######## phase_sequencer ########
phase_sequencer/m1.png
Drawn at 4 px/um. Cells faint in the background.
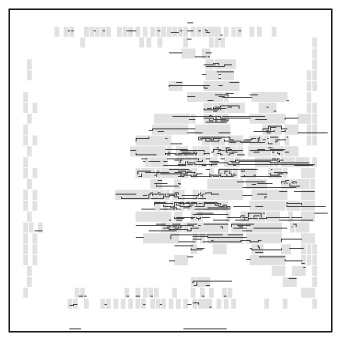
phase_sequencer/m2.png
Drawn at 6 px/um.
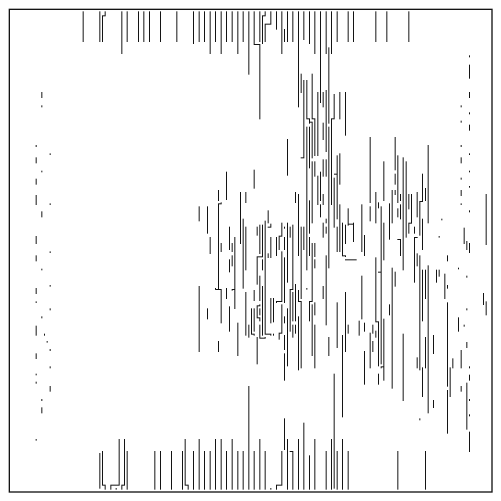
phase_sequencer/m3.png
Drawn at 3 px/um. Cells faint in the background.
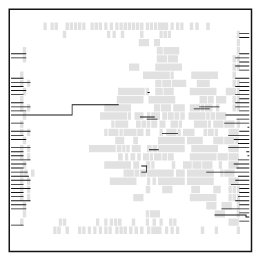
`src/rtl/phase_sequencer_pkg.sv`:
```
// Shared definitions for the phase sequencer: state encodings and the default phase count.
package phase_sequencer_pkg;

  localparam int NPHASE_DEF = 5;

  typedef enum logic [1:0] {
    ST_IDLE   = 2'd0,
    ST_RUN    = 2'd1,
    ST_HALTED = 2'd2,
    ST_ERROR  = 2'd3
  } seq_state_e;

endpackage

```
`src/rtl/phase_watchdog.sv`:
```
// Saturating wait-state counter for the active phase; flags a timeout on the
// MAX_WAIT-th consecutive held cycle.
module phase_watchdog
  import phase_sequencer_pkg::*;
#(
  parameter int WAIT_W   = 8,
  parameter int MAX_WAIT = 255
) (
  input  logic clk,
  input  logic rst,
  input  logic clr_i,
  input  logic hold_i,
  output logic timeout_o
);

  logic [WAIT_W-1:0] cnt_q;
  logic [WAIT_W-1:0] cnt_d;

  always_comb begin
    cnt_d = cnt_q;
    if (clr_i) begin
      cnt_d = '0;
    end else if (hold_i && (cnt_q != {WAIT_W{1'b1}})) begin
      cnt_d = cnt_q + WAIT_W'(1);
    end
  end

  always_ff @(posedge clk or posedge rst) begin
    if (rst) begin
      cnt_q <= '0;
    end else begin
      cnt_q <= cnt_d;
    end
  end

  assign timeout_o = hold_i && (cnt_q == WAIT_W'(MAX_WAIT - 1));

endmodule

```
`src/rtl/phase_sequencer.sv`:
```
// NPHASE-phase instruction sequencer with wait states, flush, halt/resume and watchdog.
// Optional performance counters are built when PHASE_SEQUENCER_PERF_CNT_EN is defined.
module phase_sequencer
  import phase_sequencer_pkg::*;
#(
  parameter int NPHASE   = NPHASE_DEF,
  parameter int WAIT_W   = 8,
  parameter int MAX_WAIT = 255,
  parameter int CNT_W    = 64,
  localparam int IDX_W   = $clog2(NPHASE)
) (
  input  logic              clk,
  input  logic              rst,
  input  logic              start,
  input  logic [NPHASE-1:0] wait_req,
  input  logic              flush,
  input  logic              halt_req,
  input  logic              resume,
  input  logic              clr_err,
  output logic [NPHASE-1:0] phase,
  output logic [NPHASE-1:0] stall,
  output logic [IDX_W-1:0]  phase_idx,
  output logic              retire,
  output logic              halted,
  output logic              err,
  output logic [CNT_W-1:0]  cycle_cnt,
  output logic [CNT_W-1:0]  instret_cnt
);

  seq_state_e        state_q, state_d;
  logic [NPHASE-1:0] phase_q, phase_d;
  logic [IDX_W-1:0]  idx_q, idx_d;
  logic              retire_c;
  logic              wd_hold, wd_clr, wd_timeout;

  // phase_q is one-hot in RUN and zero elsewhere, so this masks to the active bit.
  assign wd_hold = (state_q == ST_RUN) && |(wait_req & phase_q);
  assign wd_clr  = !wd_hold || flush;

  phase_watchdog #(
    .WAIT_W   (WAIT_W),
    .MAX_WAIT (MAX_WAIT)
  ) u_watchdog (
    .clk       (clk),
    .rst       (rst),
    .clr_i     (wd_clr),
    .hold_i    (wd_hold),
    .timeout_o (wd_timeout)
  );

  always_comb begin
    state_d  = state_q;
    phase_d  = phase_q;
    idx_d    = idx_q;
    retire_c = 1'b0;
    unique case (state_q)
      ST_IDLE: begin
        if (start) begin
          state_d = ST_RUN;
          phase_d = NPHASE'(1);
          idx_d   = '0;
        end
      end
      ST_RUN: begin
        if (wd_timeout) begin
          state_d = ST_ERROR;
          phase_d = '0;
          idx_d   = '0;
        end else if (flush) begin
          phase_d = NPHASE'(1);
          idx_d   = '0;
        end else if (wd_hold) begin
          phase_d = phase_q;
        end else if (idx_q == IDX_W'(NPHASE - 1)) begin
          retire_c = 1'b1;
          idx_d    = '0;
          if (halt_req) begin
            state_d = ST_HALTED;
            phase_d = '0;
          end else begin
            phase_d = NPHASE'(1);
          end
        end else begin
          phase_d = {phase_q[NPHASE-2:0], 1'b0};
          idx_d   = idx_q + IDX_W'(1);
        end
      end
      ST_HALTED: begin
        if (resume) begin
          state_d = ST_RUN;
          phase_d = NPHASE'(1);
          idx_d   = '0;
        end
      end
      ST_ERROR: begin
        if (clr_err) begin
          state_d = ST_IDLE;
        end
      end
      default: begin
        state_d = ST_IDLE;
        phase_d = '0;
        idx_d   = '0;
      end
    endcase
  end

  always_ff @(posedge clk or posedge rst) begin
    if (rst) begin
      state_q <= ST_IDLE;
      phase_q <= '0;
      idx_q   <= '0;
    end else begin
      state_q <= state_d;
      phase_q <= phase_d;
      idx_q   <= idx_d;
    end
  end

  assign phase     = phase_q;
  assign stall     = ~phase_q;
  assign phase_idx = idx_q;
  assign retire    = retire_c;
  assign halted    = (state_q == ST_HALTED);
  assign err       = (state_q == ST_ERROR);

`ifdef PHASE_SEQUENCER_PERF_CNT_EN
  logic [CNT_W-1:0] cycle_q, instret_q;

  always_ff @(posedge clk or posedge rst) begin
    if (rst) begin
      cycle_q   <= '0;
      instret_q <= '0;
    end else begin
      if (state_q == ST_RUN) cycle_q <= cycle_q + CNT_W'(1);
      if (retire_c)          instret_q <= instret_q + CNT_W'(1);
    end
  end

  assign cycle_cnt   = cycle_q;
  assign instret_cnt = instret_q;
`else
  assign cycle_cnt   = '0;
  assign instret_cnt = '0;
`endif

endmodule

```
`config.mk`:
```
export PLATFORM = sky130hd
export DESIGN_NAME = phase_sequencer
export DESIGN_NICKNAME = d
export VERILOG_FILES = /design/src/rtl/phase_sequencer_pkg.sv /design/src/rtl/phase_watchdog.sv /design/src/rtl/phase_sequencer.sv
export SDC_FILE = /design/constraint.sdc
export NUM_CORES = 1
export LEC_CHECK = 0
export ABC_CLOCK_PERIOD_IN_PS = 7650
export CAP_MARGIN = 20
export CORE_MARGIN = 3
export CORE_UTILIZATION = 37
export CTS_BUF_LIST = sky130_fd_sc_hd__clkbuf_16
export CTS_CLUSTER_DIAMETER = 60
export DETAILED_ROUTE_END_ITERATION = 10
export PLACE_DENSITY = 0.94
export SLEW_MARGIN = 20
export SYNTH_ARGS = -nofsm -noshare
export SYNTH_HDL_FRONTEND = slang
export SYNTH_HIERARCHICAL = 1
export SYNTH_SLANG_ARGS = --single-unit
```
`constraint.sdc`:
```
create_clock -name clk -period 7.65 [get_ports clk]
set_clock_uncertainty 0.15 [all_clocks]
set_input_delay 1.9125 -clock clk [delete_from_list [all_inputs] [get_ports clk]]
set_output_delay 1.9125 -clock clk [all_outputs]
set_load 0.02 [all_outputs]
```
==> results.tsv <==
stage	metric	value	unit
status	outcome	complete, no violations	
synthesis	Post-synth mux share	0.01719	
floorplanning	Die W	80.22	um
final_layout	layout cells sized above 1	0.04089	
route	DR vias/cell	3.755	
critical_path	WP depth	8	
cts	Root Buffer	clkbuf_16	
grt	vias in the first global route	993	
cts	clock insertion delay at the later pin of the skew report	0.25	ns
flow_run	Max Cap Violations	0	
critical_path	worst path bufs/invs	2	
synthesis	top area contributor share	0.4715	
power	Largest Pwr Group	combinational cells	
critical_path	worst-path fanout max	9	
route	Avg WL per Cell	9.348	um
About phase_sequencer/m1.png:
main direction = horizontal
longest straight run = 21.6 um

About phase_sequencer/m2.png:
nets with wire on the layer = 267
main direction = vertical

About phase_sequencer/m3.png:
nets with wire on the layer = 81
share of all routed wire = 13%


######## master_rx_burst_port ########
master_rx_burst_port/m1.png
Drawn at 4 px/um. Cells faint in the background.
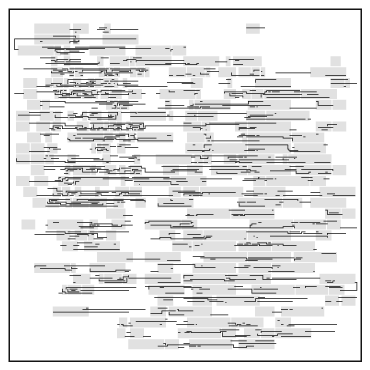
master_rx_burst_port/m2.png
Drawn at 6 px/um.
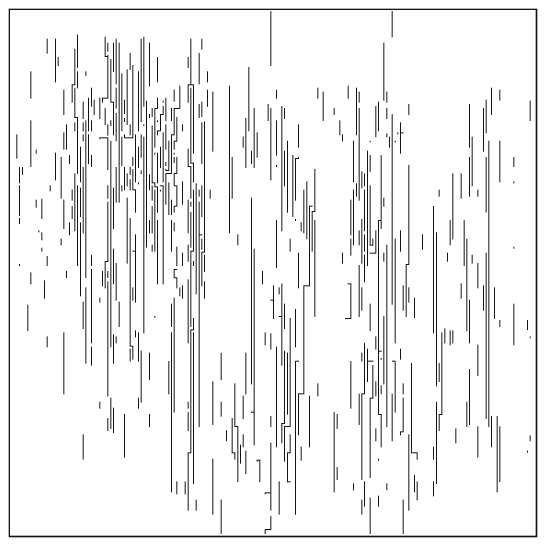
===== src/rtl/master_rx_pkg.sv =====
// Shared encodings for the master-side serial receive port.
package master_rx_pkg;

  typedef enum logic [1:0] {
    INSTR_IDLE       = 2'b00,
    INSTR_WRITE      = 2'b01,
    INSTR_READ       = 2'b10,
    INSTR_BURST_READ = 2'b11
  } instr_e;

  typedef enum logic [1:0] {
    IDLE = 2'b00,
    RX   = 2'b01,
    DONE = 2'b10
  } state_e;

endpackage


===== src/rtl/rx_word_fifo.sv =====
// Show-ahead word FIFO; the head output holds its last value while empty.
module rx_word_fifo #(
  parameter int unsigned WIDTH = 8,
  parameter int unsigned DEPTH = 4
) (
  input  logic             clk,
  input  logic             reset,
  input  logic             push,
  input  logic [WIDTH-1:0] push_data,
  input  logic             pop,
  output logic [WIDTH-1:0] head,
  output logic             empty,
  output logic             full
);

  localparam int unsigned AW = (DEPTH > 1) ? $clog2(DEPTH) : 1;
  localparam int unsigned CW = AW + 1;

  logic [WIDTH-1:0] mem_q [DEPTH];
  logic [AW-1:0]    wr_q;
  logic [AW-1:0]    rd_q;
  logic [CW-1:0]    cnt_q;
  logic [WIDTH-1:0] last_q;
  logic             do_push;
  logic             do_pop;

  assign empty   = (cnt_q == '0);
  assign full    = (cnt_q == CW'(DEPTH));
  assign do_push = push && !full;
  assign do_pop  = pop && !empty;
  assign head    = empty ? last_q : mem_q[rd_q];

  // Pointers wrap naturally because DEPTH is a power of two.
  always_ff @(posedge clk or posedge reset) begin
    if (reset) begin
      wr_q   <= '0;
      rd_q   <= '0;
      cnt_q  <= '0;
      last_q <= '0;
    end else begin
      if (do_push) wr_q <= wr_q + AW'(1);
      if (do_pop)  rd_q <= rd_q + AW'(1);
      cnt_q  <= cnt_q + CW'(do_push) - CW'(do_pop);
      last_q <= head;
    end
  end

  always_ff @(posedge clk) begin
    if (do_push) mem_q[wr_q] <= push_data;
  end

endmodule


===== src/rtl/master_rx_burst_port.sv =====
// Master receive port: deserialises slave bits into words for single/burst reads.
module master_rx_burst_port
  import master_rx_pkg::*;
#(
  parameter int unsigned DATA_LEN   = 8,
  parameter int unsigned BURST_LEN  = 12,
  parameter int unsigned FIFO_DEPTH = 4,
  parameter int unsigned MSB_FIRST  = 0
) (
  input  logic                 clk,
  input  logic                 reset,
  input  logic                 tx_done,
  input  logic [1:0]           instruction,
  input  logic [BURST_LEN-1:0] burst_num,
  input  logic                 rx_data,
  input  logic                 slave_valid,
  output logic                 master_ready,
  output logic [DATA_LEN-1:0]  data,
  output logic                 data_valid,
  input  logic                 data_ready,
  output logic                 new_rx,
  output logic                 rx_done,
  output logic                 busy
);

  localparam int unsigned BIT_W = $clog2(DATA_LEN);

  state_e               state_q, state_d;
  logic [BIT_W-1:0]     bit_cnt_q, bit_cnt_d;
  logic [BURST_LEN-1:0] word_cnt_q, word_cnt_d;
  logic [DATA_LEN-1:0]  shift_q, shift_d;
  logic                 new_rx_q, new_rx_d;
  logic                 rx_done_q, rx_done_d;
  logic                 fifo_full;
  logic                 fifo_empty;
  logic                 xfer;
  logic                 word_end;

  assign master_ready = (state_q == RX) && !fifo_full;
  assign xfer         = slave_valid && master_ready;
  assign word_end     = xfer && (bit_cnt_q == BIT_W'(DATA_LEN - 1));
  assign data_valid   = !fifo_empty;
  assign new_rx       = new_rx_q;
  assign rx_done      = rx_done_q;
  assign busy         = (state_q != IDLE);

  always_ff @(posedge clk or posedge reset) begin
    if (reset) begin
      state_q    <= IDLE;
      bit_cnt_q  <= '0;
      word_cnt_q <= '0;
      shift_q    <= '0;
      new_rx_q   <= 1'b0;
      rx_done_q  <= 1'b0;
    end else begin
      state_q    <= state_d;
      bit_cnt_q  <= bit_cnt_d;
      word_cnt_q <= word_cnt_d;
      shift_q    <= shift_d;
      new_rx_q   <= new_rx_d;
      rx_done_q  <= rx_done_d;
    end
  end

  always_comb begin
    state_d    = state_q;
    bit_cnt_d  = bit_cnt_q;
    word_cnt_d = word_cnt_q;
    shift_d    = shift_q;
    new_rx_d   = 1'b0;
    rx_done_d  = 1'b0;

    // The push uses shift_d so the bit arriving on this edge is included.
    if (xfer) begin
      if (MSB_FIRST != 0) shift_d = {shift_q[DATA_LEN-2:0], rx_data};
      else                shift_d = {rx_data, shift_q[DATA_LEN-1:1]};
      bit_cnt_d = word_end ? '0 : bit_cnt_q + BIT_W'(1);
    end

    case (state_q)
      IDLE: begin
        if (tx_done && instruction[1]) begin
          word_cnt_d = ((instruction == INSTR_BURST_READ) && (burst_num != '0))
                       ? burst_num : BURST_LEN'(1);
          bit_cnt_d  = '0;
          state_d    = RX;
        end
      end
      RX: begin
        if (word_end) begin
          new_rx_d   = 1'b1;
          word_cnt_d = word_cnt_q - BURST_LEN'(1);
          if (word_cnt_q == BURST_LEN'(1)) state_d = DONE;
        end
      end
      DONE: begin
        rx_done_d = 1'b1;
        state_d   = IDLE;
      end
      default: state_d = IDLE;
    endcase
  end

  rx_word_fifo #(
    .WIDTH (DATA_LEN),
    .DEPTH (FIFO_DEPTH)
  ) u_fifo (
    .clk       (clk),
    .reset     (reset),
    .push      (word_end),
    .push_data (shift_d),
    .pop       (data_ready),
    .head      (data),
    .empty     (fifo_empty),
    .full      (fifo_full)
  );

endmodule

===== config.mk =====
export PLATFORM = sky130hd
export DESIGN_NAME = master_rx_burst_port
export DESIGN_NICKNAME = d
export VERILOG_FILES = /design/src/rtl/master_rx_pkg.sv /design/src/rtl/rx_word_fifo.sv /design/src/rtl/master_rx_burst_port.sv
export SDC_FILE = /design/constraint.sdc
export NUM_CORES = 1
export LEC_CHECK = 0
export CORE_UTILIZATION = 45
export DETAILED_ROUTE_END_ITERATION = 7
export HOLD_SLACK_MARGIN = 0.12
export PLACE_DENSITY = 0.65
export SYNTH_ARGS = -nofsm -noshare
export SYNTH_HDL_FRONTEND = slang
export SYNTH_SLANG_ARGS = --single-unit

===== constraint.sdc =====
create_clock -name clk -period 4.4 [get_ports clk]
set_input_delay 0.44 -clock clk [delete_from_list [all_inputs] [get_ports clk]]
set_output_delay 0.44 -clock clk [all_outputs]
set_load 0.02 [all_outputs]

==> results.tsv <==
stage	metric	value	unit
power	power in the clock group	0.531	mW
place	detailed placer's ending HPWL	4094	um
synthesis	yosys cell count	236	
critical_path	crit-path max cell delay	0.71	ns
place	buffers added on ports	32	
worst_hold_path	hold path cells	1	
final_layout	sequential cell count	74	
final_layout	area delta synth->final	17.79	%
worst_hold_path	Hold Path Origin	u_fifo.cnt_q[2]	
route	initial detailed-routing violation count	114	
status	outcome	complete, no violations	
synthesis	Basic Gates by Area	0.1047	
critical_path	WP data arrival	2.46	ns
final_layout	nets	302	
final_layout	comb. cell area	1181	um^2
power	Clock power frac	0.207	
place	GPL Wtd Cong	0.8709	
## Picture notes: master_rx_burst_port/m1.png
share of all routed wire = 47%
main direction = horizontal
nets with wire on the layer = 269

## Picture notes: master_rx_burst_port/m2.png
nets with wire on the layer = 256
main direction = vertical
wire length on this layer = 2790 um
longest straight run = 47.6 um


######## hh_membrane_integrator ########
hh_membrane_integrator/m1.png
Drawn at 1.5 px/um. Cells faint in the background.
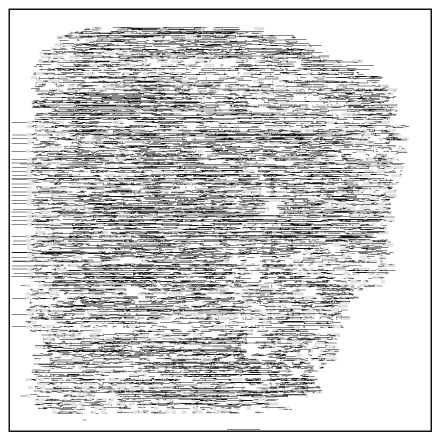
===== src/rtl/hh_membrane_integrator.sv =====
// Hodgkin-Huxley membrane step: computes I_Na, I_K and I_L with one time-shared
// multiplier, then takes a forward-Euler step of V with saturation and spike detection.
module hh_membrane_integrator #(
    parameter int G_NA     = 120,
    parameter int G_K      = 36,
    parameter int G_L      = 77,
    parameter int E_NA     = 12800,
    parameter int E_K      = -19712,
    parameter int E_L      = -13926,
    parameter int DT_SHIFT = 5,
    parameter int V_TH     = 0
) (
    input  logic               clk,
    input  logic               reset,
    input  logic               in_valid,
    output logic               in_ready,
    input  logic signed [15:0] v_in,
    input  logic        [15:0] m_in,
    input  logic        [15:0] h_in,
    input  logic        [15:0] n_in,
    input  logic signed [15:0] i_ext,
    output logic               out_valid,
    input  logic               out_ready,
    output logic signed [15:0] v_next,
    output logic               spike,
    output logic        [15:0] spike_count
);

    typedef enum logic [3:0] {
        IDLE, M2, M3, MH, N2, N4, GNA, GK, INA, IK, IL, UPD, OUT
    } state_t;

    state_t state;

    logic signed [15:0] v_r, iext_r;
    logic        [15:0] m_r, h_r, n_r;
    logic        [15:0] m2_r, m3_r, mh_r, n2_r, n4_r;
    logic        [23:0] a_r, b_r;
    logic signed [24:0] ina_r, ik_r;
    logic signed [16:0] il_r;

    logic signed [16:0] diff_na, diff_k, diff_l;
    logic signed [24:0] mul_a;
    logic signed [17:0] mul_b;
    logic signed [40:0] product;

    logic signed [31:0] sum_i, dv, v_sum;
    logic signed [15:0] v_sat;
    logic               spike_now;

    assign diff_na = {v_r[15], v_r} - 17'(E_NA);
    assign diff_k  = {v_r[15], v_r} - 17'(E_K);
    assign diff_l  = {v_r[15], v_r} - 17'(E_L);

    // Operand selection for the shared multiplier; every operand fits a signed 25x18 product.
    always_comb begin
        mul_a = '0;
        mul_b = '0;
        case (state)
            M2:  begin mul_a = {9'b0, m_r};    mul_b = {2'b0, m_r};        end
            M3:  begin mul_a = {9'b0, m2_r};   mul_b = {2'b0, m_r};        end
            MH:  begin mul_a = {9'b0, m3_r};   mul_b = {2'b0, h_r};        end
            N2:  begin mul_a = {9'b0, n_r};    mul_b = {2'b0, n_r};        end
            N4:  begin mul_a = {9'b0, n2_r};   mul_b = {2'b0, n2_r};       end
            GNA: begin mul_a = {9'b0, mh_r};   mul_b = 18'(G_NA);          end
            GK:  begin mul_a = {9'b0, n4_r};   mul_b = 18'(G_K);           end
            INA: begin mul_a = {1'b0, a_r};    mul_b = {diff_na[16], diff_na}; end
            IK:  begin mul_a = {1'b0, b_r};    mul_b = {diff_k[16], diff_k};   end
            IL:  begin mul_a = 25'(G_L);       mul_b = {diff_l[16], diff_l};   end
            default: ;
        endcase
    end

    assign product = 41'(mul_a * mul_b);

    // Euler update in 32 bits so the current sum can never overflow before clamping.
    always_comb begin
        sum_i = 32'(iext_r) - (32'(ina_r) + 32'(ik_r) + 32'(il_r));
        dv    = sum_i >>> DT_SHIFT;
        v_sum = 32'(v_r) + dv;
        if (v_sum > 32'sd32767)
            v_sat = 16'sh7FFF;
        else if (v_sum < -32'sd32768)
            v_sat = 16'sh8000;
        else
            v_sat = v_sum[15:0];
        spike_now = (v_r < V_TH) && (v_sat >= V_TH);
    end

    always_ff @(posedge clk) begin
        if (reset) begin
            state       <= IDLE;
            in_ready    <= 1'b1;
            out_valid   <= 1'b0;
            v_next      <= '0;
            spike       <= 1'b0;
            spike_count <= '0;
            v_r  <= '0; iext_r <= '0; m_r <= '0; h_r <= '0; n_r <= '0;
            m2_r <= '0; m3_r <= '0; mh_r <= '0; n2_r <= '0; n4_r <= '0;
            a_r  <= '0; b_r <= '0; ina_r <= '0; ik_r <= '0; il_r <= '0;
        end else begin
            case (state)
                IDLE: if (in_valid) begin
                    v_r      <= v_in;
                    m_r      <= m_in;
                    h_r      <= h_in;
                    n_r      <= n_in;
                    iext_r   <= i_ext;
                    in_ready <= 1'b0;
                    state    <= M2;
                end
                M2:  begin m2_r  <= product[31:16]; state <= M3;  end
                M3:  begin m3_r  <= product[31:16]; state <= MH;  end
                MH:  begin mh_r  <= product[31:16]; state <= N2;  end
                N2:  begin n2_r  <= product[31:16]; state <= N4;  end
                N4:  begin n4_r  <= product[31:16]; state <= GNA; end
                GNA: begin a_r   <= product[23:0];  state <= GK;  end
                GK:  begin b_r   <= product[23:0];  state <= INA; end
                INA: begin ina_r <= product[40:16]; state <= IK;  end
                IK:  begin ik_r  <= product[40:16]; state <= IL;  end
                IL:  begin il_r  <= product[24:8];  state <= UPD; end
                UPD: begin
                    v_next    <= v_sat;
                    spike     <= spike_now;
                    out_valid <= 1'b1;
                    if (spike_now && spike_count != 16'hFFFF)
                        spike_count <= spike_count + 16'd1;
                    state <= OUT;
                end
                OUT: if (out_ready) begin
                    out_valid <= 1'b0;
                    spike     <= 1'b0;
                    in_ready  <= 1'b1;
                    state     <= IDLE;
                end
                default: state <= IDLE;
            endcase
        end
    end

endmodule


===== config.mk =====
export PLATFORM = sky130hd
export DESIGN_NAME = hh_membrane_integrator
export DESIGN_NICKNAME = d
export VERILOG_FILES = /design/src/rtl/hh_membrane_integrator.sv
export SDC_FILE = /design/constraint.sdc
export NUM_CORES = 2
export LEC_CHECK = 0
export CAP_MARGIN = 40
export CORE_MARGIN = 10
export CORE_UTILIZATION = 45
export CTS_CLUSTER_SIZE = 10
export DETAILED_ROUTE_END_ITERATION = 6
export MAX_ROUTING_LAYER = met4
export PLACE_DENSITY = 0.6
export SYNTH_ARGS = -nofsm -noshare
export SYNTH_HDL_FRONTEND = slang
export SYNTH_SLANG_ARGS = --single-unit

===== constraint.sdc =====
create_clock -name clk -period 8.5 [get_ports clk]
set_input_delay 1.7 -clock clk [delete_from_list [all_inputs] [get_ports clk]]
set_output_delay 1.7 -clock clk [all_outputs]
set_load 0.02 [all_outputs]

==> results.tsv <==
stage	metric	value	unit
status	outcome	complete, no violations	
critical_path	WP depth	33	
power	worst vdd rail ir drop	0.0001980	V
place	buffers added on ports	118	
route	metal2 WL	42600	um
floorplanning	Rows	95	
final_layout	design area	35140	um^2
route	Avg WL per Cell	19.91	um
grt	grt total ovfl	0	
cts	Clock transition at path regs	0.06	ns
final_layout	clkbuf count	49	
timing	fin crit period	8.089	ns
synthesis	Mapped Avg Cell Area	8.004	um^2
critical_path	worst-path fanout max	30	
final_layout	combinational share of cell area	0.6083	
synthesis	yosys aoi share	0.1375	
final_layout	Final Non-Filler Cells	4850	
synthesis	Yosys top cell by instances	nand2_1	
final_layout	most instantiated logic cell after routing	nand2_1	
synthesis	mapped cell area	30500	um^2
cts	CTS Buf Count	39	
critical_path	CP dominant cell by count	fa_1	
synthesis	top area contributor share	0.2638	
Notes on hh_membrane_integrator/m1.png above:
wire length on this layer = 43.4 mm
share of all routed wire = 45%
longest straight run = 76.8 um


######## assertion_shaper ########
===== src/rtl/assertion_shaper_pkg.sv =====
// Shared types and defaults for the assertion shaper.
//   shape_mode_t : per-channel shaping mode (off / echo / trip / one-shot)
//   SHP_DEF_*    : default parameter values used by the top level
package assertion_shaper_pkg;

    typedef enum logic [1:0] {
        SHP_OFF     = 2'b00,
        SHP_ECHO    = 2'b01,
        SHP_TRIP    = 2'b10,
        SHP_ONESHOT = 2'b11
    } shape_mode_t;

    localparam int SHP_DEF_CHANNELS = 4;
    localparam int SHP_DEF_LAT_W    = 3;

endpackage


===== src/rtl/assertion_shaper_channel.sv =====
// One independent shaping channel.
//   i_clk, i_rst     : clock, asynchronous active-high reset
//   i_trigger        : one-cycle event input
//   i_mode           : requested shaping mode (registered into r_mode_q)
//   i_latency        : latency L, 0 .. 2**LAT_W-1
//   i_kill           : drop all pending activity at the next edge
//   i_clr_overrun    : clear the sticky overrun flag
//   o_assertion      : shaped output (combinational from state and inputs)
//   o_busy           : channel holds pending state (pre-edge view)
//   o_overrun        : sticky, a one-shot trigger was dropped while busy
module assertion_shaper_channel
    import assertion_shaper_pkg::*;
#(
    parameter int LAT_W         = 3,
    parameter bit IMMEDIATE_BIT = 1'b1
) (
    input  logic              i_clk,
    input  logic              i_rst,
    input  logic              i_trigger,
    input  shape_mode_t       i_mode,
    input  logic [LAT_W-1:0]  i_latency,
    input  logic              i_kill,
    input  logic              i_clr_overrun,
    output logic              o_assertion,
    output logic              o_busy,
    output logic              o_overrun
);

    localparam int LMAX = (1 << LAT_W) - 1;

    shape_mode_t      r_mode_q;
    logic [LAT_W-1:0] r_cnt;      // echo timer or one-shot countdown
    logic [LMAX-1:0]  r_line;     // trip delay line, bit k = trigger k+1 cycles ago
    logic             r_overrun;

    logic [LAT_W-1:0] w_cnt_nxt;
    logic [LMAX-1:0]  w_line_nxt;
    logic [LMAX-1:0]  w_mask;
    logic             w_mode_chg;
    logic             w_trig;
    logic             w_tap;
    logic             w_cnt_nz;
    logic             w_overrun_set;
    logic             w_assert;
    logic             w_busy;

    assign w_mode_chg = (i_mode != r_mode_q);
    // A trigger only takes effect when neither kill nor a mode switch owns the cycle.
    assign w_trig     = i_trigger && !i_kill && !w_mode_chg;
    assign w_cnt_nz   = (r_cnt != '0);

    // Bits [L-1:0] of the line; the L=LMAX case wraps to all ones on purpose.
    assign w_mask = (LMAX'(1) << i_latency) - LMAX'(1);
    // The top bit of the mask is bit L-1, the tap for a delay of L cycles.
    assign w_tap  = |(r_line & w_mask & ~(w_mask >> 1));

    always_comb begin
        w_cnt_nxt     = '0;
        w_line_nxt    = '0;
        w_overrun_set = 1'b0;
        w_assert      = 1'b0;
        w_busy        = 1'b0;
        case (r_mode_q)
            SHP_ECHO: begin
                w_busy   = w_cnt_nz;
                w_assert = (IMMEDIATE_BIT && i_trigger) || w_cnt_nz;
                if (w_trig) begin
                    w_cnt_nxt = i_latency;
                end else if (w_cnt_nz) begin
                    w_cnt_nxt = r_cnt - LAT_W'(1);
                end
            end
            SHP_TRIP: begin
                w_busy     = |(r_line & w_mask);
                w_assert   = (i_latency == '0) ? i_trigger : w_tap;
                w_line_nxt = (r_line << 1) | LMAX'(w_trig);
            end
            SHP_ONESHOT: begin
                w_busy   = w_cnt_nz;
                w_assert = (r_cnt == LAT_W'(1));
                if (w_cnt_nz) begin
                    w_cnt_nxt     = r_cnt - LAT_W'(1);
                    // Includes the pulse cycle itself (cnt==1): still busy.
                    w_overrun_set = w_trig;
                end else if (w_trig) begin
                    w_cnt_nxt = (i_latency == '0) ? LAT_W'(1) : i_latency;
                end
            end
            default: ;
        endcase
        // Kill and mode switch both clear state and silence every output path,
        // including the combinational trigger passthroughs.
        if (i_kill || w_mode_chg) begin
            w_assert   = 1'b0;
            w_cnt_nxt  = '0;
            w_line_nxt = '0;
        end
    end

    always_ff @(posedge i_clk or posedge i_rst) begin
        if (i_rst) begin
            r_mode_q  <= SHP_OFF;
            r_cnt     <= '0;
            r_line    <= '0;
            r_overrun <= 1'b0;
        end else begin
            r_mode_q <= i_mode;
            r_cnt    <= w_cnt_nxt;
            r_line   <= w_line_nxt;
            if (w_overrun_set) begin
                r_overrun <= 1'b1;
            end else if (i_clr_overrun) begin
                r_overrun <= 1'b0;
            end
        end
    end

    assign o_assertion = w_assert;
    assign o_busy      = w_busy;
    assign o_overrun   = r_overrun;

endmodule


===== src/rtl/assertion_shaper.sv =====
// Multi-channel pulse shaper: each channel stretches (echo), delays (trip)
// or converts to a delayed one-shot a single-cycle event, with its own
// latency, kill and sticky overrun status.
//   clk, rst     : clock, asynchronous active-high reset
//   trigger      : event input, one bit per channel
//   mode         : per-channel shape_mode_t, ch i = [2i+1:2i]
//   latency      : per-channel latency, ch i = [LAT_W*i +: LAT_W]
//   kill         : cancel pending activity per channel
//   clr_overrun  : clear sticky overrun per channel
//   assertion    : shaped outputs
//   busy         : channel holds pending state
//   overrun      : sticky one-shot drop indicator
module assertion_shaper
    import assertion_shaper_pkg::*;
#(
    parameter int                    CHANNELS  = SHP_DEF_CHANNELS,
    parameter int                    LAT_W     = SHP_DEF_LAT_W,
    parameter logic [CHANNELS-1:0]   IMMEDIATE = '1
) (
    input  logic                      clk,
    input  logic                      rst,
    input  logic [CHANNELS-1:0]       trigger,
    input  logic [2*CHANNELS-1:0]     mode,
    input  logic [LAT_W*CHANNELS-1:0] latency,
    input  logic [CHANNELS-1:0]       kill,
    input  logic [CHANNELS-1:0]       clr_overrun,
    output logic [CHANNELS-1:0]       assertion,
    output logic [CHANNELS-1:0]       busy,
    output logic [CHANNELS-1:0]       overrun
);

    for (genvar gi = 0; gi < CHANNELS; gi++) begin : g_ch
        assertion_shaper_channel #(
            .LAT_W         (LAT_W),
            .IMMEDIATE_BIT (IMMEDIATE[gi])
        ) u_ch (
            .i_clk         (clk),
            .i_rst         (rst),
            .i_trigger     (trigger[gi]),
            .i_mode        (shape_mode_t'(mode[2*gi +: 2])),
            .i_latency     (latency[LAT_W*gi +: LAT_W]),
            .i_kill        (kill[gi]),
            .i_clr_overrun (clr_overrun[gi]),
            .o_assertion   (assertion[gi]),
            .o_busy        (busy[gi]),
            .o_overrun     (overrun[gi])
        );
    end

endmodule


===== config.mk =====
export PLATFORM = sky130hd
export DESIGN_NAME = assertion_shaper
export DESIGN_NICKNAME = d
export VERILOG_FILES = /design/src/rtl/assertion_shaper_pkg.sv /design/src/rtl/assertion_shaper_channel.sv /design/src/rtl/assertion_shaper.sv
export SDC_FILE = /design/constraint.sdc
export NUM_CORES = 1
export LEC_CHECK = 0
export ABC_AREA = 1
export CORE_MARGIN = 2
export CORE_UTILIZATION = 50
export CTS_CLUSTER_SIZE = 24
export DETAILED_ROUTE_END_ITERATION = 7
export PLACE_DENSITY_LB_ADDON = 0.12
export SYNTH_ARGS = -nofsm -noshare
export SYNTH_HDL_FRONTEND = slang
export SYNTH_SLANG_ARGS = --single-unit

===== constraint.sdc =====
create_clock -name clk -period 2.9 [get_ports clk]
set_input_delay 0.58 -clock clk [delete_from_list [all_inputs] [get_ports clk]]
set_output_delay 0.58 -clock clk [all_outputs]
set_load 0.05 [all_outputs]

==> results.tsv <==
stage	metric	value	unit
status	outcome	complete, no violations	
critical_path	Reg2Reg Capture Point	g_ch[2].u_ch.r_cnt[0]	
synthesis	Post-synth top cells	142 x nand2_1, 75 x inv_1, 69 x nor2_1	
timing	setup TNS	0	ns
timing	fin crit period	2.797	ns
critical_path	CP required	2.32	ns
critical_path	CP endpoint	busy[2]	
synthesis	Yosys warnings	0	
synthesis	yosys aoi share	0.09091	
route	Post-DRT Antenna Nets	0	
route	routed via count	3641	
cts	clock insertion delay at the later pin of the skew report	0.31	ns
synthesis	Adder Area Share	0.05448	
worst_hold_path	Hold Crit Class	register to register	
critical_path	FF-to-FF path depth	8	
route	DR pass1 iterations	4	
floorplanning	area of the core	7176	um^2
route	Avg WL per Cell	11.76	um
cts	post-CTS setup buffers	11	
cts	TritonCTS clock tree	done	
grt	antenna violations before repair	0	
floorplanning	I/O pin cnt	46	
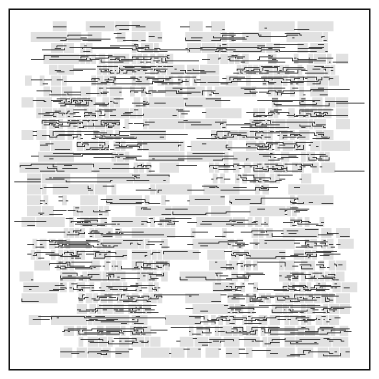
assertion_shaper/m1.png
Drawn at 4 px/um. Cells faint in the background.
longest straight run = 21.2 um
main direction = horizontal

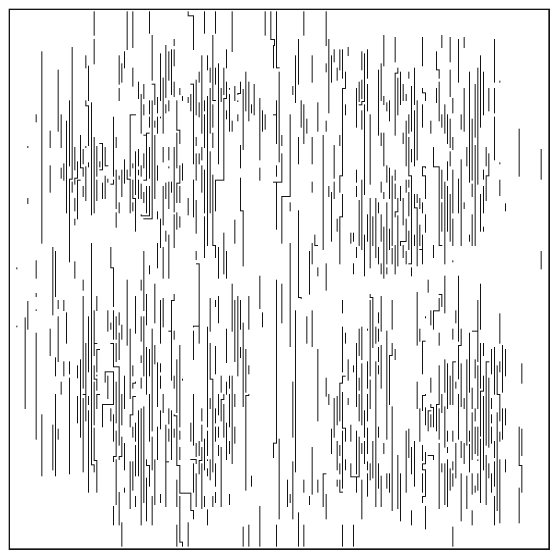
assertion_shaper/m2.png
Drawn at 6 px/um.
main direction = vertical
longest straight run = 36.9 um
nets with wire on the layer = 545


######## spi_arbiter_flat ########
spi_arbiter_flat/m1.png
Drawn at 6 px/um. Cells faint in the background.
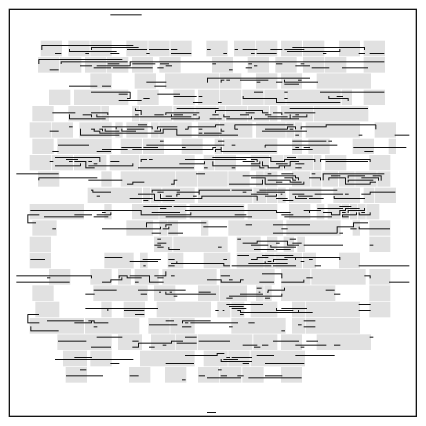
spi_arbiter_flat/m2.png
Drawn at 6 px/um.
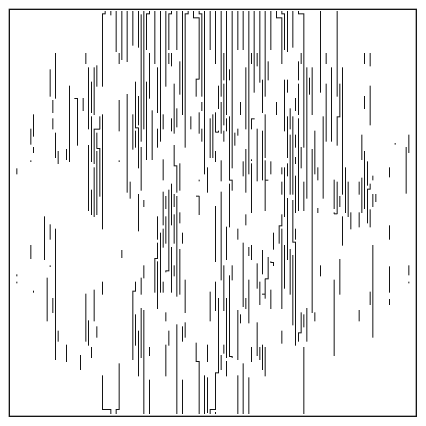
[config.mk]
export PLATFORM = sky130hd
export DESIGN_NAME = spi_arbiter_flat
export DESIGN_NICKNAME = d
export VERILOG_FILES = /design/src/rtl/spi_arb_pkg.sv /design/src/rtl/spi_arbiter_if.sv /design/src/rtl/spi_arbiter_rr_pick.sv /design/src/rtl/spi_arbiter.sv /design/src/flat_wrapper.sv
export SDC_FILE = /design/constraint.sdc
export NUM_CORES = 1
export LEC_CHECK = 0
export CAP_MARGIN = 10
export CORE_MARGIN = 3
export CORE_UTILIZATION = 45
export CTS_CLUSTER_SIZE = 20
export DETAILED_ROUTE_END_ITERATION = 7
export PLACE_DENSITY = 0.95
export SLEW_MARGIN = 5
export SYNTH_ARGS = -nofsm -noshare
export SYNTH_HDL_FRONTEND = slang
export SYNTH_HIERARCHICAL = 1
export SYNTH_SLANG_ARGS = --single-unit
[constraint.sdc]
create_clock -name CLK -period 3.1 [get_ports CLK]
set_input_delay 0.62 -clock CLK [delete_from_list [all_inputs] [get_ports CLK]]
set_output_delay 0.62 -clock CLK [all_outputs]
set_load 0.01 [all_outputs]
[src/rtl/spi_arb_pkg.sv]
// Shared types and sizing for the SPI arbiter.
package spi_arb_pkg;

  localparam int NUM_REQ = 4;
  localparam int DATA_W  = 8;
  localparam int IDX_W   = $clog2(NUM_REQ);

  typedef enum logic [1:0] {
    ST_IDLE,
    ST_START,
    ST_WAIT,
    ST_GUARD
  } arb_state_t;

  // Round-robin successor; wraps naturally because NUM_REQ is a power of two.
  function automatic logic [IDX_W-1:0] next_idx(input logic [IDX_W-1:0] idx);
    return IDX_W'(idx + 1'b1);
  endfunction

endpackage

[src/rtl/spi_arbiter_if.sv]
// Requester-side and SPI-master-side signals of the arbiter.
// slave  : arbiter view
// master : environment view (requesters plus SPI master)
interface spi_arbiter_if;
  import spi_arb_pkg::*;

  logic [NUM_REQ-1:0]        REQ;
  logic [NUM_REQ*DATA_W-1:0] TX_DATA;
  logic [NUM_REQ-1:0]        GNT;
  logic [NUM_REQ-1:0]        DONE;
  logic [DATA_W-1:0]         RX_DATA;
  logic                      ERR;
  logic                      M_TX_EN;
  logic [DATA_W-1:0]         M_TX_DATA;
  logic [IDX_W-1:0]          M_CSI;
  logic                      M_TC;
  logic [DATA_W-1:0]         M_RX_DATA;

  modport slave (
    input  REQ, TX_DATA, M_TC, M_RX_DATA,
    output GNT, DONE, RX_DATA, ERR, M_TX_EN, M_TX_DATA, M_CSI
  );

  modport master (
    output REQ, TX_DATA, M_TC, M_RX_DATA,
    input  GNT, DONE, RX_DATA, ERR, M_TX_EN, M_TX_DATA, M_CSI
  );

endinterface

[src/rtl/spi_arbiter_rr_pick.sv]
// Combinational round-robin search: first set request at or above ptr,
// wrapping from the top requester back to 0.
module rr_pick
  import spi_arb_pkg::*;
(
  input  logic [NUM_REQ-1:0] req,
  input  logic [IDX_W-1:0]   ptr,
  output logic [IDX_W-1:0]   idx,
  output logic               valid
);

  // Scan offsets from farthest to nearest so the nearest set bit wins.
  always_comb begin
    idx   = '0;
    valid = 1'b0;
    for (int i = NUM_REQ - 1; i >= 0; i--) begin
      if (req[IDX_W'(ptr + IDX_W'(i))]) begin
        idx   = IDX_W'(ptr + IDX_W'(i));
        valid = 1'b1;
      end
    end
  end

endmodule

[src/rtl/spi_arbiter.sv]
// Round-robin arbiter sharing one SPI master among four requesters.
// Optional build macro: SPI_ARB_TIMEOUT_EN adds a WAIT-state watchdog that
// aborts a transfer after TIMEOUT_CYC cycles (ERR + DONE, RX_DATA = 0).
//
// state    | meaning
// ---------+-----------------------------------------------------------
// ST_IDLE  | no transfer; pick a requester when any REQ bit is set
// ST_START | one-cycle M_TX_EN strobe to the master
// ST_WAIT  | waiting for a rising edge on M_TC (or watchdog expiry)
// ST_GUARD | GNT low, DONE pulse in first cycle, spacing before IDLE
//
// GUARD_CYC counts every GNT-low cycle between two grants, including the
// IDLE arbitration cycle, so GUARD itself lasts GUARD_CYC-1 cycles (min 1).
module spi_arbiter
  import spi_arb_pkg::*;
#(
  parameter int TIMEOUT_CYC = 1024,
  parameter int GUARD_CYC   = 2
) (
  input  logic          CLK,
  input  logic          RST_,
  spi_arbiter_if.slave  bus
);

  localparam int GUARD_LEN = (GUARD_CYC > 1) ? GUARD_CYC - 1 : 1;
  localparam int GUARD_W   = $clog2(GUARD_LEN + 1);

  if (TIMEOUT_CYC < 1 || GUARD_CYC < 1) begin : g_param_check
    $error("spi_arbiter: TIMEOUT_CYC and GUARD_CYC must be >= 1");
  end

  arb_state_t          state_q, state_d;
  logic [IDX_W-1:0]    ptr_q, idx_q, pick_idx;
  logic                pick_valid;
  logic [NUM_REQ-1:0]  gnt_q, done_q;
  logic [DATA_W-1:0]   rx_q, tx_data_q;
  logic                tx_en_q;
  logic                tc_q, tc_rise;
  logic [GUARD_W-1:0]  guard_cnt_q;
  logic                capture, finish, abort, guard_exit;
  logic                timeout_hit;

  rr_pick u_rr_pick (
    .req   (bus.REQ),
    .ptr   (ptr_q),
    .idx   (pick_idx),
    .valid (pick_valid)
  );

  assign tc_rise = bus.M_TC & ~tc_q;

`ifdef SPI_ARB_TIMEOUT_EN
  localparam int TO_W = $clog2(TIMEOUT_CYC + 1);
  logic [TO_W-1:0] to_cnt_q;
  logic            err_q;

  // Watchdog down-counter: armed in START, terminal count in WAIT aborts.
  always_ff @(posedge CLK or negedge RST_) begin
    if (!RST_) begin
      to_cnt_q <= '0;
    end else if (state_q == ST_START) begin
      to_cnt_q <= TO_W'(TIMEOUT_CYC - 1);
    end else if (state_q == ST_WAIT && to_cnt_q != '0) begin
      to_cnt_q <= to_cnt_q - 1'b1;
    end
  end

  assign timeout_hit = (state_q == ST_WAIT) && (to_cnt_q == '0);

  // ERR rides alongside the DONE pulse of an aborted transfer.
  always_ff @(posedge CLK or negedge RST_) begin
    if (!RST_) err_q <= 1'b0;
    else       err_q <= abort;
  end

  assign bus.ERR = err_q;
`else
  assign timeout_hit = 1'b0;
  assign bus.ERR     = 1'b0;
`endif

  // State register.
  always_ff @(posedge CLK or negedge RST_) begin
    if (!RST_) state_q <= ST_IDLE;
    else       state_q <= state_d;
  end

  // Next-state and per-cycle control strobes.
  always_comb begin
    state_d    = state_q;
    capture    = 1'b0;
    finish     = 1'b0;
    abort      = 1'b0;
    guard_exit = 1'b0;
    case (state_q)
      ST_IDLE: begin
        if (pick_valid) begin
          capture = 1'b1;
          state_d = ST_START;
        end
      end
      ST_START: state_d = ST_WAIT;
      ST_WAIT: begin
        if (tc_rise) begin
          finish  = 1'b1;
          state_d = ST_GUARD;
        end else if (timeout_hit) begin
          finish  = 1'b1;
          abort   = 1'b1;
          state_d = ST_GUARD;
        end
      end
      ST_GUARD: begin
        if (guard_cnt_q == '0) begin
          guard_exit = 1'b1;
          state_d    = ST_IDLE;
        end
      end
      default: state_d = ST_IDLE;
    endcase
  end

  // Registered copy of M_TC; a level already high on WAIT entry is no edge.
  always_ff @(posedge CLK or negedge RST_) begin
    if (!RST_) tc_q <= 1'b0;
    else       tc_q <= bus.M_TC;
  end

  // Guard spacing down-counter, loaded as the transfer finishes.
  always_ff @(posedge CLK or negedge RST_) begin
    if (!RST_) begin
      guard_cnt_q <= '0;
    end else if (finish) begin
      guard_cnt_q <= GUARD_W'(GUARD_LEN - 1);
    end else if (state_q == ST_GUARD && guard_cnt_q != '0) begin
      guard_cnt_q <= guard_cnt_q - 1'b1;
    end
  end

  // Grant capture, completion pulses, received byte and rotation pointer.
  always_ff @(posedge CLK or negedge RST_) begin
    if (!RST_) begin
      ptr_q     <= '0;
      idx_q     <= '0;
      gnt_q     <= '0;
      done_q    <= '0;
      rx_q      <= '0;
      tx_en_q   <= 1'b0;
      tx_data_q <= '0;
    end else begin
      tx_en_q <= capture;
      done_q  <= finish ? (NUM_REQ'(1) << idx_q) : '0;
      if (capture) begin
        idx_q     <= pick_idx;
        gnt_q     <= NUM_REQ'(1) << pick_idx;
        tx_data_q <= bus.TX_DATA[pick_idx*DATA_W +: DATA_W];
      end
      if (finish) begin
        gnt_q <= '0;
        rx_q  <= abort ? '0 : bus.M_RX_DATA;
      end
      if (guard_exit) begin
        ptr_q <= next_idx(idx_q);
      end
    end
  end

  assign bus.GNT       = gnt_q;
  assign bus.DONE      = done_q;
  assign bus.RX_DATA   = rx_q;
  assign bus.M_TX_EN   = tx_en_q;
  assign bus.M_TX_DATA = tx_data_q;
  assign bus.M_CSI     = idx_q;

endmodule

[src/flat_wrapper.sv]
// flat-port wrapper written by rule: the top's interface ports become plain ports
module spi_arbiter_flat import spi_arb_pkg::*;
#(
  parameter int TIMEOUT_CYC = 1024,
  parameter int GUARD_CYC   = 2
)
  (CLK, RST_, bus_REQ, bus_TX_DATA, bus_M_TC, bus_M_RX_DATA, bus_GNT, bus_DONE, bus_RX_DATA, bus_ERR, bus_M_TX_EN, bus_M_TX_DATA, bus_M_CSI);
  spi_arbiter_if bus_i ();
  input  logic CLK;
  input  logic RST_;
  input wire logic [$bits(bus_i.REQ)-1:0] bus_REQ;
  input wire logic [$bits(bus_i.TX_DATA)-1:0] bus_TX_DATA;
  input wire logic [$bits(bus_i.M_TC)-1:0] bus_M_TC;
  input wire logic [$bits(bus_i.M_RX_DATA)-1:0] bus_M_RX_DATA;
  output wire logic [$bits(bus_i.GNT)-1:0] bus_GNT;
  output wire logic [$bits(bus_i.DONE)-1:0] bus_DONE;
  output wire logic [$bits(bus_i.RX_DATA)-1:0] bus_RX_DATA;
  output wire logic [$bits(bus_i.ERR)-1:0] bus_ERR;
  output wire logic [$bits(bus_i.M_TX_EN)-1:0] bus_M_TX_EN;
  output wire logic [$bits(bus_i.M_TX_DATA)-1:0] bus_M_TX_DATA;
  output wire logic [$bits(bus_i.M_CSI)-1:0] bus_M_CSI;
  assign bus_i.REQ = bus_REQ;
  assign bus_i.TX_DATA = bus_TX_DATA;
  assign bus_i.M_TC = bus_M_TC;
  assign bus_i.M_RX_DATA = bus_M_RX_DATA;
  assign bus_GNT = bus_i.GNT;
  assign bus_DONE = bus_i.DONE;
  assign bus_RX_DATA = bus_i.RX_DATA;
  assign bus_ERR = bus_i.ERR;
  assign bus_M_TX_EN = bus_i.M_TX_EN;
  assign bus_M_TX_DATA = bus_i.M_TX_DATA;
  assign bus_M_CSI = bus_i.M_CSI;
  spi_arbiter #(.TIMEOUT_CYC(TIMEOUT_CYC), .GUARD_CYC(GUARD_CYC)) u_core (.CLK(CLK), .RST_(RST_), .bus(bus_i));
endmodule
==> results.tsv <==
stage	metric	value	unit
synthesis	Basic Gates by Area	0.1282	
final_layout	Final Non-Filler Cells	263	
critical_path	Worst Setup SP	bus_REQ[3]	
grt	vias in the first global route	1260	
synthesis	Main logic family	multiplexers	
timing	fin crit period	2.455	ns
floorplanning	tap cells	46	
final_layout	invs w/o clock	6	
final_layout	Clock-cell share	0.03254	
status	outcome	complete, no violations	
critical_path	FF-to-FF path depth	4	
power	Power Density	835.1	nW/um^2
cts	clock insertion delay at the later pin of the skew report	0.28	ns
worst_hold_path	Hold Crit Class	primary input to async pin	
place	DP Area	2455	um^2
cts	TritonCTS clock tree	done	
route	metal2 WL	1994	um
floorplanning	Rows	21	
final_layout	most instantiated logic cell after routing	clkdlybuf4s50_1	
## Picture notes: spi_arbiter_flat/m1.png
nets with wire on the layer = 227
wire length on this layer = 1610 um
main direction = horizontal

## Picture notes: spi_arbiter_flat/m2.png
longest straight run = 27.2 um
nets with wire on the layer = 236


######## ser5_word_framer ########
ser5_word_framer/m1.png
Drawn at 4 px/um. Cells faint in the background.
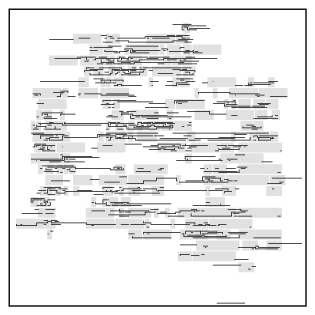
ser5_word_framer/m2.png
Drawn at 6 px/um.
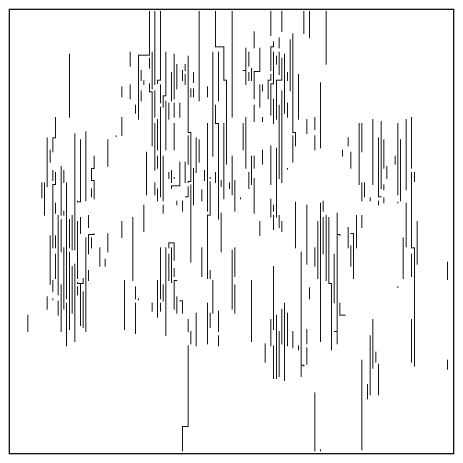
[src/rtl/fat_pkg.sv]
// Shared definitions for the serial word framer: data width, FSM states,
// counter width default and the frame parity check.
package fat_pkg;

   localparam int W     = 5;
   localparam int CNT_W = 8;

   typedef enum logic [1:0] {
      IDLE,
      DATA,
      PAR
   } state_t;

   // Even parity: the XOR over all data bits and the parity bit must be zero.
   function automatic logic even_par_ok(input logic [W-1:0] word, input logic par);
      return ~((^word) ^ par);
   endfunction

endpackage

[src/rtl/word_fifo.sv]
// Synchronous FIFO with registered storage; dout shows the head entry.
// The extra pointer bit separates full from empty.
module word_fifo #(
   parameter int W     = 5,
   parameter int DEPTH = 2
) (
   input  logic         clk,
   input  logic         rst_n,
   input  logic         push,
   input  logic [W-1:0] din,
   input  logic         pop,
   output logic         full,
   output logic         empty,
   output logic [W-1:0] dout
);

   localparam int AW = $clog2(DEPTH);

   logic [W-1:0] mem [DEPTH];
   logic [AW:0]  wptr;
   logic [AW:0]  rptr;
   logic         do_push;
   logic         do_pop;

   always_comb begin
      empty   = (wptr == rptr);
      full    = (wptr[AW] != rptr[AW]) && (wptr[AW-1:0] == rptr[AW-1:0]);
      do_pop  = pop && !empty;
      do_push = push && (!full || do_pop);
      dout    = mem[rptr[AW-1:0]];
   end

   always_ff @(posedge clk) begin
      if (!rst_n) begin
         wptr <= '0;
         rptr <= '0;
         for (int i = 0; i < DEPTH; i++) mem[i] <= '0;
      end else begin
         if (do_push) begin
            mem[wptr[AW-1:0]] <= din;
            wptr              <= wptr + 1'b1;
         end
         if (do_pop) rptr <= rptr + 1'b1;
      end
   end

endmodule

[src/rtl/ser5_word_framer.sv]
// Serial-to-word framer: assembles MSB-first data bits plus an even-parity bit,
// buffers good words in a FIFO and counts/flags bad frames and overflow.
module ser5_word_framer #(
   parameter int W     = fat_pkg::W,
   parameter int DEPTH = 2,
   parameter int CNT_W = fat_pkg::CNT_W
) (
   input  logic             clk,
   input  logic             rst_n,
   input  logic             sin_valid,
   input  logic             sin_sof,
   input  logic             sin,
   input  logic             word_ready,
   input  logic             clr,
   output logic [W-1:0]     word_out,
   output logic             word_valid,
   output logic             par_err,
   output logic             ovf,
   output logic [CNT_W-1:0] err_cnt
);

   import fat_pkg::*;

   localparam int IW = $clog2(W);

   state_t       state;
   logic [W-1:0] sreg;
   logic [IW-1:0] idx;
   logic         frame_done;
   logic         frame_good;
   logic         push;
   logic         pop;
   logic         full;
   logic         empty;
   logic         ovf_set;
   logic         err_set;

   // Handshake: a word transfers on every cycle where word_valid && word_ready;
   // word_out holds steady while word_valid is high and word_ready is low.
   always_comb begin
      frame_done = sin_valid && !sin_sof && (state == PAR);
      frame_good = even_par_ok(sreg, sin);
      pop        = word_valid && word_ready;
      push       = frame_done && frame_good && (!full || pop);
      ovf_set    = frame_done && frame_good && full && !pop;
      err_set    = frame_done && !frame_good;
      word_valid = !empty;
   end

   word_fifo #(
      .W    (W),
      .DEPTH(DEPTH)
   ) u_fifo (
      .clk  (clk),
      .rst_n(rst_n),
      .push (push),
      .din  (sreg),
      .pop  (pop),
      .full (full),
      .empty(empty),
      .dout (word_out)
   );

   always_ff @(posedge clk) begin
      if (!rst_n) begin
         state   <= IDLE;
         sreg    <= '0;
         idx     <= '0;
         par_err <= 1'b0;
         ovf     <= 1'b0;
         err_cnt <= '0;
      end else begin
         par_err <= err_set;

         // A set event in the same cycle as clr takes priority.
         if (ovf_set)  ovf <= 1'b1;
         else if (clr) ovf <= 1'b0;

         if (err_set) begin
            if (clr)                 err_cnt <= CNT_W'(1);
            else if (err_cnt != '1)  err_cnt <= err_cnt + 1'b1;
         end else if (clr) begin
            err_cnt <= '0;
         end

         // sof on any valid bit restarts framing, silently abandoning a partial frame.
         if (sin_valid) begin
            if (sin_sof) begin
               state <= DATA;
               sreg  <= {{(W-1){1'b0}}, sin};
               idx   <= IW'(W-2);
            end else begin
               case (state)
                  DATA: begin
                     sreg <= {sreg[W-2:0], sin};
                     if (idx == '0) state <= PAR;
                     else           idx   <= idx - 1'b1;
                  end
                  PAR:     state <= IDLE;
                  default: state <= IDLE;
               endcase
            end
         end
      end
   end

endmodule

[config.mk]
export PLATFORM = sky130hd
export DESIGN_NAME = ser5_word_framer
export DESIGN_NICKNAME = d
export VERILOG_FILES = /design/src/rtl/fat_pkg.sv /design/src/rtl/word_fifo.sv /design/src/rtl/ser5_word_framer.sv
export SDC_FILE = /design/constraint.sdc
export NUM_CORES = 1
export LEC_CHECK = 0
export CORE_UTILIZATION = 35
export CTS_CLUSTER_SIZE = 24
export DETAILED_ROUTE_END_ITERATION = 10
export DONT_BUFFER_PORTS = 1
export GPL_ROUTABILITY_DRIVEN = 0
export PLACE_DENSITY = 0.53
export SKIP_LAST_GASP = 1
export SYNTH_ARGS = -nofsm -noshare
export SYNTH_HDL_FRONTEND = slang
export SYNTH_SLANG_ARGS = --single-unit
[constraint.sdc]
create_clock -name clk -period 5.2 [get_ports clk]
set_input_delay 1.04 -clock clk [delete_from_list [all_inputs] [get_ports clk]]
set_output_delay 1.04 -clock clk [all_outputs]
set_load 0.03 [all_outputs]
==> results.tsv <==
stage	metric	value	unit
route	Met3 Wirelength	166	um
cts	TritonCTS clock tree	done	
final_layout	Clock-cell share	0.04433	
timing	relative slew slack	0.5195	
place	dpl cells	238	
critical_path	WP depth	3	
status	outcome	complete, no violations	
critical_path	CP cell instances	nand4bb_1 > or4_4 > o21ai_0	
synthesis	Main logic family	simple AND/OR/NAND/NOR gates	
route	uppermost layer routed	met4	
grt	GRT met3 Usage	0.03978	
place	DP Area	1834	um^2
floorplanning	Die Y	73.82	um
final_layout	layout cells sized above 1	0.1453	
synthesis	Syn Inst Count	178	
floorplanning	area of the core	4848	um^2
route	M1 WL	1647	um
floorplanning	Rows	25	
synthesis	biggest area cells	dfxtp_1 28%, edfxtp_1 17%, nor3_2 5.0%, nor2_1 3.3%, mux2_2 3.1%	
power	Internal	0.3944	mW
floorplanning	Die Size	5449	um^2
synthesis	mapped cell area	1805	um^2
timing	worst-margin pin slew	0.7132	ns
critical_path	WP data arrival	3.02	ns
power	worst vdd rail ir drop	0.0001326	V
cts	clock insertion delay at the later pin of the skew report	0.29	ns
cts	CTS Buf Count	5	
synthesis	syn nets	188	
About ser5_word_framer/m1.png:
nets with wire on the layer = 175
share of all routed wire = 46%
longest straight run = 23.9 um
wire length on this layer = 1650 um

About ser5_word_framer/m2.png:
nets with wire on the layer = 166
share of all routed wire = 47%
wire length on this layer = 1670 um


######## instruction_fetch ########
instruction_fetch/m1.png
Drawn at 3 px/um. Cells faint in the background.
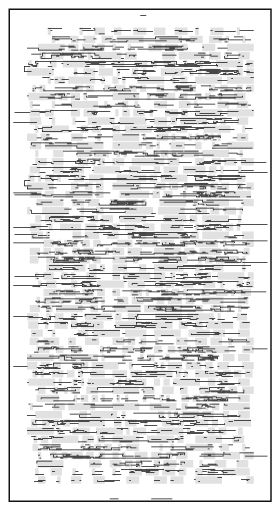
## src/rtl/instruction_fetch.sv

```systemverilog
// Instruction fetch stage: PC register, fetch/halt FSM and a one-entry output register
// handshaked to decode with if_valid/id_ready.
//
// state | meaning
// IDLE  | first cycle after reset, no capture
// FETCH | capture read_data whenever the output slot is free
// HALT  | HALT_WORD captured, PC frozen until a redirect
module instruction_fetch #(
    parameter logic [15:0] RESET_PC  = 16'h0000,
    parameter int          MEM_DEPTH = 256,
    parameter logic [31:0] HALT_WORD = 32'hFFFF_FFFF
) (
    input  logic        clk,
    input  logic        rst_n,
    output logic [15:0] inst_address,
    input  logic [31:0] read_data,
    input  logic        redirect_valid,
    input  logic [15:0] redirect_pc,
    output logic [31:0] if_instr,
    output logic [15:0] if_pc,
    output logic        if_valid,
    input  logic        id_ready,
    output logic        halted,
    output logic [15:0] fetch_count
);

    localparam logic [15:0] LAST_PC = 16'(MEM_DEPTH - 1);

    typedef enum logic [1:0] {IDLE, FETCH, HALT} state_t;

    state_t      state, state_next;
    logic [15:0] pc, pc_next, pc_inc;
    logic        capture;

    assign inst_address = pc;
    assign halted       = (state == HALT);
    // Out-of-range redirect targets also wrap to zero on their next increment
    assign pc_inc       = (pc >= LAST_PC) ? 16'h0000 : pc + 16'h0001;

    always_comb begin
        state_next = state;
        pc_next    = pc;
        capture    = 1'b0;
        case (state)
            IDLE: begin
                state_next = FETCH;
                if (redirect_valid) pc_next = redirect_pc;
            end
            FETCH: begin
                if (redirect_valid) begin
                    pc_next = redirect_pc;
                end else if (!if_valid || id_ready) begin
                    capture = 1'b1;
                    pc_next = pc_inc;
                    if (read_data == HALT_WORD) state_next = HALT;
                end
            end
            HALT: begin
                if (redirect_valid) begin
                    pc_next    = redirect_pc;
                    state_next = FETCH;
                end
            end
            default: state_next = IDLE;
        endcase
    end

    always_ff @(posedge clk or negedge rst_n) begin
        if (!rst_n) begin
            state <= IDLE;
            pc    <= RESET_PC;
        end else begin
            state <= state_next;
            pc    <= pc_next;
        end
    end

    always_ff @(posedge clk or negedge rst_n) begin
        if (!rst_n) begin
            if_instr    <= 32'h0000_0000;
            if_pc       <= 16'h0000;
            if_valid    <= 1'b0;
            fetch_count <= 16'h0000;
        end else begin
            if (redirect_valid) begin
                if_valid <= 1'b0;
            end else if (capture) begin
                if_instr <= read_data;
                if_pc    <= pc;
                if_valid <= 1'b1;
            end else if (id_ready) begin
                if_valid <= 1'b0;
            end
            if (capture && fetch_count != 16'hFFFF) fetch_count <= fetch_count + 16'h0001;
        end
    end

endmodule

```

## config.mk

```make
export PLATFORM = sky130hd
export DESIGN_NAME = instruction_fetch
export DESIGN_NICKNAME = d
export VERILOG_FILES = /design/src/rtl/instruction_fetch.sv
export SDC_FILE = /design/constraint.sdc
export NUM_CORES = 1
export LEC_CHECK = 0
export CAP_MARGIN = 20
export CELL_PAD_IN_SITES_DETAIL_PLACEMENT = 1
export CELL_PAD_IN_SITES_GLOBAL_PLACEMENT = 1
export CORE_ASPECT_RATIO = 2
export CORE_MARGIN = 5
export CORE_UTILIZATION = 31
export CTS_BUF_LIST = sky130_fd_sc_hd__clkbuf_8
export CTS_CLUSTER_DIAMETER = 100
export DETAILED_ROUTE_END_ITERATION = 10
export PLACE_DENSITY_LB_ADDON = 0.05
export RECOVER_POWER = 100
export REMOVE_ABC_BUFFERS = 1
export SETUP_SLACK_MARGIN = 0.5
export SLEW_MARGIN = 10
export SYNTH_ARGS = -nofsm -noshare
export SYNTH_HDL_FRONTEND = slang
export SYNTH_SLANG_ARGS = --single-unit
```

## constraint.sdc

```tcl
create_clock -name clk -period 1.74 [get_ports clk]
set_input_delay 0.348 -clock clk [delete_from_list [all_inputs] [get_ports clk]]
set_output_delay 0.348 -clock clk [all_outputs]
set_load 0.02 [all_outputs]
```

==> results.tsv <==
stage	metric	value	unit
floorplanning	Die Size	14180	um^2
timing	relative slew slack	0.4628	
timing	final setup fails	2	
power	Comb group	2.18	mW
timing	skew final	0.02417	ns
cts	clock buffer depth	2	
final_layout	design area	7322	um^2
synthesis	Yosys warnings	0	
route	Post-Route WL	18410	um
synthesis	Post-synth regs	83	
timing	setup TNS	-0.1068	ns
final_layout	area delta synth->final	100.5	%
final_layout	post-layout util	0.6295	
critical_path	slowest CP cell	nor4_4	
status	outcome	finished with violations	
final_layout	invs w/o clock	4	
route	DR vias/cell	5.108	
status	failing checks	negative setup slack	
timing	slack of the critical path	-0.06723	ns
power	Sw Pwr	2.096	mW
final_layout	sequential cell count	83	
Notes on instruction_fetch/m1.png above:
nets with wire on the layer = 650
main direction = horizontal
share of all routed wire = 33%


######## seq_div32 ########
[src/rtl/seq_div32.sv]
// Iterative radix-2 restoring divider, one trial subtract per cycle, start/busy/done handshake.
// Optional two's-complement operation is enabled by defining SEQ_DIV_SIGNED_EN.
module seq_div32 #(
  parameter int unsigned WIDTH = 32
) (
  input  logic             clk,
  input  logic             rst,
  input  logic             start,
  input  logic [WIDTH-1:0] dividend,
  input  logic [WIDTH-1:0] divisor,
  output logic             busy,
  output logic             done,
  output logic [WIDTH-1:0] quotient,
  output logic [WIDTH-1:0] remainder,
  output logic             div_by_zero
);

  localparam int unsigned CW = $clog2(WIDTH);

  typedef enum logic [1:0] {IDLE, CALC, DONE} state_t;

  state_t           state, state_nx;
  logic [CW-1:0]    count;
  logic [WIDTH-1:0] q_reg, r_reg, dvs_reg;
  logic             dbz_reg;
  logic             last_step;

  logic [WIDTH-1:0] a_mag, b_mag;
  logic [WIDTH-1:0] r_sh, q_sh, r_nx, q_nx;
  logic [WIDTH:0]   trial;
  logic [WIDTH-1:0] q_fin, r_fin;

`ifdef SEQ_DIV_SIGNED_EN
  logic sign_q, sign_r;

  always_comb begin
    a_mag = dividend[WIDTH-1] ? -dividend : dividend;
    b_mag = divisor[WIDTH-1]  ? -divisor  : divisor;
    q_fin = sign_q ? -q_nx : q_nx;
    r_fin = sign_r ? -r_nx : r_nx;
  end

  always_ff @(posedge clk or posedge rst) begin
    if (rst) begin
      sign_q <= 1'b0;
      sign_r <= 1'b0;
    end else if (state == IDLE && start) begin
      sign_q <= dividend[WIDTH-1] ^ divisor[WIDTH-1];
      sign_r <= dividend[WIDTH-1];
    end
  end
`else
  always_comb begin
    a_mag = dividend;
    b_mag = divisor;
    q_fin = q_nx;
    r_fin = r_nx;
  end
`endif

  // One restoring step: shift the next dividend bit into r, trial subtract, keep if non-negative.
  always_comb begin
    r_sh  = {r_reg[WIDTH-2:0], q_reg[WIDTH-1]};
    q_sh  = {q_reg[WIDTH-2:0], 1'b0};
    trial = {1'b0, r_sh} - {1'b0, dvs_reg};
    if (!trial[WIDTH]) begin
      r_nx = trial[WIDTH-1:0];
      q_nx = q_sh | WIDTH'(1);
    end else begin
      r_nx = r_sh;
      q_nx = q_sh;
    end
  end

  // A zero divisor spends a single cycle in CALC so its done lands one edge after acceptance.
  assign last_step = dbz_reg || (count == CW'(WIDTH-1));

  always_ff @(posedge clk or posedge rst) begin
    if (rst) state <= IDLE;
    else     state <= state_nx;
  end

  always_comb begin
    state_nx = state;
    case (state)
      IDLE:    if (start) state_nx = CALC;
      CALC:    if (last_step) state_nx = DONE;
      DONE:    state_nx = IDLE;
      default: state_nx = IDLE;
    endcase
  end

  always_comb begin
    busy = (state != IDLE);
    done = (state == DONE);
  end

  always_ff @(posedge clk or posedge rst) begin
    if (rst) begin
      count       <= '0;
      q_reg       <= '0;
      r_reg       <= '0;
      dvs_reg     <= '0;
      dbz_reg     <= 1'b0;
      quotient    <= '0;
      remainder   <= '0;
      div_by_zero <= 1'b0;
    end else begin
      case (state)
        IDLE: if (start) begin
          count   <= '0;
          r_reg   <= '0;
          dvs_reg <= b_mag;
          dbz_reg <= (divisor == '0);
          // Raw dividend kept for the zero-divisor case, it becomes the remainder unchanged.
          q_reg   <= (divisor == '0) ? dividend : a_mag;
        end
        CALC: begin
          if (dbz_reg) begin
            quotient    <= '1;
            remainder   <= q_reg;
            div_by_zero <= 1'b1;
          end else begin
            q_reg <= q_nx;
            r_reg <= r_nx;
            count <= count + CW'(1);
            if (last_step) begin
              quotient    <= q_fin;
              remainder   <= r_fin;
              div_by_zero <= 1'b0;
            end
          end
        end
        default: ;
      endcase
    end
  end

endmodule

[config.mk]
export PLATFORM = sky130hd
export DESIGN_NAME = seq_div32
export DESIGN_NICKNAME = d
export VERILOG_FILES = /design/src/rtl/seq_div32.sv
export SDC_FILE = /design/constraint.sdc
export NUM_CORES = 1
export LEC_CHECK = 0
export CAP_MARGIN = 30
export CELL_PAD_IN_SITES_DETAIL_PLACEMENT = 1
export CELL_PAD_IN_SITES_GLOBAL_PLACEMENT = 2
export CORE_MARGIN = 2
export CORE_UTILIZATION = 33
export DETAILED_ROUTE_END_ITERATION = 7
export PLACE_DENSITY_LB_ADDON = 0.05
export SETUP_SLACK_MARGIN = 0.1
export SYNTH_ARGS = -nofsm -noshare
export SYNTH_HDL_FRONTEND = slang
export SYNTH_SLANG_ARGS = --single-unit
[constraint.sdc]
create_clock -name clk -period 7.9 [get_ports clk]
set_input_delay 1.975 -clock clk [delete_from_list [all_inputs] [get_ports clk]]
set_output_delay 1.975 -clock clk [all_outputs]
set_load 0.1 [all_outputs]
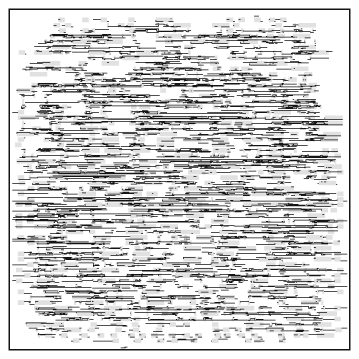
seq_div32/m1.png
Drawn at 2 px/um. Cells faint in the background.
longest straight run = 72.7 um
share of all routed wire = 47%
nets with wire on the layer = 1140

==> results.tsv <==
stage	metric	value	unit
synthesis	Basic Gates by Area	0.1687	
critical_path	worst path bufs/invs	1	
critical_path	Crit. End Element	output port	
synthesis	Seq/Total Area, Yosys	0.4653	
cts	CTS Sinks	168	
critical_path	reg2reg start	q_reg[31]	
synthesis	Yosys top cell by area	dfrtp_1	
synthesis	Post-synth regs	168	
floorplanning	Initial Util	0.3352	
route	residual DRC count	0	
critical_path	startpoint type of the worst setup path	register	
critical_path	flop-to-flop setup slack	3.88	ns
final_layout	Non-clk bufs	146	
critical_path	WS Path Type	register to output port	
route	initial detailed-routing violation count	379	
timing	fin crit period	4.309	ns
synthesis	Cell Type Count	57	
final_layout	most instantiated logic cell after routing	nand2_1	
critical_path	worst-path fanout max	4	
critical_path	Crit path max-delay family	buffers and inverters	
final_layout	Clock-cell share	0.05204	
final_layout	buffer share of cell area	0.1296	
final_layout	FF/Latch Area	4205	um^2
critical_path	CP endpoint	done	
floorplanning	area of the core	26950	um^2
synthesis	EDFF count, synth	0	
timing	Max Fclk	232.1	MHz
status	outcome	complete, no violations	
synthesis	top_reg_cell synth	dfrtp_1	
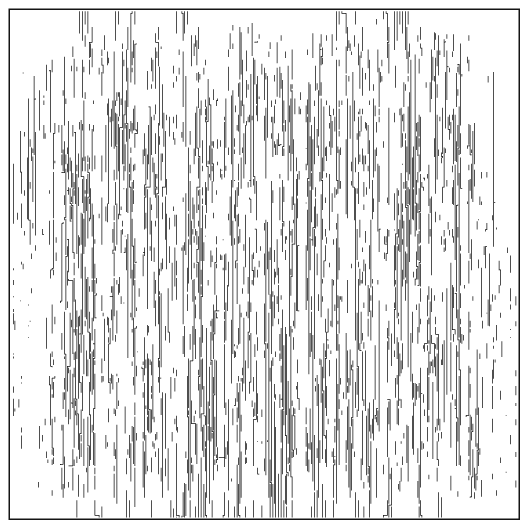
seq_div32/m2.png
Drawn at 3 px/um.
wire length on this layer = 14100 um
share of all routed wire = 50%


######## seg_scan_mux_flat ########
seg_scan_mux_flat/m1.png
Drawn at 4 px/um. Cells faint in the background.
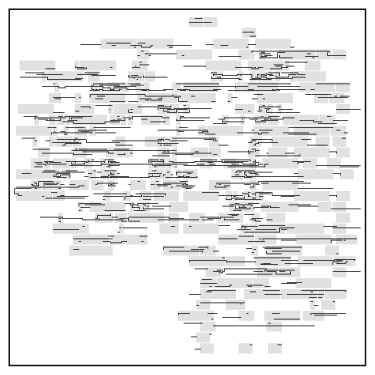
--- src/rtl/seg7_pkg.sv ---
// Shared constants and scan-state encoding for the two-digit 7-segment scan path.
// Patterns are internal positive logic: bit 6 = segment a ... bit 0 = segment g, 1 = lit.
package seg7_pkg;

  localparam logic [6:0] SEG_OFF  = 7'b0000000;
  localparam logic [6:0] SEG_ZERO = 7'b1111110;

  typedef enum logic [1:0] {
    DIG0 = 2'd0,
    GAP0 = 2'd1,
    DIG1 = 2'd2,
    GAP1 = 2'd3
  } scan_state_t;

  // Converts an internal lit pattern to pin levels.
  function automatic logic [6:0] seg_pins(input logic [6:0] lit, input logic active_low);
    return active_low ? ~lit : lit;
  endfunction

endpackage

--- src/rtl/seg_scan_mux_if.sv ---
// Input-pattern and display-pin bundle of the scan multiplexer.
// The slave side is the multiplexer; the master side is whatever feeds it.
interface seg_scan_mux_if;

  logic       enable;
  logic       load;
  logic [6:0] led_1;
  logic [6:0] led_0;
  logic [6:0] seg;
  logic [1:0] an;
  logic       frame_start;

  modport master (
    output enable,
    output load,
    output led_1,
    output led_0,
    input  seg,
    input  an,
    input  frame_start
  );

  modport slave (
    input  enable,
    input  load,
    input  led_1,
    input  led_0,
    output seg,
    output an,
    output frame_start
  );

endinterface

--- src/rtl/seg_scan_timer.sv ---
// Slot counter and DIG0/GAP0/DIG1/GAP1 sequencer; reports the current slot and
// a pulse on the clock edge that starts a new frame in DIG0.
module seg_scan_timer
  import seg7_pkg::*;
#(
  parameter logic [15:0] CLK_DIV      = 16'd50000,
  parameter logic [7:0]  BLANK_CYCLES = 8'd4
) (
  input  logic        clk,
  input  logic        rst_n,
  input  logic        enable,
  output scan_state_t state,
  output logic        run,
  output logic        frame_pulse,
  output logic        enter
);

  scan_state_t state_reg;
  scan_state_t state_next;
  logic [15:0] cnt_reg;
  logic [15:0] cnt_next;
  logic        run_reg;
  logic        run_next;
  logic [15:0] limit;
  logic        last;

  // run_reg low means "parked before DIG0": the next enabled edge is a fresh frame entry.
  always_ff @(posedge clk or negedge rst_n) begin
    if (!rst_n) begin
      state_reg <= DIG0;
      cnt_reg   <= 16'd0;
      run_reg   <= 1'b0;
    end else begin
      state_reg <= state_next;
      cnt_reg   <= cnt_next;
      run_reg   <= run_next;
    end
  end

  always_comb begin
    limit      = ((state_reg == DIG0) || (state_reg == DIG1)) ? CLK_DIV : {8'd0, BLANK_CYCLES};
    last       = (cnt_reg == (limit - 16'd1));
    state_next = state_reg;
    cnt_next   = cnt_reg + 16'd1;
    run_next   = run_reg;
    enter      = 1'b0;

    if (!enable) begin
      state_next = DIG0;
      cnt_next   = 16'd0;
      run_next   = 1'b0;
    end else if (!run_reg) begin
      state_next = DIG0;
      cnt_next   = 16'd0;
      run_next   = 1'b1;
      enter      = 1'b1;
    end else if (last) begin
      cnt_next = 16'd0;
      unique case (state_reg)
        DIG0:    state_next = (BLANK_CYCLES == 8'd0) ? DIG1 : GAP0;
        GAP0:    state_next = DIG1;
        DIG1:    state_next = (BLANK_CYCLES == 8'd0) ? DIG0 : GAP1;
        GAP1:    state_next = DIG0;
        default: state_next = DIG0;
      endcase
      enter = (state_next == DIG0);
    end
  end

  assign state       = state_reg;
  assign run         = run_reg;
  assign frame_pulse = run_reg && (state_reg == DIG0) && (cnt_reg == 16'd0);

endmodule

--- src/rtl/seg_scan_mux.sv ---
// Two-digit 7-segment scan multiplexer: double-buffered patterns committed at frame
// entry, blanking gaps between digits, optional tens leading-zero blanking.
module seg_scan_mux
  import seg7_pkg::*;
#(
  parameter logic [15:0] CLK_DIV        = 16'd50000,
  parameter logic [7:0]  BLANK_CYCLES   = 8'd4,
  parameter logic        SEG_ACTIVE_LOW = 1'b0,
  parameter logic        AN_ACTIVE_LOW  = 1'b1,
  parameter logic        LZ_BLANK       = 1'b1
) (
  input  logic           clk,
  input  logic           rst_n,
  seg_scan_mux_if.slave  bus
);

  localparam logic [6:0] SEG_IDLE = {7{SEG_ACTIVE_LOW}};
  localparam logic [1:0] AN_IDLE  = {2{AN_ACTIVE_LOW}};

  scan_state_t state;
  logic        run;
  logic        frame_pulse;
  logic        enter;

  logic [6:0]  led_in [2];
  logic [6:0]  sh_reg [2];
  logic [6:0]  ac_reg [2];

  logic [6:0]  seg_lit;
  logic [1:0]  an_lit;
  logic        fs_next;
  logic [6:0]  seg_reg;
  logic [1:0]  an_reg;
  logic        fs_reg;

  seg_scan_timer #(
    .CLK_DIV      (CLK_DIV),
    .BLANK_CYCLES (BLANK_CYCLES)
  ) u_timer (
    .clk         (clk),
    .rst_n       (rst_n),
    .enable      (bus.enable),
    .state       (state),
    .run         (run),
    .frame_pulse (frame_pulse),
    .enter       (enter)
  );

  assign led_in[0] = bus.led_0;
  assign led_in[1] = bus.led_1;

  // A load coinciding with the commit edge bypasses the shadow so it lands this frame.
  always_ff @(posedge clk or negedge rst_n) begin
    if (!rst_n) begin
      for (int i = 0; i < 2; i++) begin
        sh_reg[i] <= SEG_OFF;
        ac_reg[i] <= SEG_OFF;
      end
    end else begin
      for (int i = 0; i < 2; i++) begin
        if (bus.load) begin
          sh_reg[i] <= led_in[i];
        end
        if (enter) begin
          ac_reg[i] <= bus.load ? led_in[i] : sh_reg[i];
        end
      end
    end
  end

  always_comb begin
    seg_lit = SEG_OFF;
    an_lit  = 2'b00;
    fs_next = 1'b0;
    if (bus.enable && run) begin
      fs_next = frame_pulse;
      unique case (state)
        DIG0: begin
          seg_lit = ac_reg[0];
          an_lit  = 2'b01;
        end
        DIG1: begin
          if (!(LZ_BLANK && (ac_reg[1] == SEG_ZERO))) begin
            seg_lit = ac_reg[1];
            an_lit  = 2'b10;
          end
        end
        default: begin
          seg_lit = SEG_OFF;
          an_lit  = 2'b00;
        end
      endcase
    end
  end

  always_ff @(posedge clk or negedge rst_n) begin
    if (!rst_n) begin
      seg_reg <= SEG_IDLE;
      an_reg  <= AN_IDLE;
      fs_reg  <= 1'b0;
    end else begin
      seg_reg <= seg_pins(seg_lit, SEG_ACTIVE_LOW);
      an_reg  <= an_lit ^ AN_IDLE;
      fs_reg  <= fs_next;
    end
  end

  assign bus.seg         = seg_reg;
  assign bus.an          = an_reg;
  assign bus.frame_start = fs_reg;

endmodule

--- src/flat_wrapper.sv ---
// flat-port wrapper written by rule: the top's interface ports become plain ports
module seg_scan_mux_flat import seg7_pkg::*;
#(
  parameter logic [15:0] CLK_DIV        = 16'd50000,
  parameter logic [7:0]  BLANK_CYCLES   = 8'd4,
  parameter logic        SEG_ACTIVE_LOW = 1'b0,
  parameter logic        AN_ACTIVE_LOW  = 1'b1,
  parameter logic        LZ_BLANK       = 1'b1
)
  (clk, rst_n, bus_enable, bus_load, bus_led_1, bus_led_0, bus_seg, bus_an, bus_frame_start);
  seg_scan_mux_if bus_i ();
  input  logic clk;
  input  logic rst_n;
  input wire logic [$bits(bus_i.enable)-1:0] bus_enable;
  input wire logic [$bits(bus_i.load)-1:0] bus_load;
  input wire logic [$bits(bus_i.led_1)-1:0] bus_led_1;
  input wire logic [$bits(bus_i.led_0)-1:0] bus_led_0;
  output wire logic [$bits(bus_i.seg)-1:0] bus_seg;
  output wire logic [$bits(bus_i.an)-1:0] bus_an;
  output wire logic [$bits(bus_i.frame_start)-1:0] bus_frame_start;
  assign bus_i.enable = bus_enable;
  assign bus_i.load = bus_load;
  assign bus_i.led_1 = bus_led_1;
  assign bus_i.led_0 = bus_led_0;
  assign bus_seg = bus_i.seg;
  assign bus_an = bus_i.an;
  assign bus_frame_start = bus_i.frame_start;
  seg_scan_mux #(.CLK_DIV(CLK_DIV), .BLANK_CYCLES(BLANK_CYCLES), .SEG_ACTIVE_LOW(SEG_ACTIVE_LOW), .AN_ACTIVE_LOW(AN_ACTIVE_LOW), .LZ_BLANK(LZ_BLANK)) u_core (.clk(clk), .rst_n(rst_n), .bus(bus_i));
endmodule
--- config.mk ---
export PLATFORM = sky130hd
export DESIGN_NAME = seg_scan_mux_flat
export DESIGN_NICKNAME = d
export VERILOG_FILES = /design/src/rtl/seg7_pkg.sv /design/src/rtl/seg_scan_mux_if.sv /design/src/rtl/seg_scan_timer.sv /design/src/rtl/seg_scan_mux.sv /design/src/flat_wrapper.sv
export SDC_FILE = /design/constraint.sdc
export NUM_CORES = 1
export LEC_CHECK = 0
export CORE_UTILIZATION = 35
export CTS_BUF_LIST = sky130_fd_sc_hd__clkbuf_4 sky130_fd_sc_hd__clkbuf_8
export CTS_CLUSTER_DIAMETER = 30
export CTS_CLUSTER_SIZE = 14
export DETAILED_ROUTE_END_ITERATION = 7
export RECOVER_POWER = 50
export SKIP_LAST_GASP = 1
export SLEW_MARGIN = 20
export SYNTH_ARGS = -nofsm -noshare
export SYNTH_HDL_FRONTEND = slang
export SYNTH_HIERARCHICAL = 1
export SYNTH_SLANG_ARGS = --single-unit
--- constraint.sdc ---
create_clock -name clk -period 6.2 [get_ports clk]
set_clock_uncertainty 0.05 [all_clocks]
set_input_delay 0.62 -clock clk [delete_from_list [all_inputs] [get_ports clk]]
set_output_delay 0.62 -clock clk [all_outputs]
set_load 0.1 [all_outputs]
==> results.tsv <==
stage	metric	value	unit
final_layout	design area	3177	um^2
worst_hold_path	WHS Endpoint	u_core/sh_reg[5]	
grt	vias in the first global route	1780	
timing	Final Max Tran Viols	58	
synthesis	mapped cell area	2629	um^2
final_layout	Clock-cell share	0.06302	
timing	slack of the critical path	3.139	ns
timing	fin crit share	0.4938	
final_layout	Top class by area	registers	
cts	H-Tree Depth	3	
synthesis	EDFF count, synth	0	
final_layout	number of fill cells	710	
final_layout	FF/Latch Area	1429	um^2
critical_path	worst-path fanout max	57	
power	sw frac	0.2547	
final_layout	Final Non-Filler Cells	360	
worst_hold_path	hold path cells	1	
cts	clock insertion delay at the later pin of the skew report	0.33	ns
status	failing checks	max-capacitance violations, max-slew violations	
flow_run	Max Cap Violations	1	
synthesis	Post-synth mux share	0.1133	
final_layout	buffer share of cell area	0.08468	
synthesis	yosys cell count	225	
synthesis	Adder Area Share	0.02380	
timing	fin crit period	3.061	ns
status	outcome	finished with violations	
floorplanning	I/O pin cnt	28	
synthesis	Basic Gates by Area	0.1542	
Notes on seg_scan_mux_flat/m1.png above:
wire length on this layer = 2240 um
share of all routed wire = 45%
nets with wire on the layer = 246
longest straight run = 26.2 um


######## counter_seq_ctrl ########
**src/rtl/counter_seq_ctrl.sv**
```systemverilog
// Command sequencer driving an external 8-bit loadable up/down counter (LOAD / STEP / GOTO).
// Optional step prescaler enabled by defining COUNTER_SEQ_PRESCALE_EN.
module counter_seq_ctrl (
    input  logic       clk,
    input  logic       reset_n,
    input  logic       cmd_valid,
    output logic       cmd_ready,
    input  logic [1:0] cmd_op,
    input  logic [7:0] cmd_arg,
    input  logic       abort,
    input  logic [3:0] step_div,
    output logic       ctr_en,
    output logic       ctr_load,
    output logic       ctr_up,
    output logic [7:0] ctr_d,
    input  logic [7:0] ctr_q,
    output logic       busy,
    output logic       done,
    output logic       aborted
);

    typedef enum logic [2:0] {
        S_IDLE,
        S_LOAD,
        S_STEP,
        S_GOTO,
        S_DONE
    } state_e;

    typedef enum logic [1:0] {
        OP_LOAD      = 2'b00,
        OP_STEP_UP   = 2'b01,
        OP_STEP_DOWN = 2'b10,
        OP_GOTO      = 2'b11
    } op_e;

    state_e     state_q, state_d;
    op_e        op_q, op_d;
    logic [7:0] arg_q, arg_d;
    logic [7:0] rem_q, rem_d;
    logic       aborted_q, aborted_d;
    logic       tick;

`ifdef COUNTER_SEQ_PRESCALE_EN
    logic [3:0] div_q, div_d;
    logic [3:0] pcnt_q, pcnt_d;

    // pcnt_q is cleared on accept so the first STEP/GOTO cycle always ticks
    assign tick = (pcnt_q == '0);

    always_ff @(posedge clk or negedge reset_n) begin
        if (!reset_n) begin
            div_q  <= '0;
            pcnt_q <= '0;
        end else begin
            div_q  <= div_d;
            pcnt_q <= pcnt_d;
        end
    end
`else
    logic unused_step_div;

    assign tick            = 1'b1;
    assign unused_step_div = ^step_div;
`endif

    always_ff @(posedge clk or negedge reset_n) begin
        if (!reset_n) begin
            state_q   <= S_IDLE;
            op_q      <= OP_LOAD;
            arg_q     <= '0;
            rem_q     <= '0;
            aborted_q <= 1'b0;
        end else begin
            state_q   <= state_d;
            op_q      <= op_d;
            arg_q     <= arg_d;
            rem_q     <= rem_d;
            aborted_q <= aborted_d;
        end
    end

    always_comb begin
        state_d   = state_q;
        op_d      = op_q;
        arg_d     = arg_q;
        rem_d     = rem_q;
        aborted_d = aborted_q;
        ctr_en    = 1'b0;
        ctr_load  = 1'b0;
        ctr_up    = 1'b0;
`ifdef COUNTER_SEQ_PRESCALE_EN
        div_d     = div_q;
        pcnt_d    = pcnt_q;
`endif

        unique case (state_q)
            S_IDLE: begin
                if (cmd_valid) begin
                    op_d      = op_e'(cmd_op);
                    arg_d     = cmd_arg;
                    rem_d     = cmd_arg;
                    aborted_d = 1'b0;
`ifdef COUNTER_SEQ_PRESCALE_EN
                    div_d     = step_div;
                    pcnt_d    = '0;
`endif
                    unique case (op_e'(cmd_op))
                        OP_LOAD:      state_d = S_LOAD;
                        OP_STEP_UP,
                        OP_STEP_DOWN: state_d = (cmd_arg == '0) ? S_DONE : S_STEP;
                        OP_GOTO:      state_d = S_GOTO;
                        default:      state_d = S_IDLE;
                    endcase
                end
            end

            S_LOAD: begin
                if (abort) begin
                    state_d   = S_IDLE;
                    aborted_d = 1'b1;
                end else begin
                    ctr_load = 1'b1;
                    state_d  = S_DONE;
                end
            end

            S_STEP: begin
                ctr_up = (op_q == OP_STEP_UP);
                if (abort) begin
                    state_d   = S_IDLE;
                    aborted_d = 1'b1;
                end else if (tick) begin
                    ctr_en = 1'b1;
                    rem_d  = rem_q - 8'd1;
                    if (rem_q == 8'd1) begin
                        state_d = S_DONE;
                    end
                end
            end

            S_GOTO: begin
                // Direction is a plain unsigned compare; the wrap path is never taken
                ctr_up = (arg_q > ctr_q);
                if (abort) begin
                    state_d   = S_IDLE;
                    aborted_d = 1'b1;
                end else if (ctr_q == arg_q) begin
                    state_d = S_DONE;
                end else if (tick) begin
                    ctr_en = 1'b1;
                end
            end

            S_DONE: begin
                state_d = S_IDLE;
            end

            default: begin
                state_d = S_IDLE;
            end
        endcase

`ifdef COUNTER_SEQ_PRESCALE_EN
        if (state_q == S_STEP || state_q == S_GOTO) begin
            pcnt_d = tick ? div_q : (pcnt_q - 4'd1);
        end
`endif
    end

    assign cmd_ready = (state_q == S_IDLE);
    assign busy      = (state_q != S_IDLE);
    assign done      = (state_q == S_DONE);
    assign aborted   = aborted_q;
    assign ctr_d     = arg_q;

endmodule

```
**config.mk**
```make
export PLATFORM = sky130hd
export DESIGN_NAME = counter_seq_ctrl
export DESIGN_NICKNAME = d
export VERILOG_FILES = /design/src/rtl/counter_seq_ctrl.sv
export SDC_FILE = /design/constraint.sdc
export NUM_CORES = 1
export LEC_CHECK = 0
export ABC_AREA = 0
export CORE_UTILIZATION = 47
export CTS_BUF_LIST = sky130_fd_sc_hd__clkbuf_4 sky130_fd_sc_hd__clkbuf_8 sky130_fd_sc_hd__clkbuf_16
export DETAILED_ROUTE_END_ITERATION = 8
export PLACE_DENSITY_LB_ADDON = 0.3
export SYNTH_ARGS = -nofsm -noshare
export SYNTH_HDL_FRONTEND = slang
export SYNTH_SLANG_ARGS = --single-unit
export TNS_END_PERCENT = 50
```
**constraint.sdc**
```tcl
create_clock -name clk -period 1.94 [get_ports clk]
set_clock_uncertainty 0.05 [all_clocks]
set_input_delay 0.388 -clock clk [delete_from_list [all_inputs] [get_ports clk]]
set_output_delay 0.388 -clock clk [all_outputs]
set_load 0.1 [all_outputs]
```
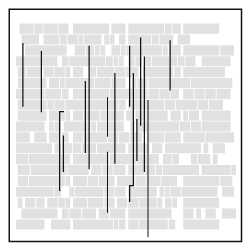
counter_seq_ctrl/m4.png
Drawn at 4 px/um. Cells faint in the background.
wire length on this layer = 310 um
nets with wire on the layer = 16
main direction = vertical
longest straight run = 34.0 um

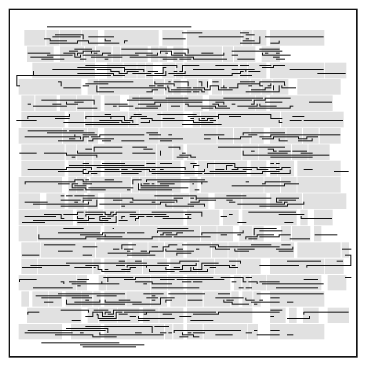
counter_seq_ctrl/m1.png
Drawn at 6 px/um. Cells faint in the background.
share of all routed wire = 36%
longest straight run = 23.9 um

==> results.tsv <==
stage	metric	value	unit
final_layout	clkbuf count	3	
route	residual DRC count	3	
status	failing checks	design-rule violations, negative setup slack	
critical_path	Reg2Reg Capture Point	state_q[2]	
timing	setup TNS	-1.893	ns
timing	slack of the critical path	-0.7165	ns
status	outcome	finished with violations	
route	Post-DRT Antenna Nets	0	
route	Post-Route WL	5772	um
power	Sw Pwr	2.567	mW
final_layout	Final Non-Filler Cells	261	
critical_path	Worst Setup SP	ctr_q[0]	
route	DR vias/cell	6.326	
synthesis	Adder Area Share	0.1030	
critical_path	CP cell instances	clkdlybuf4s50_1 > ha_1 > nand4_1 > o2111ai_2 > a21oi_1 > or3_4 > buf_12	
timing	final setup fails	9	
power	post-layout power	4.984	mW

######## input_pio_slave ########
File: src/rtl/input_pio_slave.sv
// Avalon-MM input PIO: synchronized, per-bit debounced level register plus sticky edge capture.
// Define INPUT_PIO_IRQ_EN to build the MASK register and the level interrupt; otherwise MASK reads 0 and irq is 0.
module input_pio_slave #(
  parameter int unsigned      WIDTH           = 10,
  parameter int unsigned      DEBOUNCE_CYCLES = 50000,
  parameter logic [WIDTH-1:0] IDLE_VALUE      = WIDTH'(10'b11_0000_0000)
) (
  input  logic             Clk,
  input  logic             Reset,
  input  logic             avs_chipselect,
  input  logic [1:0]       avs_address,
  input  logic             avs_read,
  input  logic             avs_write,
  input  logic [31:0]      avs_writedata,
  output logic [31:0]      avs_readdata,
  input  logic [WIDTH-1:0] in_raw,
  output logic             irq
);

  localparam int unsigned    CNT_W     = $clog2(DEBOUNCE_CYCLES);
  localparam logic [CNT_W-1:0] CNT_LAST = CNT_W'(DEBOUNCE_CYCLES - 1);

  localparam logic [1:0] ADDR_DATA = 2'd0;
  localparam logic [1:0] ADDR_EDGE = 2'd1;
  localparam logic [1:0] ADDR_MASK = 2'd2;
  localparam logic [1:0] ADDR_POL  = 2'd3;

  logic             rd_en_c;
  logic             wr_en_c;
  logic [WIDTH-1:0] wdata_c;

  logic [WIDTH-1:0] sync1_q;
  logic [WIDTH-1:0] sync2_q;
  logic [WIDTH-1:0] stable_q;
  logic [WIDTH-1:0] stable_d;
  logic [WIDTH-1:0] stable_prev_q;
  logic [CNT_W-1:0] cnt_q [WIDTH];
  logic [CNT_W-1:0] cnt_d [WIDTH];

  logic [WIDTH-1:0] edge_q;
  logic [WIDTH-1:0] edge_d;
  logic [WIDTH-1:0] edge_set_c;
  logic [WIDTH-1:0] edge_clr_c;
  logic [WIDTH-1:0] pol_q;
  logic [WIDTH-1:0] mask_q;
  logic [31:0]      rdata_c;

  // Upper write-data bits have no register behind them.
  logic unused_wdata;
  assign unused_wdata = ^avs_writedata;

  assign rd_en_c = avs_chipselect & avs_read;
  assign wr_en_c = avs_chipselect & avs_write;
  assign wdata_c = avs_writedata[WIDTH-1:0];

  // Two-flop synchronizer for the asynchronous pad inputs.
  always_ff @(posedge Clk or posedge Reset) begin
    if (Reset) begin
      sync1_q <= IDLE_VALUE;
      sync2_q <= IDLE_VALUE;
    end else begin
      sync1_q <= in_raw;
      sync2_q <= sync1_q;
    end
  end

  // Per-bit debounce: accept a new level only after DEBOUNCE_CYCLES consecutive differing samples.
  always_comb begin
    stable_d = stable_q;
    cnt_d    = cnt_q;
    for (int unsigned i = 0; i < WIDTH; i++) begin
      if (sync2_q[i] == stable_q[i]) begin
        cnt_d[i] = '0;
      end else if (cnt_q[i] == CNT_LAST) begin
        stable_d[i] = sync2_q[i];
        cnt_d[i]    = '0;
      end else begin
        cnt_d[i] = cnt_q[i] + CNT_W'(1);
      end
    end
  end

  always_ff @(posedge Clk or posedge Reset) begin
    if (Reset) begin
      stable_q      <= IDLE_VALUE;
      stable_prev_q <= IDLE_VALUE;
      for (int unsigned i = 0; i < WIDTH; i++) begin
        cnt_q[i] <= '0;
      end
    end else begin
      stable_q      <= stable_d;
      stable_prev_q <= stable_q;
      cnt_q         <= cnt_d;
    end
  end

  // A debounced transition toward the selected polarity sets EDGE; a coincident W1C loses.
  always_comb begin
    edge_set_c = (stable_q ^ stable_prev_q) & (stable_q ^ pol_q);
    edge_clr_c = '0;
    if (wr_en_c && (avs_address == ADDR_EDGE)) begin
      edge_clr_c = wdata_c;
    end
    edge_d = (edge_q & ~edge_clr_c) | edge_set_c;
  end

  always_ff @(posedge Clk or posedge Reset) begin
    if (Reset) begin
      edge_q <= '0;
      pol_q  <= '0;
    end else begin
      edge_q <= edge_d;
      if (wr_en_c && (avs_address == ADDR_POL)) begin
        pol_q <= wdata_c;
      end
    end
  end

`ifdef INPUT_PIO_IRQ_EN
  always_ff @(posedge Clk or posedge Reset) begin
    if (Reset) begin
      mask_q <= '0;
      irq    <= 1'b0;
    end else begin
      if (wr_en_c && (avs_address == ADDR_MASK)) begin
        mask_q <= wdata_c;
      end
      irq <= |(edge_q & mask_q);
    end
  end
`else
  assign mask_q = '0;
  assign irq    = 1'b0;
`endif

  // Read mux; readdata is captured only on a selected read and held otherwise.
  always_comb begin
    rdata_c = '0;
    case (avs_address)
      ADDR_DATA: rdata_c = 32'(stable_q);
      ADDR_EDGE: rdata_c = 32'(edge_q);
      ADDR_MASK: rdata_c = 32'(mask_q);
      ADDR_POL:  rdata_c = 32'(pol_q);
      default:   rdata_c = '0;
    endcase
  end

  always_ff @(posedge Clk or posedge Reset) begin
    if (Reset) begin
      avs_readdata <= '0;
    end else if (rd_en_c) begin
      avs_readdata <= rdata_c;
    end
  end

endmodule

File: config.mk
export PLATFORM = sky130hd
export DESIGN_NAME = input_pio_slave
export DESIGN_NICKNAME = d
export VERILOG_FILES = /design/src/rtl/input_pio_slave.sv
export SDC_FILE = /design/constraint.sdc
export NUM_CORES = 1
export LEC_CHECK = 0
export CORE_UTILIZATION = 55
export DETAILED_ROUTE_END_ITERATION = 12
export MAX_ROUTING_LAYER = met4
export PLACE_DENSITY = 0.74
export SLEW_MARGIN = 10
export SYNTH_ARGS = -nofsm -noshare
export SYNTH_HDL_FRONTEND = slang
export SYNTH_SLANG_ARGS = --single-unit
File: constraint.sdc
create_clock -name Clk -period 15.8 [get_ports Clk]
set_clock_uncertainty 0.1 [all_clocks]
set_input_delay 3.16 -clock Clk [delete_from_list [all_inputs] [get_ports Clk]]
set_output_delay 3.16 -clock Clk [all_outputs]
set_load 0.1 [all_outputs]
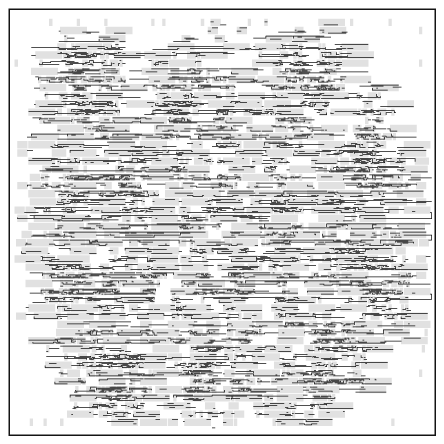
input_pio_slave/m1.png
Drawn at 3 px/um. Cells faint in the background.
nets with wire on the layer = 1026
main direction = horizontal

==> results.tsv <==
stage	metric	value	unit
status	outcome	complete, no violations	
final_layout	post-layout util	0.6376	
final_layout	buffer share of cell area	0.03116	
final_layout	Seq/total area	0.4786	
timing	worst-margin pin slew	0.9715	ns
floorplanning	Rows	50	
synthesis	yosys aoi share	0.03437	
synthesis	Seq/Total Area, Yosys	0.5388	
grt	met1 GRT Util	0.2966	
final_layout	area delta synth->final	12.57	%
final_layout	Top class by area	registers	
cts	CTS Buf Count	24	
final_layout	Final Non-Filler Cells	1365	
floorplanning	Die Y	141.5	um
power	sw frac	0.2485	
power	Gate power share	0.083	
power	Comb group	0.107	mW
critical_path	FF-to-FF path depth	4	
final_layout	comb. cell area	4656	um^2
synthesis	Cell Type Count	44	
place	detailed placer's ending HPWL	12690	um
cts	post-cts hold buffer count	0	
route	Post-Route WL	19350	um
grt	first-pass GRT wire length	33710	um
grt	Total GRT Usage	0.2118	
route	initial detailed-routing violation count	412	
route	residual DRC count	0	
floorplanning	Die Size	20020	um^2
cts	TritonCTS clock tree	done	

######## video_timing_gen ########
File: config.mk
export PLATFORM = sky130hd
export DESIGN_NAME = video_timing_gen
export DESIGN_NICKNAME = d
export VERILOG_FILES = /design/src/rtl/video_timing_gen.sv
export SDC_FILE = /design/constraint.sdc
export NUM_CORES = 1
export LEC_CHECK = 0
export CORE_MARGIN = 5
export CORE_UTILIZATION = 40
export CTS_CLUSTER_SIZE = 30
export DETAILED_ROUTE_END_ITERATION = 6
export GPL_TIMING_DRIVEN = 0
export MAX_ROUTING_LAYER = met4
export PLACE_DENSITY = 0.66
export SLEW_MARGIN = 0
export SYNTH_ARGS = -nofsm -noshare
export SYNTH_HDL_FRONTEND = slang
export SYNTH_SLANG_ARGS = --single-unit
File: constraint.sdc
create_clock -name clk -period 4.75 [get_ports clk]
set_input_delay 1.1875 -clock clk [delete_from_list [all_inputs] [get_ports clk]]
set_output_delay 1.1875 -clock clk [all_outputs]
set_load 0.05 [all_outputs]
File: src/rtl/video_timing_gen.sv
// Parametrised raster timing generator: pixel prescaler, h/v position counters,
// zero-skew registered syncs/blanking, line/frame strobes and a frame counter.
module video_timing_gen #(
  parameter int unsigned H_DISPLAY = 640,
  parameter int unsigned H_FRONT   = 16,
  parameter int unsigned H_SYNC    = 96,
  parameter int unsigned H_BACK    = 48,
  parameter int unsigned V_DISPLAY = 480,
  parameter int unsigned V_FRONT   = 10,
  parameter int unsigned V_SYNC    = 2,
  parameter int unsigned V_BACK    = 33,
  parameter bit          HS_POL    = 1'b0,
  parameter bit          VS_POL    = 1'b0,
  parameter int unsigned PIX_DIV   = 1,
  parameter int unsigned POS_W     = 10,
  parameter int unsigned FRAME_W   = 20
) (
  input  logic               clk,
  input  logic               rst_n,
  input  logic               en,
  input  logic               restart,
  output logic [POS_W-1:0]   hpos,
  output logic [POS_W-1:0]   vpos,
  output logic               hsync,
  output logic               vsync,
  output logic               display_on,
  output logic               pix_ce,
  output logic               line_end,
  output logic               frame_end,
  output logic [FRAME_W-1:0] frame
);

  localparam int unsigned H_TOTAL  = H_DISPLAY + H_FRONT + H_SYNC + H_BACK;
  localparam int unsigned V_TOTAL  = V_DISPLAY + V_FRONT + V_SYNC + V_BACK;
  localparam int unsigned HS_START = H_DISPLAY + H_FRONT;
  localparam int unsigned VS_START = V_DISPLAY + V_FRONT;
  localparam int unsigned DIV_W    = (PIX_DIV > 1) ? $clog2(PIX_DIV) : 1;

  localparam logic [POS_W-1:0] H_LAST   = POS_W'(H_TOTAL - 1);
  localparam logic [POS_W-1:0] V_LAST   = POS_W'(V_TOTAL - 1);
  localparam logic [DIV_W-1:0] DIV_LAST = DIV_W'(PIX_DIV - 1);

  logic [DIV_W-1:0]   div_cnt, div_nxt;
  logic [POS_W-1:0]   h_nxt, v_nxt;
  logic [FRAME_W-1:0] f_nxt;

  function automatic logic in_span(input logic [POS_W-1:0] p,
                                   input int unsigned lo, input int unsigned len);
    return (p >= POS_W'(lo)) && (p <= POS_W'(lo + len - 1));
  endfunction

  // Strobes are forced low while reset is held, even with PIX_DIV=1.
  assign pix_ce    = rst_n && en && (div_cnt == DIV_LAST);
  assign line_end  = pix_ce && (hpos == H_LAST);
  assign frame_end = line_end && (vpos == V_LAST);

  // Next-state counters; restart wins over any wrap so frame never bumps.
  always_comb begin
    div_nxt = div_cnt;
    h_nxt   = hpos;
    v_nxt   = vpos;
    f_nxt   = frame;
    if (restart) begin
      div_nxt = '0;
      h_nxt   = '0;
      v_nxt   = '0;
    end else if (en) begin
      if (pix_ce) begin
        div_nxt = '0;
        if (hpos == H_LAST) begin
          h_nxt = '0;
          if (vpos == V_LAST) begin
            v_nxt = '0;
            f_nxt = frame + FRAME_W'(1);
          end else begin
            v_nxt = vpos + POS_W'(1);
          end
        end else begin
          h_nxt = hpos + POS_W'(1);
        end
      end else begin
        div_nxt = div_cnt + DIV_W'(1);
      end
    end
  end

  // Syncs and blanking are decoded from the next position so they line up with hpos/vpos.
  always_ff @(posedge clk or negedge rst_n) begin
    if (!rst_n) begin
      div_cnt    <= '0;
      hpos       <= '0;
      vpos       <= '0;
      frame      <= '0;
      hsync      <= ~HS_POL;
      vsync      <= ~VS_POL;
      display_on <= 1'b1;
    end else begin
      div_cnt <= div_nxt;
      hpos    <= h_nxt;
      vpos    <= v_nxt;
      frame   <= f_nxt;
      if (restart) begin
        hsync      <= ~HS_POL;
        vsync      <= ~VS_POL;
        display_on <= 1'b1;
      end else begin
        hsync      <= in_span(h_nxt, HS_START, H_SYNC) ? HS_POL : ~HS_POL;
        vsync      <= in_span(v_nxt, VS_START, V_SYNC) ? VS_POL : ~VS_POL;
        display_on <= (h_nxt < POS_W'(H_DISPLAY)) && (v_nxt < POS_W'(V_DISPLAY));
      end
    end
  end

endmodule

==> results.tsv <==
stage	metric	value	unit
status	outcome	complete, no violations	
cts	CTS Buf Count	5	
final_layout	Final Non-Filler Cells	356	
floorplanning	Rows	27	
final_layout	Clock-cell share	0.02807	
cts	CTS Sinks	44	
synthesis	Basic Gates by Area	0.2714	
power	Pleak	1.198	nW
route	residual DRC count	0	
final_layout	Top Layout Cells	46 x clkdlybuf4s50_1, 41 x dfrtp_1, 25 x nand2_1	
synthesis	ys async rst share	1.000	
synthesis	top_reg_cell synth	dfrtp_1	
route	DR vias/cell	5.334	
power	Comb group	0.0477	mW
power	sequential power share	0.576	
synthesis	Chip Area, Yosys	2217	um^2
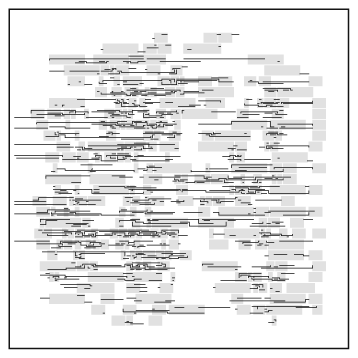
video_timing_gen/m1.png
Drawn at 4 px/um. Cells faint in the background.
main direction = horizontal
nets with wire on the layer = 248
wire length on this layer = 2410 um
share of all routed wire = 46%

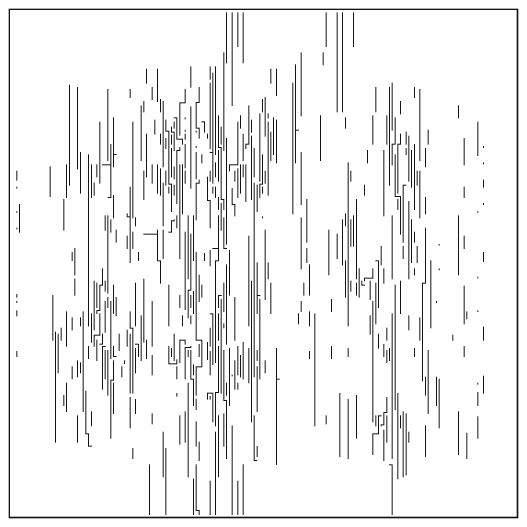
video_timing_gen/m2.png
Drawn at 6 px/um.
longest straight run = 32.3 um
wire length on this layer = 2440 um

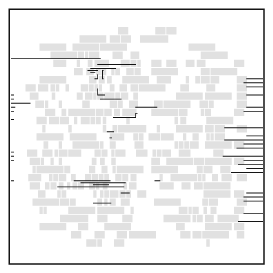
video_timing_gen/m3.png
Drawn at 3 px/um. Cells faint in the background.
share of all routed wire = 6.1%
longest straight run = 29.7 um
main direction = horizontal
nets with wire on the layer = 45
wire length on this layer = 321 um


######## deserializer ########
## src/rtl/deserializer.sv

```systemverilog
// Serial-to-parallel receiver. It samples one bit per clock while srl_vld is
// high and assembles WIDTH-bit frames. Each completed word goes to a one-deep
// valid/ready output register. It also reports truncated frames (frame_err)
// and completed words that are dropped because the output was still full
// (overrun).
//
//   state | meaning
//   ------+-----------------------------------------------------------
//   IDLE  | no frame in progress; the next srl_vld=1 cycle is bit 0
//   SHIFT | bits 1..WIDTH-1 of the current frame are still expected
module deserializer #(
  parameter int WIDTH     = 4,
  parameter bit LSB_FIRST = 1'b1
) (
  input  logic             clk,
  input  logic             rst,
  input  logic             srl_in,
  input  logic             srl_vld,
  output logic             srl_busy,
  output logic [WIDTH-1:0] pll_out,
  output logic             pll_vld,
  input  logic             pll_rdy,
  output logic             frame_err,
  output logic             overrun,
  input  logic             ovr_clr
);

  localparam int CW = $clog2(WIDTH);
  localparam logic [0:0]    IDLE  = 1'b0;
  localparam logic [0:0]    SHIFT = 1'b1;
  localparam logic [CW-1:0] LAST  = CW'(WIDTH - 1);

  logic [0:0]       state_q, state_d;
  logic [CW-1:0]    cnt_q, cnt_d;
  logic [WIDTH-1:0] shift_q, shift_d;
  logic [WIDTH-1:0] out_q, out_d;
  logic             vld_q, vld_d;
  logic             ferr_q, ferr_d;
  logic             ovr_q, ovr_d;
  logic [CW-1:0]    bit_idx;
  logic             complete;
  logic             abort;
  logic             out_free;

  // Frame assembly: steer the incoming bit into its word position and track the frame.
  always_comb begin
    state_d  = state_q;
    cnt_d    = cnt_q;
    shift_d  = shift_q;
    complete = 1'b0;
    abort    = 1'b0;
    bit_idx  = LSB_FIRST ? cnt_q : (LAST - cnt_q);
    if (state_q == IDLE) begin
      if (srl_vld) begin
        // Start from a clean word so that no bits from an older frame survive.
        shift_d          = '0;
        shift_d[bit_idx] = srl_in;
        cnt_d            = CW'(1);
        state_d          = SHIFT;
      end
    end else begin
      if (srl_vld) begin
        shift_d[bit_idx] = srl_in;
        if (cnt_q == LAST) begin
          complete = 1'b1;
          cnt_d    = '0;
          state_d  = IDLE;
        end else begin
          cnt_d = cnt_q + CW'(1);
        end
      end else begin
        abort   = 1'b1;
        cnt_d   = '0;
        state_d = IDLE;
      end
    end
  end

  // Output register handshake, frame error pulse and sticky overrun.
  always_comb begin
    out_free = !vld_q || pll_rdy;
    out_d    = out_q;
    vld_d    = vld_q;
    ovr_d    = ovr_q;
    ferr_d   = abort;
    if (complete && out_free) begin
      // This also covers a word accepted in the same cycle, so there is no bubble.
      out_d = shift_d;
      vld_d = 1'b1;
    end else if (vld_q && pll_rdy) begin
      vld_d = 1'b0;
    end
    // If an overrun and ovr_clr arrive together, the new overrun takes priority.
    if (complete && !out_free) begin
      ovr_d = 1'b1;
    end else if (ovr_clr) begin
      ovr_d = 1'b0;
    end
  end

  // State and data registers; asynchronous reset discards any partial frame.
  always_ff @(posedge clk or negedge rst) begin
    if (!rst) begin
      state_q <= IDLE;
      cnt_q   <= '0;
      shift_q <= '0;
      out_q   <= '0;
      vld_q   <= 1'b0;
      ferr_q  <= 1'b0;
      ovr_q   <= 1'b0;
    end else begin
      state_q <= state_d;
      cnt_q   <= cnt_d;
      shift_q <= shift_d;
      out_q   <= out_d;
      vld_q   <= vld_d;
      ferr_q  <= ferr_d;
      ovr_q   <= ovr_d;
    end
  end

  assign srl_busy  = (state_q == SHIFT);
  assign pll_out   = out_q;
  assign pll_vld   = vld_q;
  assign frame_err = ferr_q;
  assign overrun   = ovr_q;

endmodule

```

## config.mk

```make
export PLATFORM = sky130hd
export DESIGN_NAME = deserializer
export DESIGN_NICKNAME = d
export VERILOG_FILES = /design/src/rtl/deserializer.sv
export SDC_FILE = /design/constraint.sdc
export NUM_CORES = 1
export LEC_CHECK = 0
export CORE_MARGIN = 2
export CORE_UTILIZATION = 51
export DETAILED_ROUTE_END_ITERATION = 7
export HOLD_SLACK_MARGIN = 0.05
export PLACE_DENSITY = 0.84
export RECOVER_POWER = 50
export SLEW_MARGIN = 15
export SYNTH_ARGS = -nofsm -noshare
export SYNTH_HDL_FRONTEND = slang
export SYNTH_SLANG_ARGS = --single-unit
```

## constraint.sdc

```tcl
create_clock -name clk -period 2.9 [get_ports clk]
set_input_delay 0.58 -clock clk [delete_from_list [all_inputs] [get_ports clk]]
set_output_delay 0.58 -clock clk [all_outputs]
set_load 0.01 [all_outputs]
```

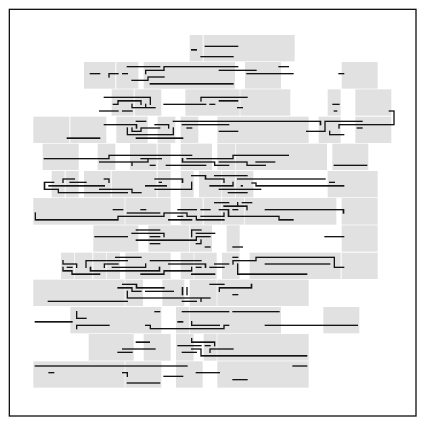
deserializer/m1.png
Drawn at 10 px/um. Cells faint in the background.
longest straight run = 15.2 um
wire length on this layer = 541 um
nets with wire on the layer = 72
share of all routed wire = 43%
main direction = horizontal

==> results.tsv <==
stage	metric	value	unit
power	Power Density	712.7	nW/um^2
floorplanning	I/O pin cnt	14	
power	worst vdd rail ir drop	0.0004566	V
synthesis	Yosys warnings	0	
power	Clock power frac	0.227	
route	Met3 Wirelength	65	um
final_layout	Seq/total area	0.4124	
place	Post-Place Worst Slack	0.8402	ns
cts	Clock transition at path regs	0.08	ns
grt	GRT met3 Usage	0.03333	
power	power in the clock group	0.137	mW
cts	Root Buffer	clkbuf_4	
final_layout	ant diodes	0	
worst_hold_path	Hold Path Origin	shift_q[2]	
worst_hold_path	WHS Endpoint	shift_q[2]	
timing	Max Fclk	501.1	MHz
synthesis	top area contributor share	0.5147	
status	outcome	complete, no violations	
place	GPL Wtd Cong	0.8017	
grt	GR peak layer	met2	
synthesis	XOR/XNOR Area Share	0	
critical_path	Crit path max-delay family	buffers and inverters	
cts	PostCTS Resize Cnt	0	
final_layout	clkbuf count	4	
critical_path	Worst Setup SP	srl_busy	
timing	worst-margin pin slew	0.5933	ns
place	dpl cells	90	

######## sobel_mag_sq ########
sobel_mag_sq/m3.png
Drawn at 1.5 px/um. Cells faint in the background.
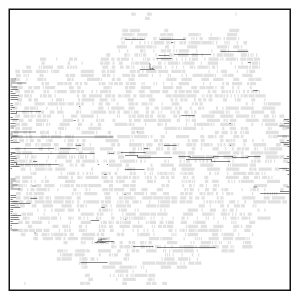
==> config.mk <==
export PLATFORM = sky130hd
export DESIGN_NAME = sobel_mag_sq
export DESIGN_NICKNAME = d
export VERILOG_FILES = /design/src/rtl/sobel_mag_sq_pkg.sv /design/src/rtl/sobel_kernel3x3.sv /design/src/rtl/sobel_mag_sq.sv
export SDC_FILE = /design/constraint.sdc
export NUM_CORES = 1
export LEC_CHECK = 0
export CAP_MARGIN = 30
export CORE_UTILIZATION = 36
export CTS_BUF_LIST = sky130_fd_sc_hd__clkbuf_8
export CTS_CLUSTER_SIZE = 28
export DETAILED_ROUTE_END_ITERATION = 10
export GPL_ROUTABILITY_DRIVEN = 0
export PLACE_DENSITY_LB_ADDON = 0.2
export SYNTH_ARGS = -nofsm -noshare
export SYNTH_HDL_FRONTEND = slang
export SYNTH_SLANG_ARGS = --single-unit
==> constraint.sdc <==
create_clock -name clk -period 6.75 [get_ports clk]
set_input_delay 0.675 -clock clk [delete_from_list [all_inputs] [get_ports clk]]
set_output_delay 0.675 -clock clk [all_outputs]
set_load 0.02 [all_outputs]
==> src/rtl/sobel_mag_sq_pkg.sv <==
// Shared edge-detect constants: pixel/radicand/sqrt widths, derived gradient
// and square widths, and the 3x3 window pixel indices (row-major).
package sobel_mag_sq_pkg;

    localparam int unsigned PIX_W  = 8;
    localparam int unsigned RAD_W  = 23;
    localparam int unsigned SQRT_W = 11;
    localparam int unsigned GRAD_W = PIX_W + 3;
    localparam int unsigned SQ_W   = 2 * (PIX_W + 2);

    // Window layout: row 0 = P0 P1 P2, row 1 = P3 P4 P5, row 2 = P6 P7 P8
    localparam int unsigned P0 = 0;
    localparam int unsigned P1 = 1;
    localparam int unsigned P2 = 2;
    localparam int unsigned P3 = 3;
    localparam int unsigned P4 = 4;
    localparam int unsigned P5 = 5;
    localparam int unsigned P6 = 6;
    localparam int unsigned P7 = 7;
    localparam int unsigned P8 = 8;

endpackage

==> src/rtl/sobel_kernel3x3.sv <==
// Combinational Sobel Gx/Gy on one 3x3 luma window.
// Ports:
//   win_i   9*PIX_W  window p0..p8, p0 at the LSBs
//   gx_c_o  GRAD_W   signed horizontal gradient
//   gy_c_o  GRAD_W   signed vertical gradient
module sobel_kernel3x3 #(
    parameter int unsigned PIX_W = sobel_mag_sq_pkg::PIX_W
) (
    input  logic [9*PIX_W-1:0]       win_i,
    output logic signed [PIX_W+2:0]  gx_c_o,
    output logic signed [PIX_W+2:0]  gy_c_o
);
    import sobel_mag_sq_pkg::*;

    localparam int unsigned GW = PIX_W + 3;

    logic signed [GW-1:0] pix [9];

    // Zero-extend each pixel into the signed gradient width
    always_comb begin
        for (int i = 0; i < 9; i++) begin
            pix[i] = $signed(GW'(win_i[i*PIX_W +: PIX_W]));
        end
    end

    assign gx_c_o = (pix[P2] + (pix[P5] <<< 1) + pix[P8])
                  - (pix[P0] + (pix[P3] <<< 1) + pix[P6]);
    assign gy_c_o = (pix[P6] + (pix[P7] <<< 1) + pix[P8])
                  - (pix[P0] + (pix[P1] <<< 1) + pix[P2]);

endmodule

==> src/rtl/sobel_mag_sq.sv <==
// Three-stage Sobel squared-magnitude pipe: S1 gradients, S2 squares, S3 sum.
// The whole pipe advances together on en = !out_valid || out_ready.
// Ports:
//   clk, rst_n          pixel clock, async active-low reset
//   in_win/in_last      3x3 window beat and end-of-line marker
//   in_valid/in_ready   input handshake (in_ready is combinational)
//   out_rad/out_last    Gx^2+Gy^2 zero-extended to RAD_W, beat's marker
//   out_valid/out_ready output handshake
module sobel_mag_sq #(
    parameter int unsigned PIX_W = sobel_mag_sq_pkg::PIX_W,
    parameter int unsigned RAD_W = sobel_mag_sq_pkg::RAD_W
) (
    input  logic                 clk,
    input  logic                 rst_n,
    input  logic [9*PIX_W-1:0]   in_win,
    input  logic                 in_last,
    input  logic                 in_valid,
    output logic                 in_ready,
    output logic [RAD_W-1:0]     out_rad,
    output logic                 out_last,
    output logic                 out_valid,
    input  logic                 out_ready
);
    import sobel_mag_sq_pkg::*;

    localparam int unsigned GW    = PIX_W + 3;
    localparam int unsigned ABS_W = PIX_W + 2;
    localparam int unsigned SW    = 2 * (PIX_W + 2);

    // Radicand must hold the full sum of two squares
    if (RAD_W < SW + 1) begin : g_rad_w_check
        $error("sobel_mag_sq: RAD_W too narrow for PIX_W");
    end

    logic en_c;

    logic signed [GW-1:0] gx_c, gy_c;
    logic signed [GW-1:0] gx_q, gy_q;
    logic                 last1_q, v1_q;

    logic [ABS_W-1:0]     ax_c, ay_c;
    logic [SW-1:0]        sqx_d, sqy_d, sqx_q, sqy_q;
    logic                 last2_q, v2_q;

    logic [RAD_W-1:0]     rad_d, rad_q;
    logic                 last3_q, v3_q;

    assign en_c     = !v3_q || out_ready;
    assign in_ready = en_c;

    sobel_kernel3x3 #(.PIX_W(PIX_W)) u_kernel (
        .win_i  (in_win),
        .gx_c_o (gx_c),
        .gy_c_o (gy_c)
    );

    // Magnitudes fit in PIX_W+2 bits since |G| <= 4*(2^PIX_W-1)
    always_comb begin
        ax_c  = gx_q[GW-1] ? ABS_W'(-gx_q) : ABS_W'(gx_q);
        ay_c  = gy_q[GW-1] ? ABS_W'(-gy_q) : ABS_W'(gy_q);
        sqx_d = SW'(ax_c) * SW'(ax_c);
        sqy_d = SW'(ay_c) * SW'(ay_c);
        rad_d = RAD_W'(sqx_q) + RAD_W'(sqy_q);
    end

    // Pipeline registers; bubbles occupy slots and are not squashed
    always_ff @(posedge clk or negedge rst_n) begin
        if (!rst_n) begin
            gx_q    <= '0;
            gy_q    <= '0;
            last1_q <= 1'b0;
            v1_q    <= 1'b0;
            sqx_q   <= '0;
            sqy_q   <= '0;
            last2_q <= 1'b0;
            v2_q    <= 1'b0;
            rad_q   <= '0;
            last3_q <= 1'b0;
            v3_q    <= 1'b0;
        end else if (en_c) begin
            gx_q    <= gx_c;
            gy_q    <= gy_c;
            last1_q <= in_last;
            v1_q    <= in_valid;
            sqx_q   <= sqx_d;
            sqy_q   <= sqy_d;
            last2_q <= last1_q;
            v2_q    <= v1_q;
            rad_q   <= rad_d;
            last3_q <= last2_q;
            v3_q    <= v2_q;
        end
    end

    assign out_rad   = rad_q;
    assign out_last  = last3_q;
    assign out_valid = v3_q;

endmodule
==> results.tsv <==
stage	metric	value	unit
cts	post-CTS setup buffers	0	
final_layout	buffer share of cell area	0.09397	
final_layout	clkbuf count	10	
final_layout	post-layout util	0.4273	
critical_path	Crit. End Element	register	
critical_path	worst-path fanout max	5	
synthesis	Post-synth regs	87	
cts	CTS Buf Count	9	
final_layout	ant diodes	0	
route	Post-Route WL	27230	um
synthesis	Yosys warnings	0	
cts	Root Buffer	clkbuf_8	
synthesis	Seq/Total Area, Yosys	0.1779	
critical_path	Crit path max-delay family	adder cells	
flow_run	Tool Warnings	39	
critical_path	WP depth	21	
place	DP Area	14010	um^2
status	outcome	complete, no violations	
critical_path	WS Path Type	register to register	
cts	clock buffer depth	2	
cts	Clock transition at path regs	0.10	ns
route	DR pass1 iterations	4	
final_layout	Final Non-Filler Cells	1988	
grt	vias in the first global route	9952	
## Picture notes: sobel_mag_sq/m3.png
longest straight run = 67.6 um
wire length on this layer = 902 um
share of all routed wire = 3.3%
main direction = horizontal
nets with wire on the layer = 112


######## mem_access_unit ########
mem_access_unit/pinout.png
Drawn at 4 px/um. Pins as bars across the die edge, other pins in gray.
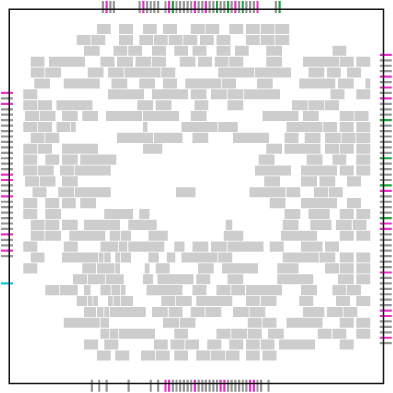
mem_access_unit/m2.png
Drawn at 4 px/um.
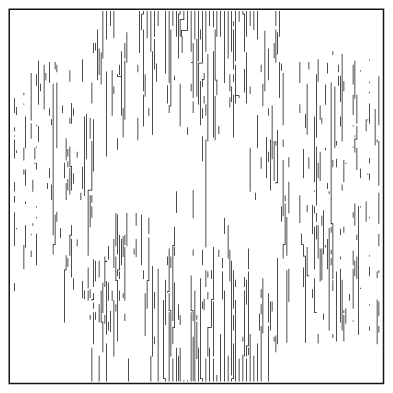
## src/rtl/mem_access_unit.sv

```systemverilog
// Memory access unit: MAR/MDR pair with a request FSM driving a single-port RAM.
// Optional MAU_TIMEOUT_EN adds a per-access wait limit and a sticky err flag.
module mem_access_unit #(
    parameter int DATA_W  = 32,
    parameter int ADDR_W  = 9,
    parameter int TIMEOUT = 15
) (
    input  logic              clk,
    input  logic              clr,
    input  logic [DATA_W-1:0] bus_in,
    input  logic              mar_in,
    input  logic              mdr_in,
    input  logic              rd_req,
    input  logic              wr_req,
    output logic [ADDR_W-1:0] mar_out,
    output logic [DATA_W-1:0] mdr_out,
    output logic              busy,
    output logic              done,
    output logic              err,
    output logic [ADDR_W-1:0] mem_addr,
    output logic [DATA_W-1:0] mem_wdata,
    output logic              mem_rd,
    output logic              mem_wr,
    input  logic [DATA_W-1:0] mem_rdata,
    input  logic              mem_ready
);

    // state   | meaning
    // IDLE    | waiting for rd_req / wr_req, MAR/MDR loadable
    // RD_WAIT | mem_rd asserted, waiting for mem_ready
    // WR_WAIT | mem_wr asserted, waiting for mem_ready
    // DONE    | one-cycle done pulse, requests ignored, MAR/MDR loadable
    typedef enum logic [1:0] {
        IDLE    = 2'd0,
        RD_WAIT = 2'd1,
        WR_WAIT = 2'd2,
        DONE    = 2'd3
    } state_t;

    state_t            state;
    logic [ADDR_W-1:0] mar;
    logic [DATA_W-1:0] mdr;

`ifdef MAU_TIMEOUT_EN
    localparam int CNT_W = $clog2(TIMEOUT + 1);
    logic [CNT_W-1:0] wait_cnt;
    logic             err_q;
    logic             wait_expired;

    assign wait_expired = (wait_cnt == CNT_W'(TIMEOUT - 1));
    assign err          = err_q;
`else
    assign err = 1'b0;
`endif

    always_ff @(posedge clk or posedge clr) begin
        if (clr) begin
            state    <= IDLE;
            mar      <= '0;
            mdr      <= '0;
            busy     <= 1'b0;
            done     <= 1'b0;
            mem_rd   <= 1'b0;
            mem_wr   <= 1'b0;
`ifdef MAU_TIMEOUT_EN
            wait_cnt <= '0;
            err_q    <= 1'b0;
`endif
        end else begin
            done <= 1'b0;
            case (state)
                IDLE: begin
                    if (mar_in) mar <= bus_in[ADDR_W-1:0];
                    if (mdr_in) mdr <= bus_in;
                    // A simultaneous write request is dropped when a read wins.
                    if (rd_req) begin
                        state  <= RD_WAIT;
                        mem_rd <= 1'b1;
                        busy   <= 1'b1;
`ifdef MAU_TIMEOUT_EN
                        wait_cnt <= '0;
                        err_q    <= 1'b0;
`endif
                    end else if (wr_req) begin
                        state  <= WR_WAIT;
                        mem_wr <= 1'b1;
                        busy   <= 1'b1;
`ifdef MAU_TIMEOUT_EN
                        wait_cnt <= '0;
                        err_q    <= 1'b0;
`endif
                    end
                end
                RD_WAIT: begin
                    if (mem_ready) begin
                        mdr    <= mem_rdata;
                        state  <= DONE;
                        mem_rd <= 1'b0;
                        busy   <= 1'b0;
                        done   <= 1'b1;
                    end
`ifdef MAU_TIMEOUT_EN
                    else if (wait_expired) begin
                        state  <= DONE;
                        mem_rd <= 1'b0;
                        busy   <= 1'b0;
                        done   <= 1'b1;
                        err_q  <= 1'b1;
                    end else begin
                        wait_cnt <= wait_cnt + 1'b1;
                    end
`endif
                end
                WR_WAIT: begin
                    if (mem_ready) begin
                        state  <= DONE;
                        mem_wr <= 1'b0;
                        busy   <= 1'b0;
                        done   <= 1'b1;
                    end
`ifdef MAU_TIMEOUT_EN
                    else if (wait_expired) begin
                        state  <= DONE;
                        mem_wr <= 1'b0;
                        busy   <= 1'b0;
                        done   <= 1'b1;
                        err_q  <= 1'b1;
                    end else begin
                        wait_cnt <= wait_cnt + 1'b1;
                    end
`endif
                end
                DONE: begin
                    if (mar_in) mar <= bus_in[ADDR_W-1:0];
                    if (mdr_in) mdr <= bus_in;
                    state <= IDLE;
                end
                default: begin
                    state  <= IDLE;
                    mem_rd <= 1'b0;
                    mem_wr <= 1'b0;
                    busy   <= 1'b0;
                end
            endcase
        end
    end

    assign mar_out   = mar;
    assign mdr_out   = mdr;
    assign mem_addr  = mar;
    assign mem_wdata = mdr;

endmodule

```

## config.mk

```make
export PLATFORM = sky130hd
export DESIGN_NAME = mem_access_unit
export DESIGN_NICKNAME = d
export VERILOG_FILES = /design/src/rtl/mem_access_unit.sv
export SDC_FILE = /design/constraint.sdc
export NUM_CORES = 1
export LEC_CHECK = 0
export ABC_CLOCK_PERIOD_IN_PS = 2170
export CORE_MARGIN = 3
export CORE_UTILIZATION = 35
export CTS_CLUSTER_SIZE = 14
export DETAILED_ROUTE_END_ITERATION = 8
export HOLD_SLACK_MARGIN = 0.08
export PLACE_DENSITY = 0.77
export SETUP_SLACK_MARGIN = 0.05
export SLEW_MARGIN = 0
export SYNTH_ARGS = -nofsm -noshare
export SYNTH_HDL_FRONTEND = slang
export SYNTH_SLANG_ARGS = --single-unit
```

## constraint.sdc

```tcl
create_clock -name clk -period 2.17 [get_ports clk]
set_input_delay 0.434 -clock clk [delete_from_list [all_inputs] [get_ports clk]]
set_output_delay 0.434 -clock clk [all_outputs]
set_load 0.01 [all_outputs]
```

==> results.tsv <==
stage	metric	value	unit
timing	final setup fails	0	
cts	clock insertion delay at the later pin of the skew report	0.29	ns
final_layout	Top Layout Cells	156 x clkdlybuf4s50_1, 63 x mux2_2, 47 x dfrtp_1	
final_layout	design area	4106	um^2
status	outcome	complete, no violations	
synthesis	syn nets	281	
floorplanning	Die Size	8679	um^2
final_layout	area delta synth->final	54.45	%
final_layout	MI comb cells	102	
cts	post-CTS setup buffers	0	
final_layout	Clock-cell share	0.02072	
final_layout	sequential cell count	47	
flow_run	Max Cap Violations	0	
place	buffers added on ports	156	
final_layout	clkbuf count	6	
critical_path	CP endpoint	mdr_out[4]	
synthesis	Cell Type Count	26	
synthesis	Yosys top cell by area	dfrtp_1	
critical_path	flop-to-flop setup slack	0.18	ns
final_layout	buffer share of cell area	0.3973	
place	detailed placer's ending HPWL	4896	um
power	Power Density	1698	nW/um^2
floorplanning	area of the core	7331	um^2
power	Largest Pwr Group	combinational cells	
timing	RSZ-0062 raised after global routing	false	
route	Avg WL per Cell	14.47	um
Notes on mem_access_unit/pinout.png above:
magenta -> bus_in  # pins 32, direction input, edge 11 right, 7 top, 7 bottom, 7 left
green -> mar_out  # pins 9, direction output, edge 5 top, 4 right
cyan -> rd_req  # pins 1, direction input, edge left
all pins by edge = 54 right, 38 top, 34 bottom, 32 left

Notes on mem_access_unit/m2.png above:
main direction = vertical
wire length on this layer = 3140 um



==> notes/layouts.md <==
Pictures saved along the way, in no particular order.

Pin placement.
picture 1
Drawn at 6 px/um. Pins as bars across the die edge, other pins in gray.
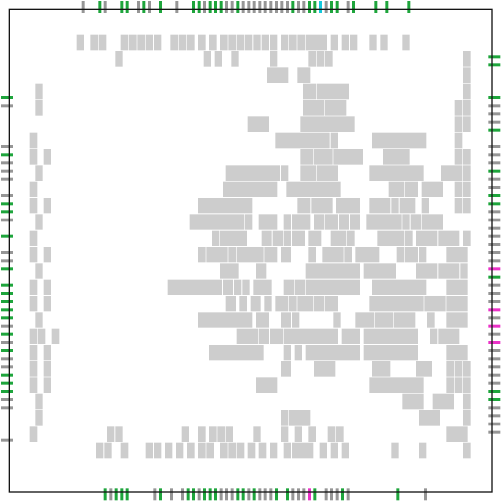
picture 2
Drawn at 6 px/um. Pins as bars across the die edge, other pins in gray.
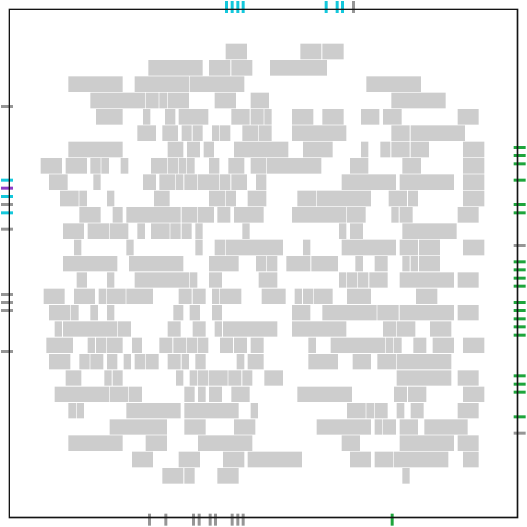
picture 3
Drawn at 6 px/um. Pins as bars across the die edge, other pins in gray.
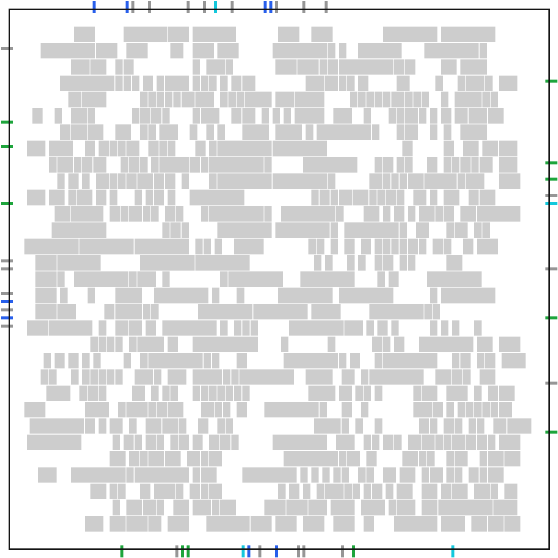
picture 4
Drawn at 6 px/um. Pins as bars across the die edge, other pins in gray.
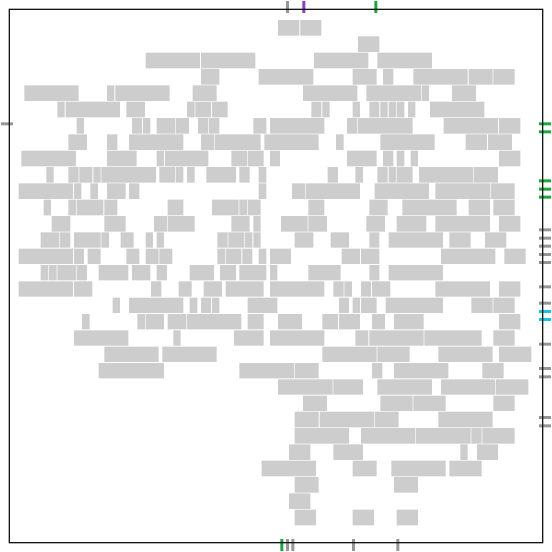
picture 5
Drawn at 12 px/um. Pins as bars across the die edge, other pins in gray.
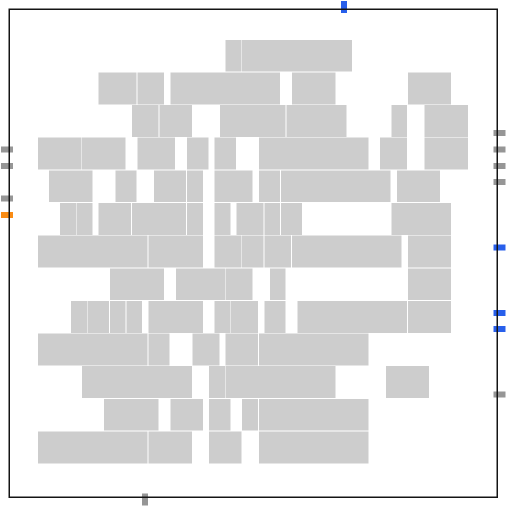
picture 6
Drawn at 6 px/um. Pins as bars across the die edge, other pins in gray.
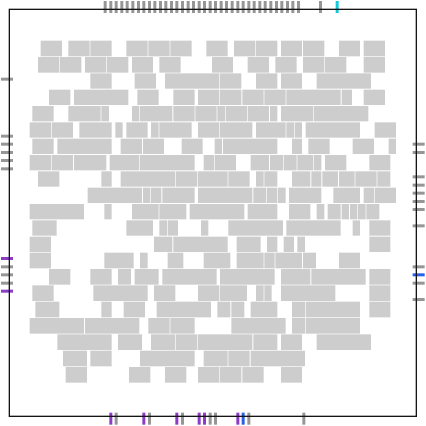
assertion_shaper: picture 3
spi_arbiter_flat: picture 6
deserializer: picture 5
seg_scan_mux_flat: picture 4
phase_sequencer: picture 1
video_timing_gen: picture 2
The one with the most pins is picture 1.

Key to picture 3:
green -> latency  # pins 12, direction input, edge 5 right, 4 bottom, 3 left
blue -> mode  # pins 8, direction input, edge 4 top, 2 left, 2 bottom
cyan -> assertion  # pins 4, direction output, edge 2 bottom, 1 right, 1 top
all pins by edge = 13 bottom, 13 top, 11 left, 9 right


==> screenshots <==
Routing congestion map.
Plate I
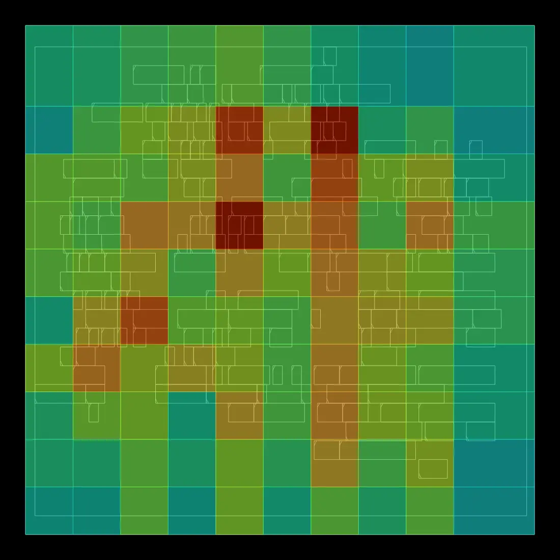
Plate II
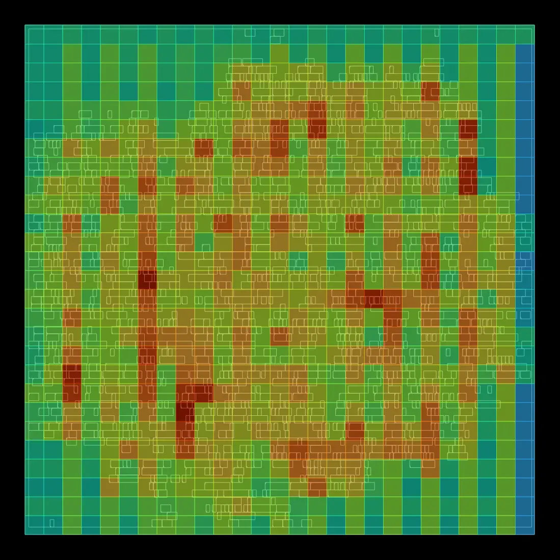
Plate III
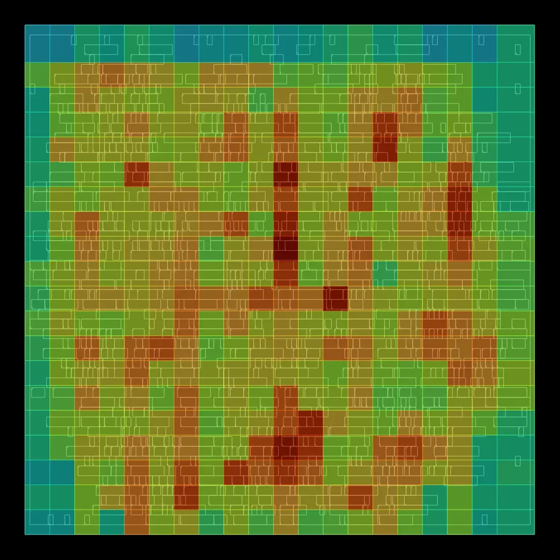
Plate IV
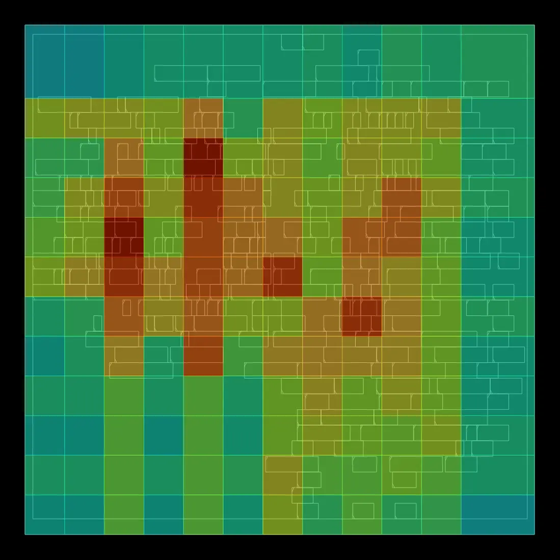
Plate V
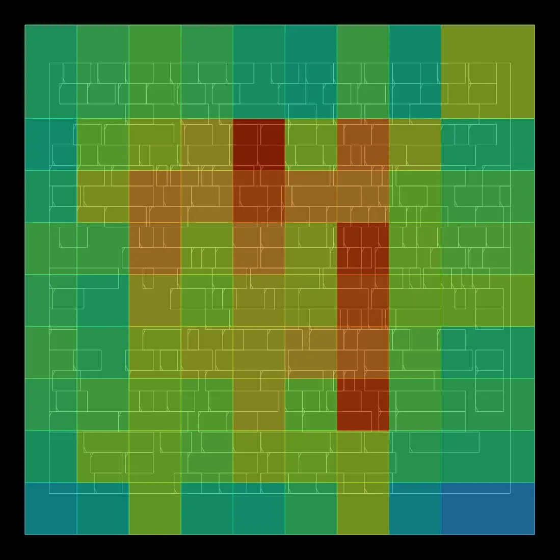
The one with the highest track usage is Plate III.
Plate III comes from input_pio_slave.
Plate II comes from sobel_mag_sq.
Plate V comes from spi_arbiter_flat.
Plate I comes from ser5_word_framer.
Plate IV comes from seg_scan_mux_flat.

Power is estimated from default activity; no workload was simulated.
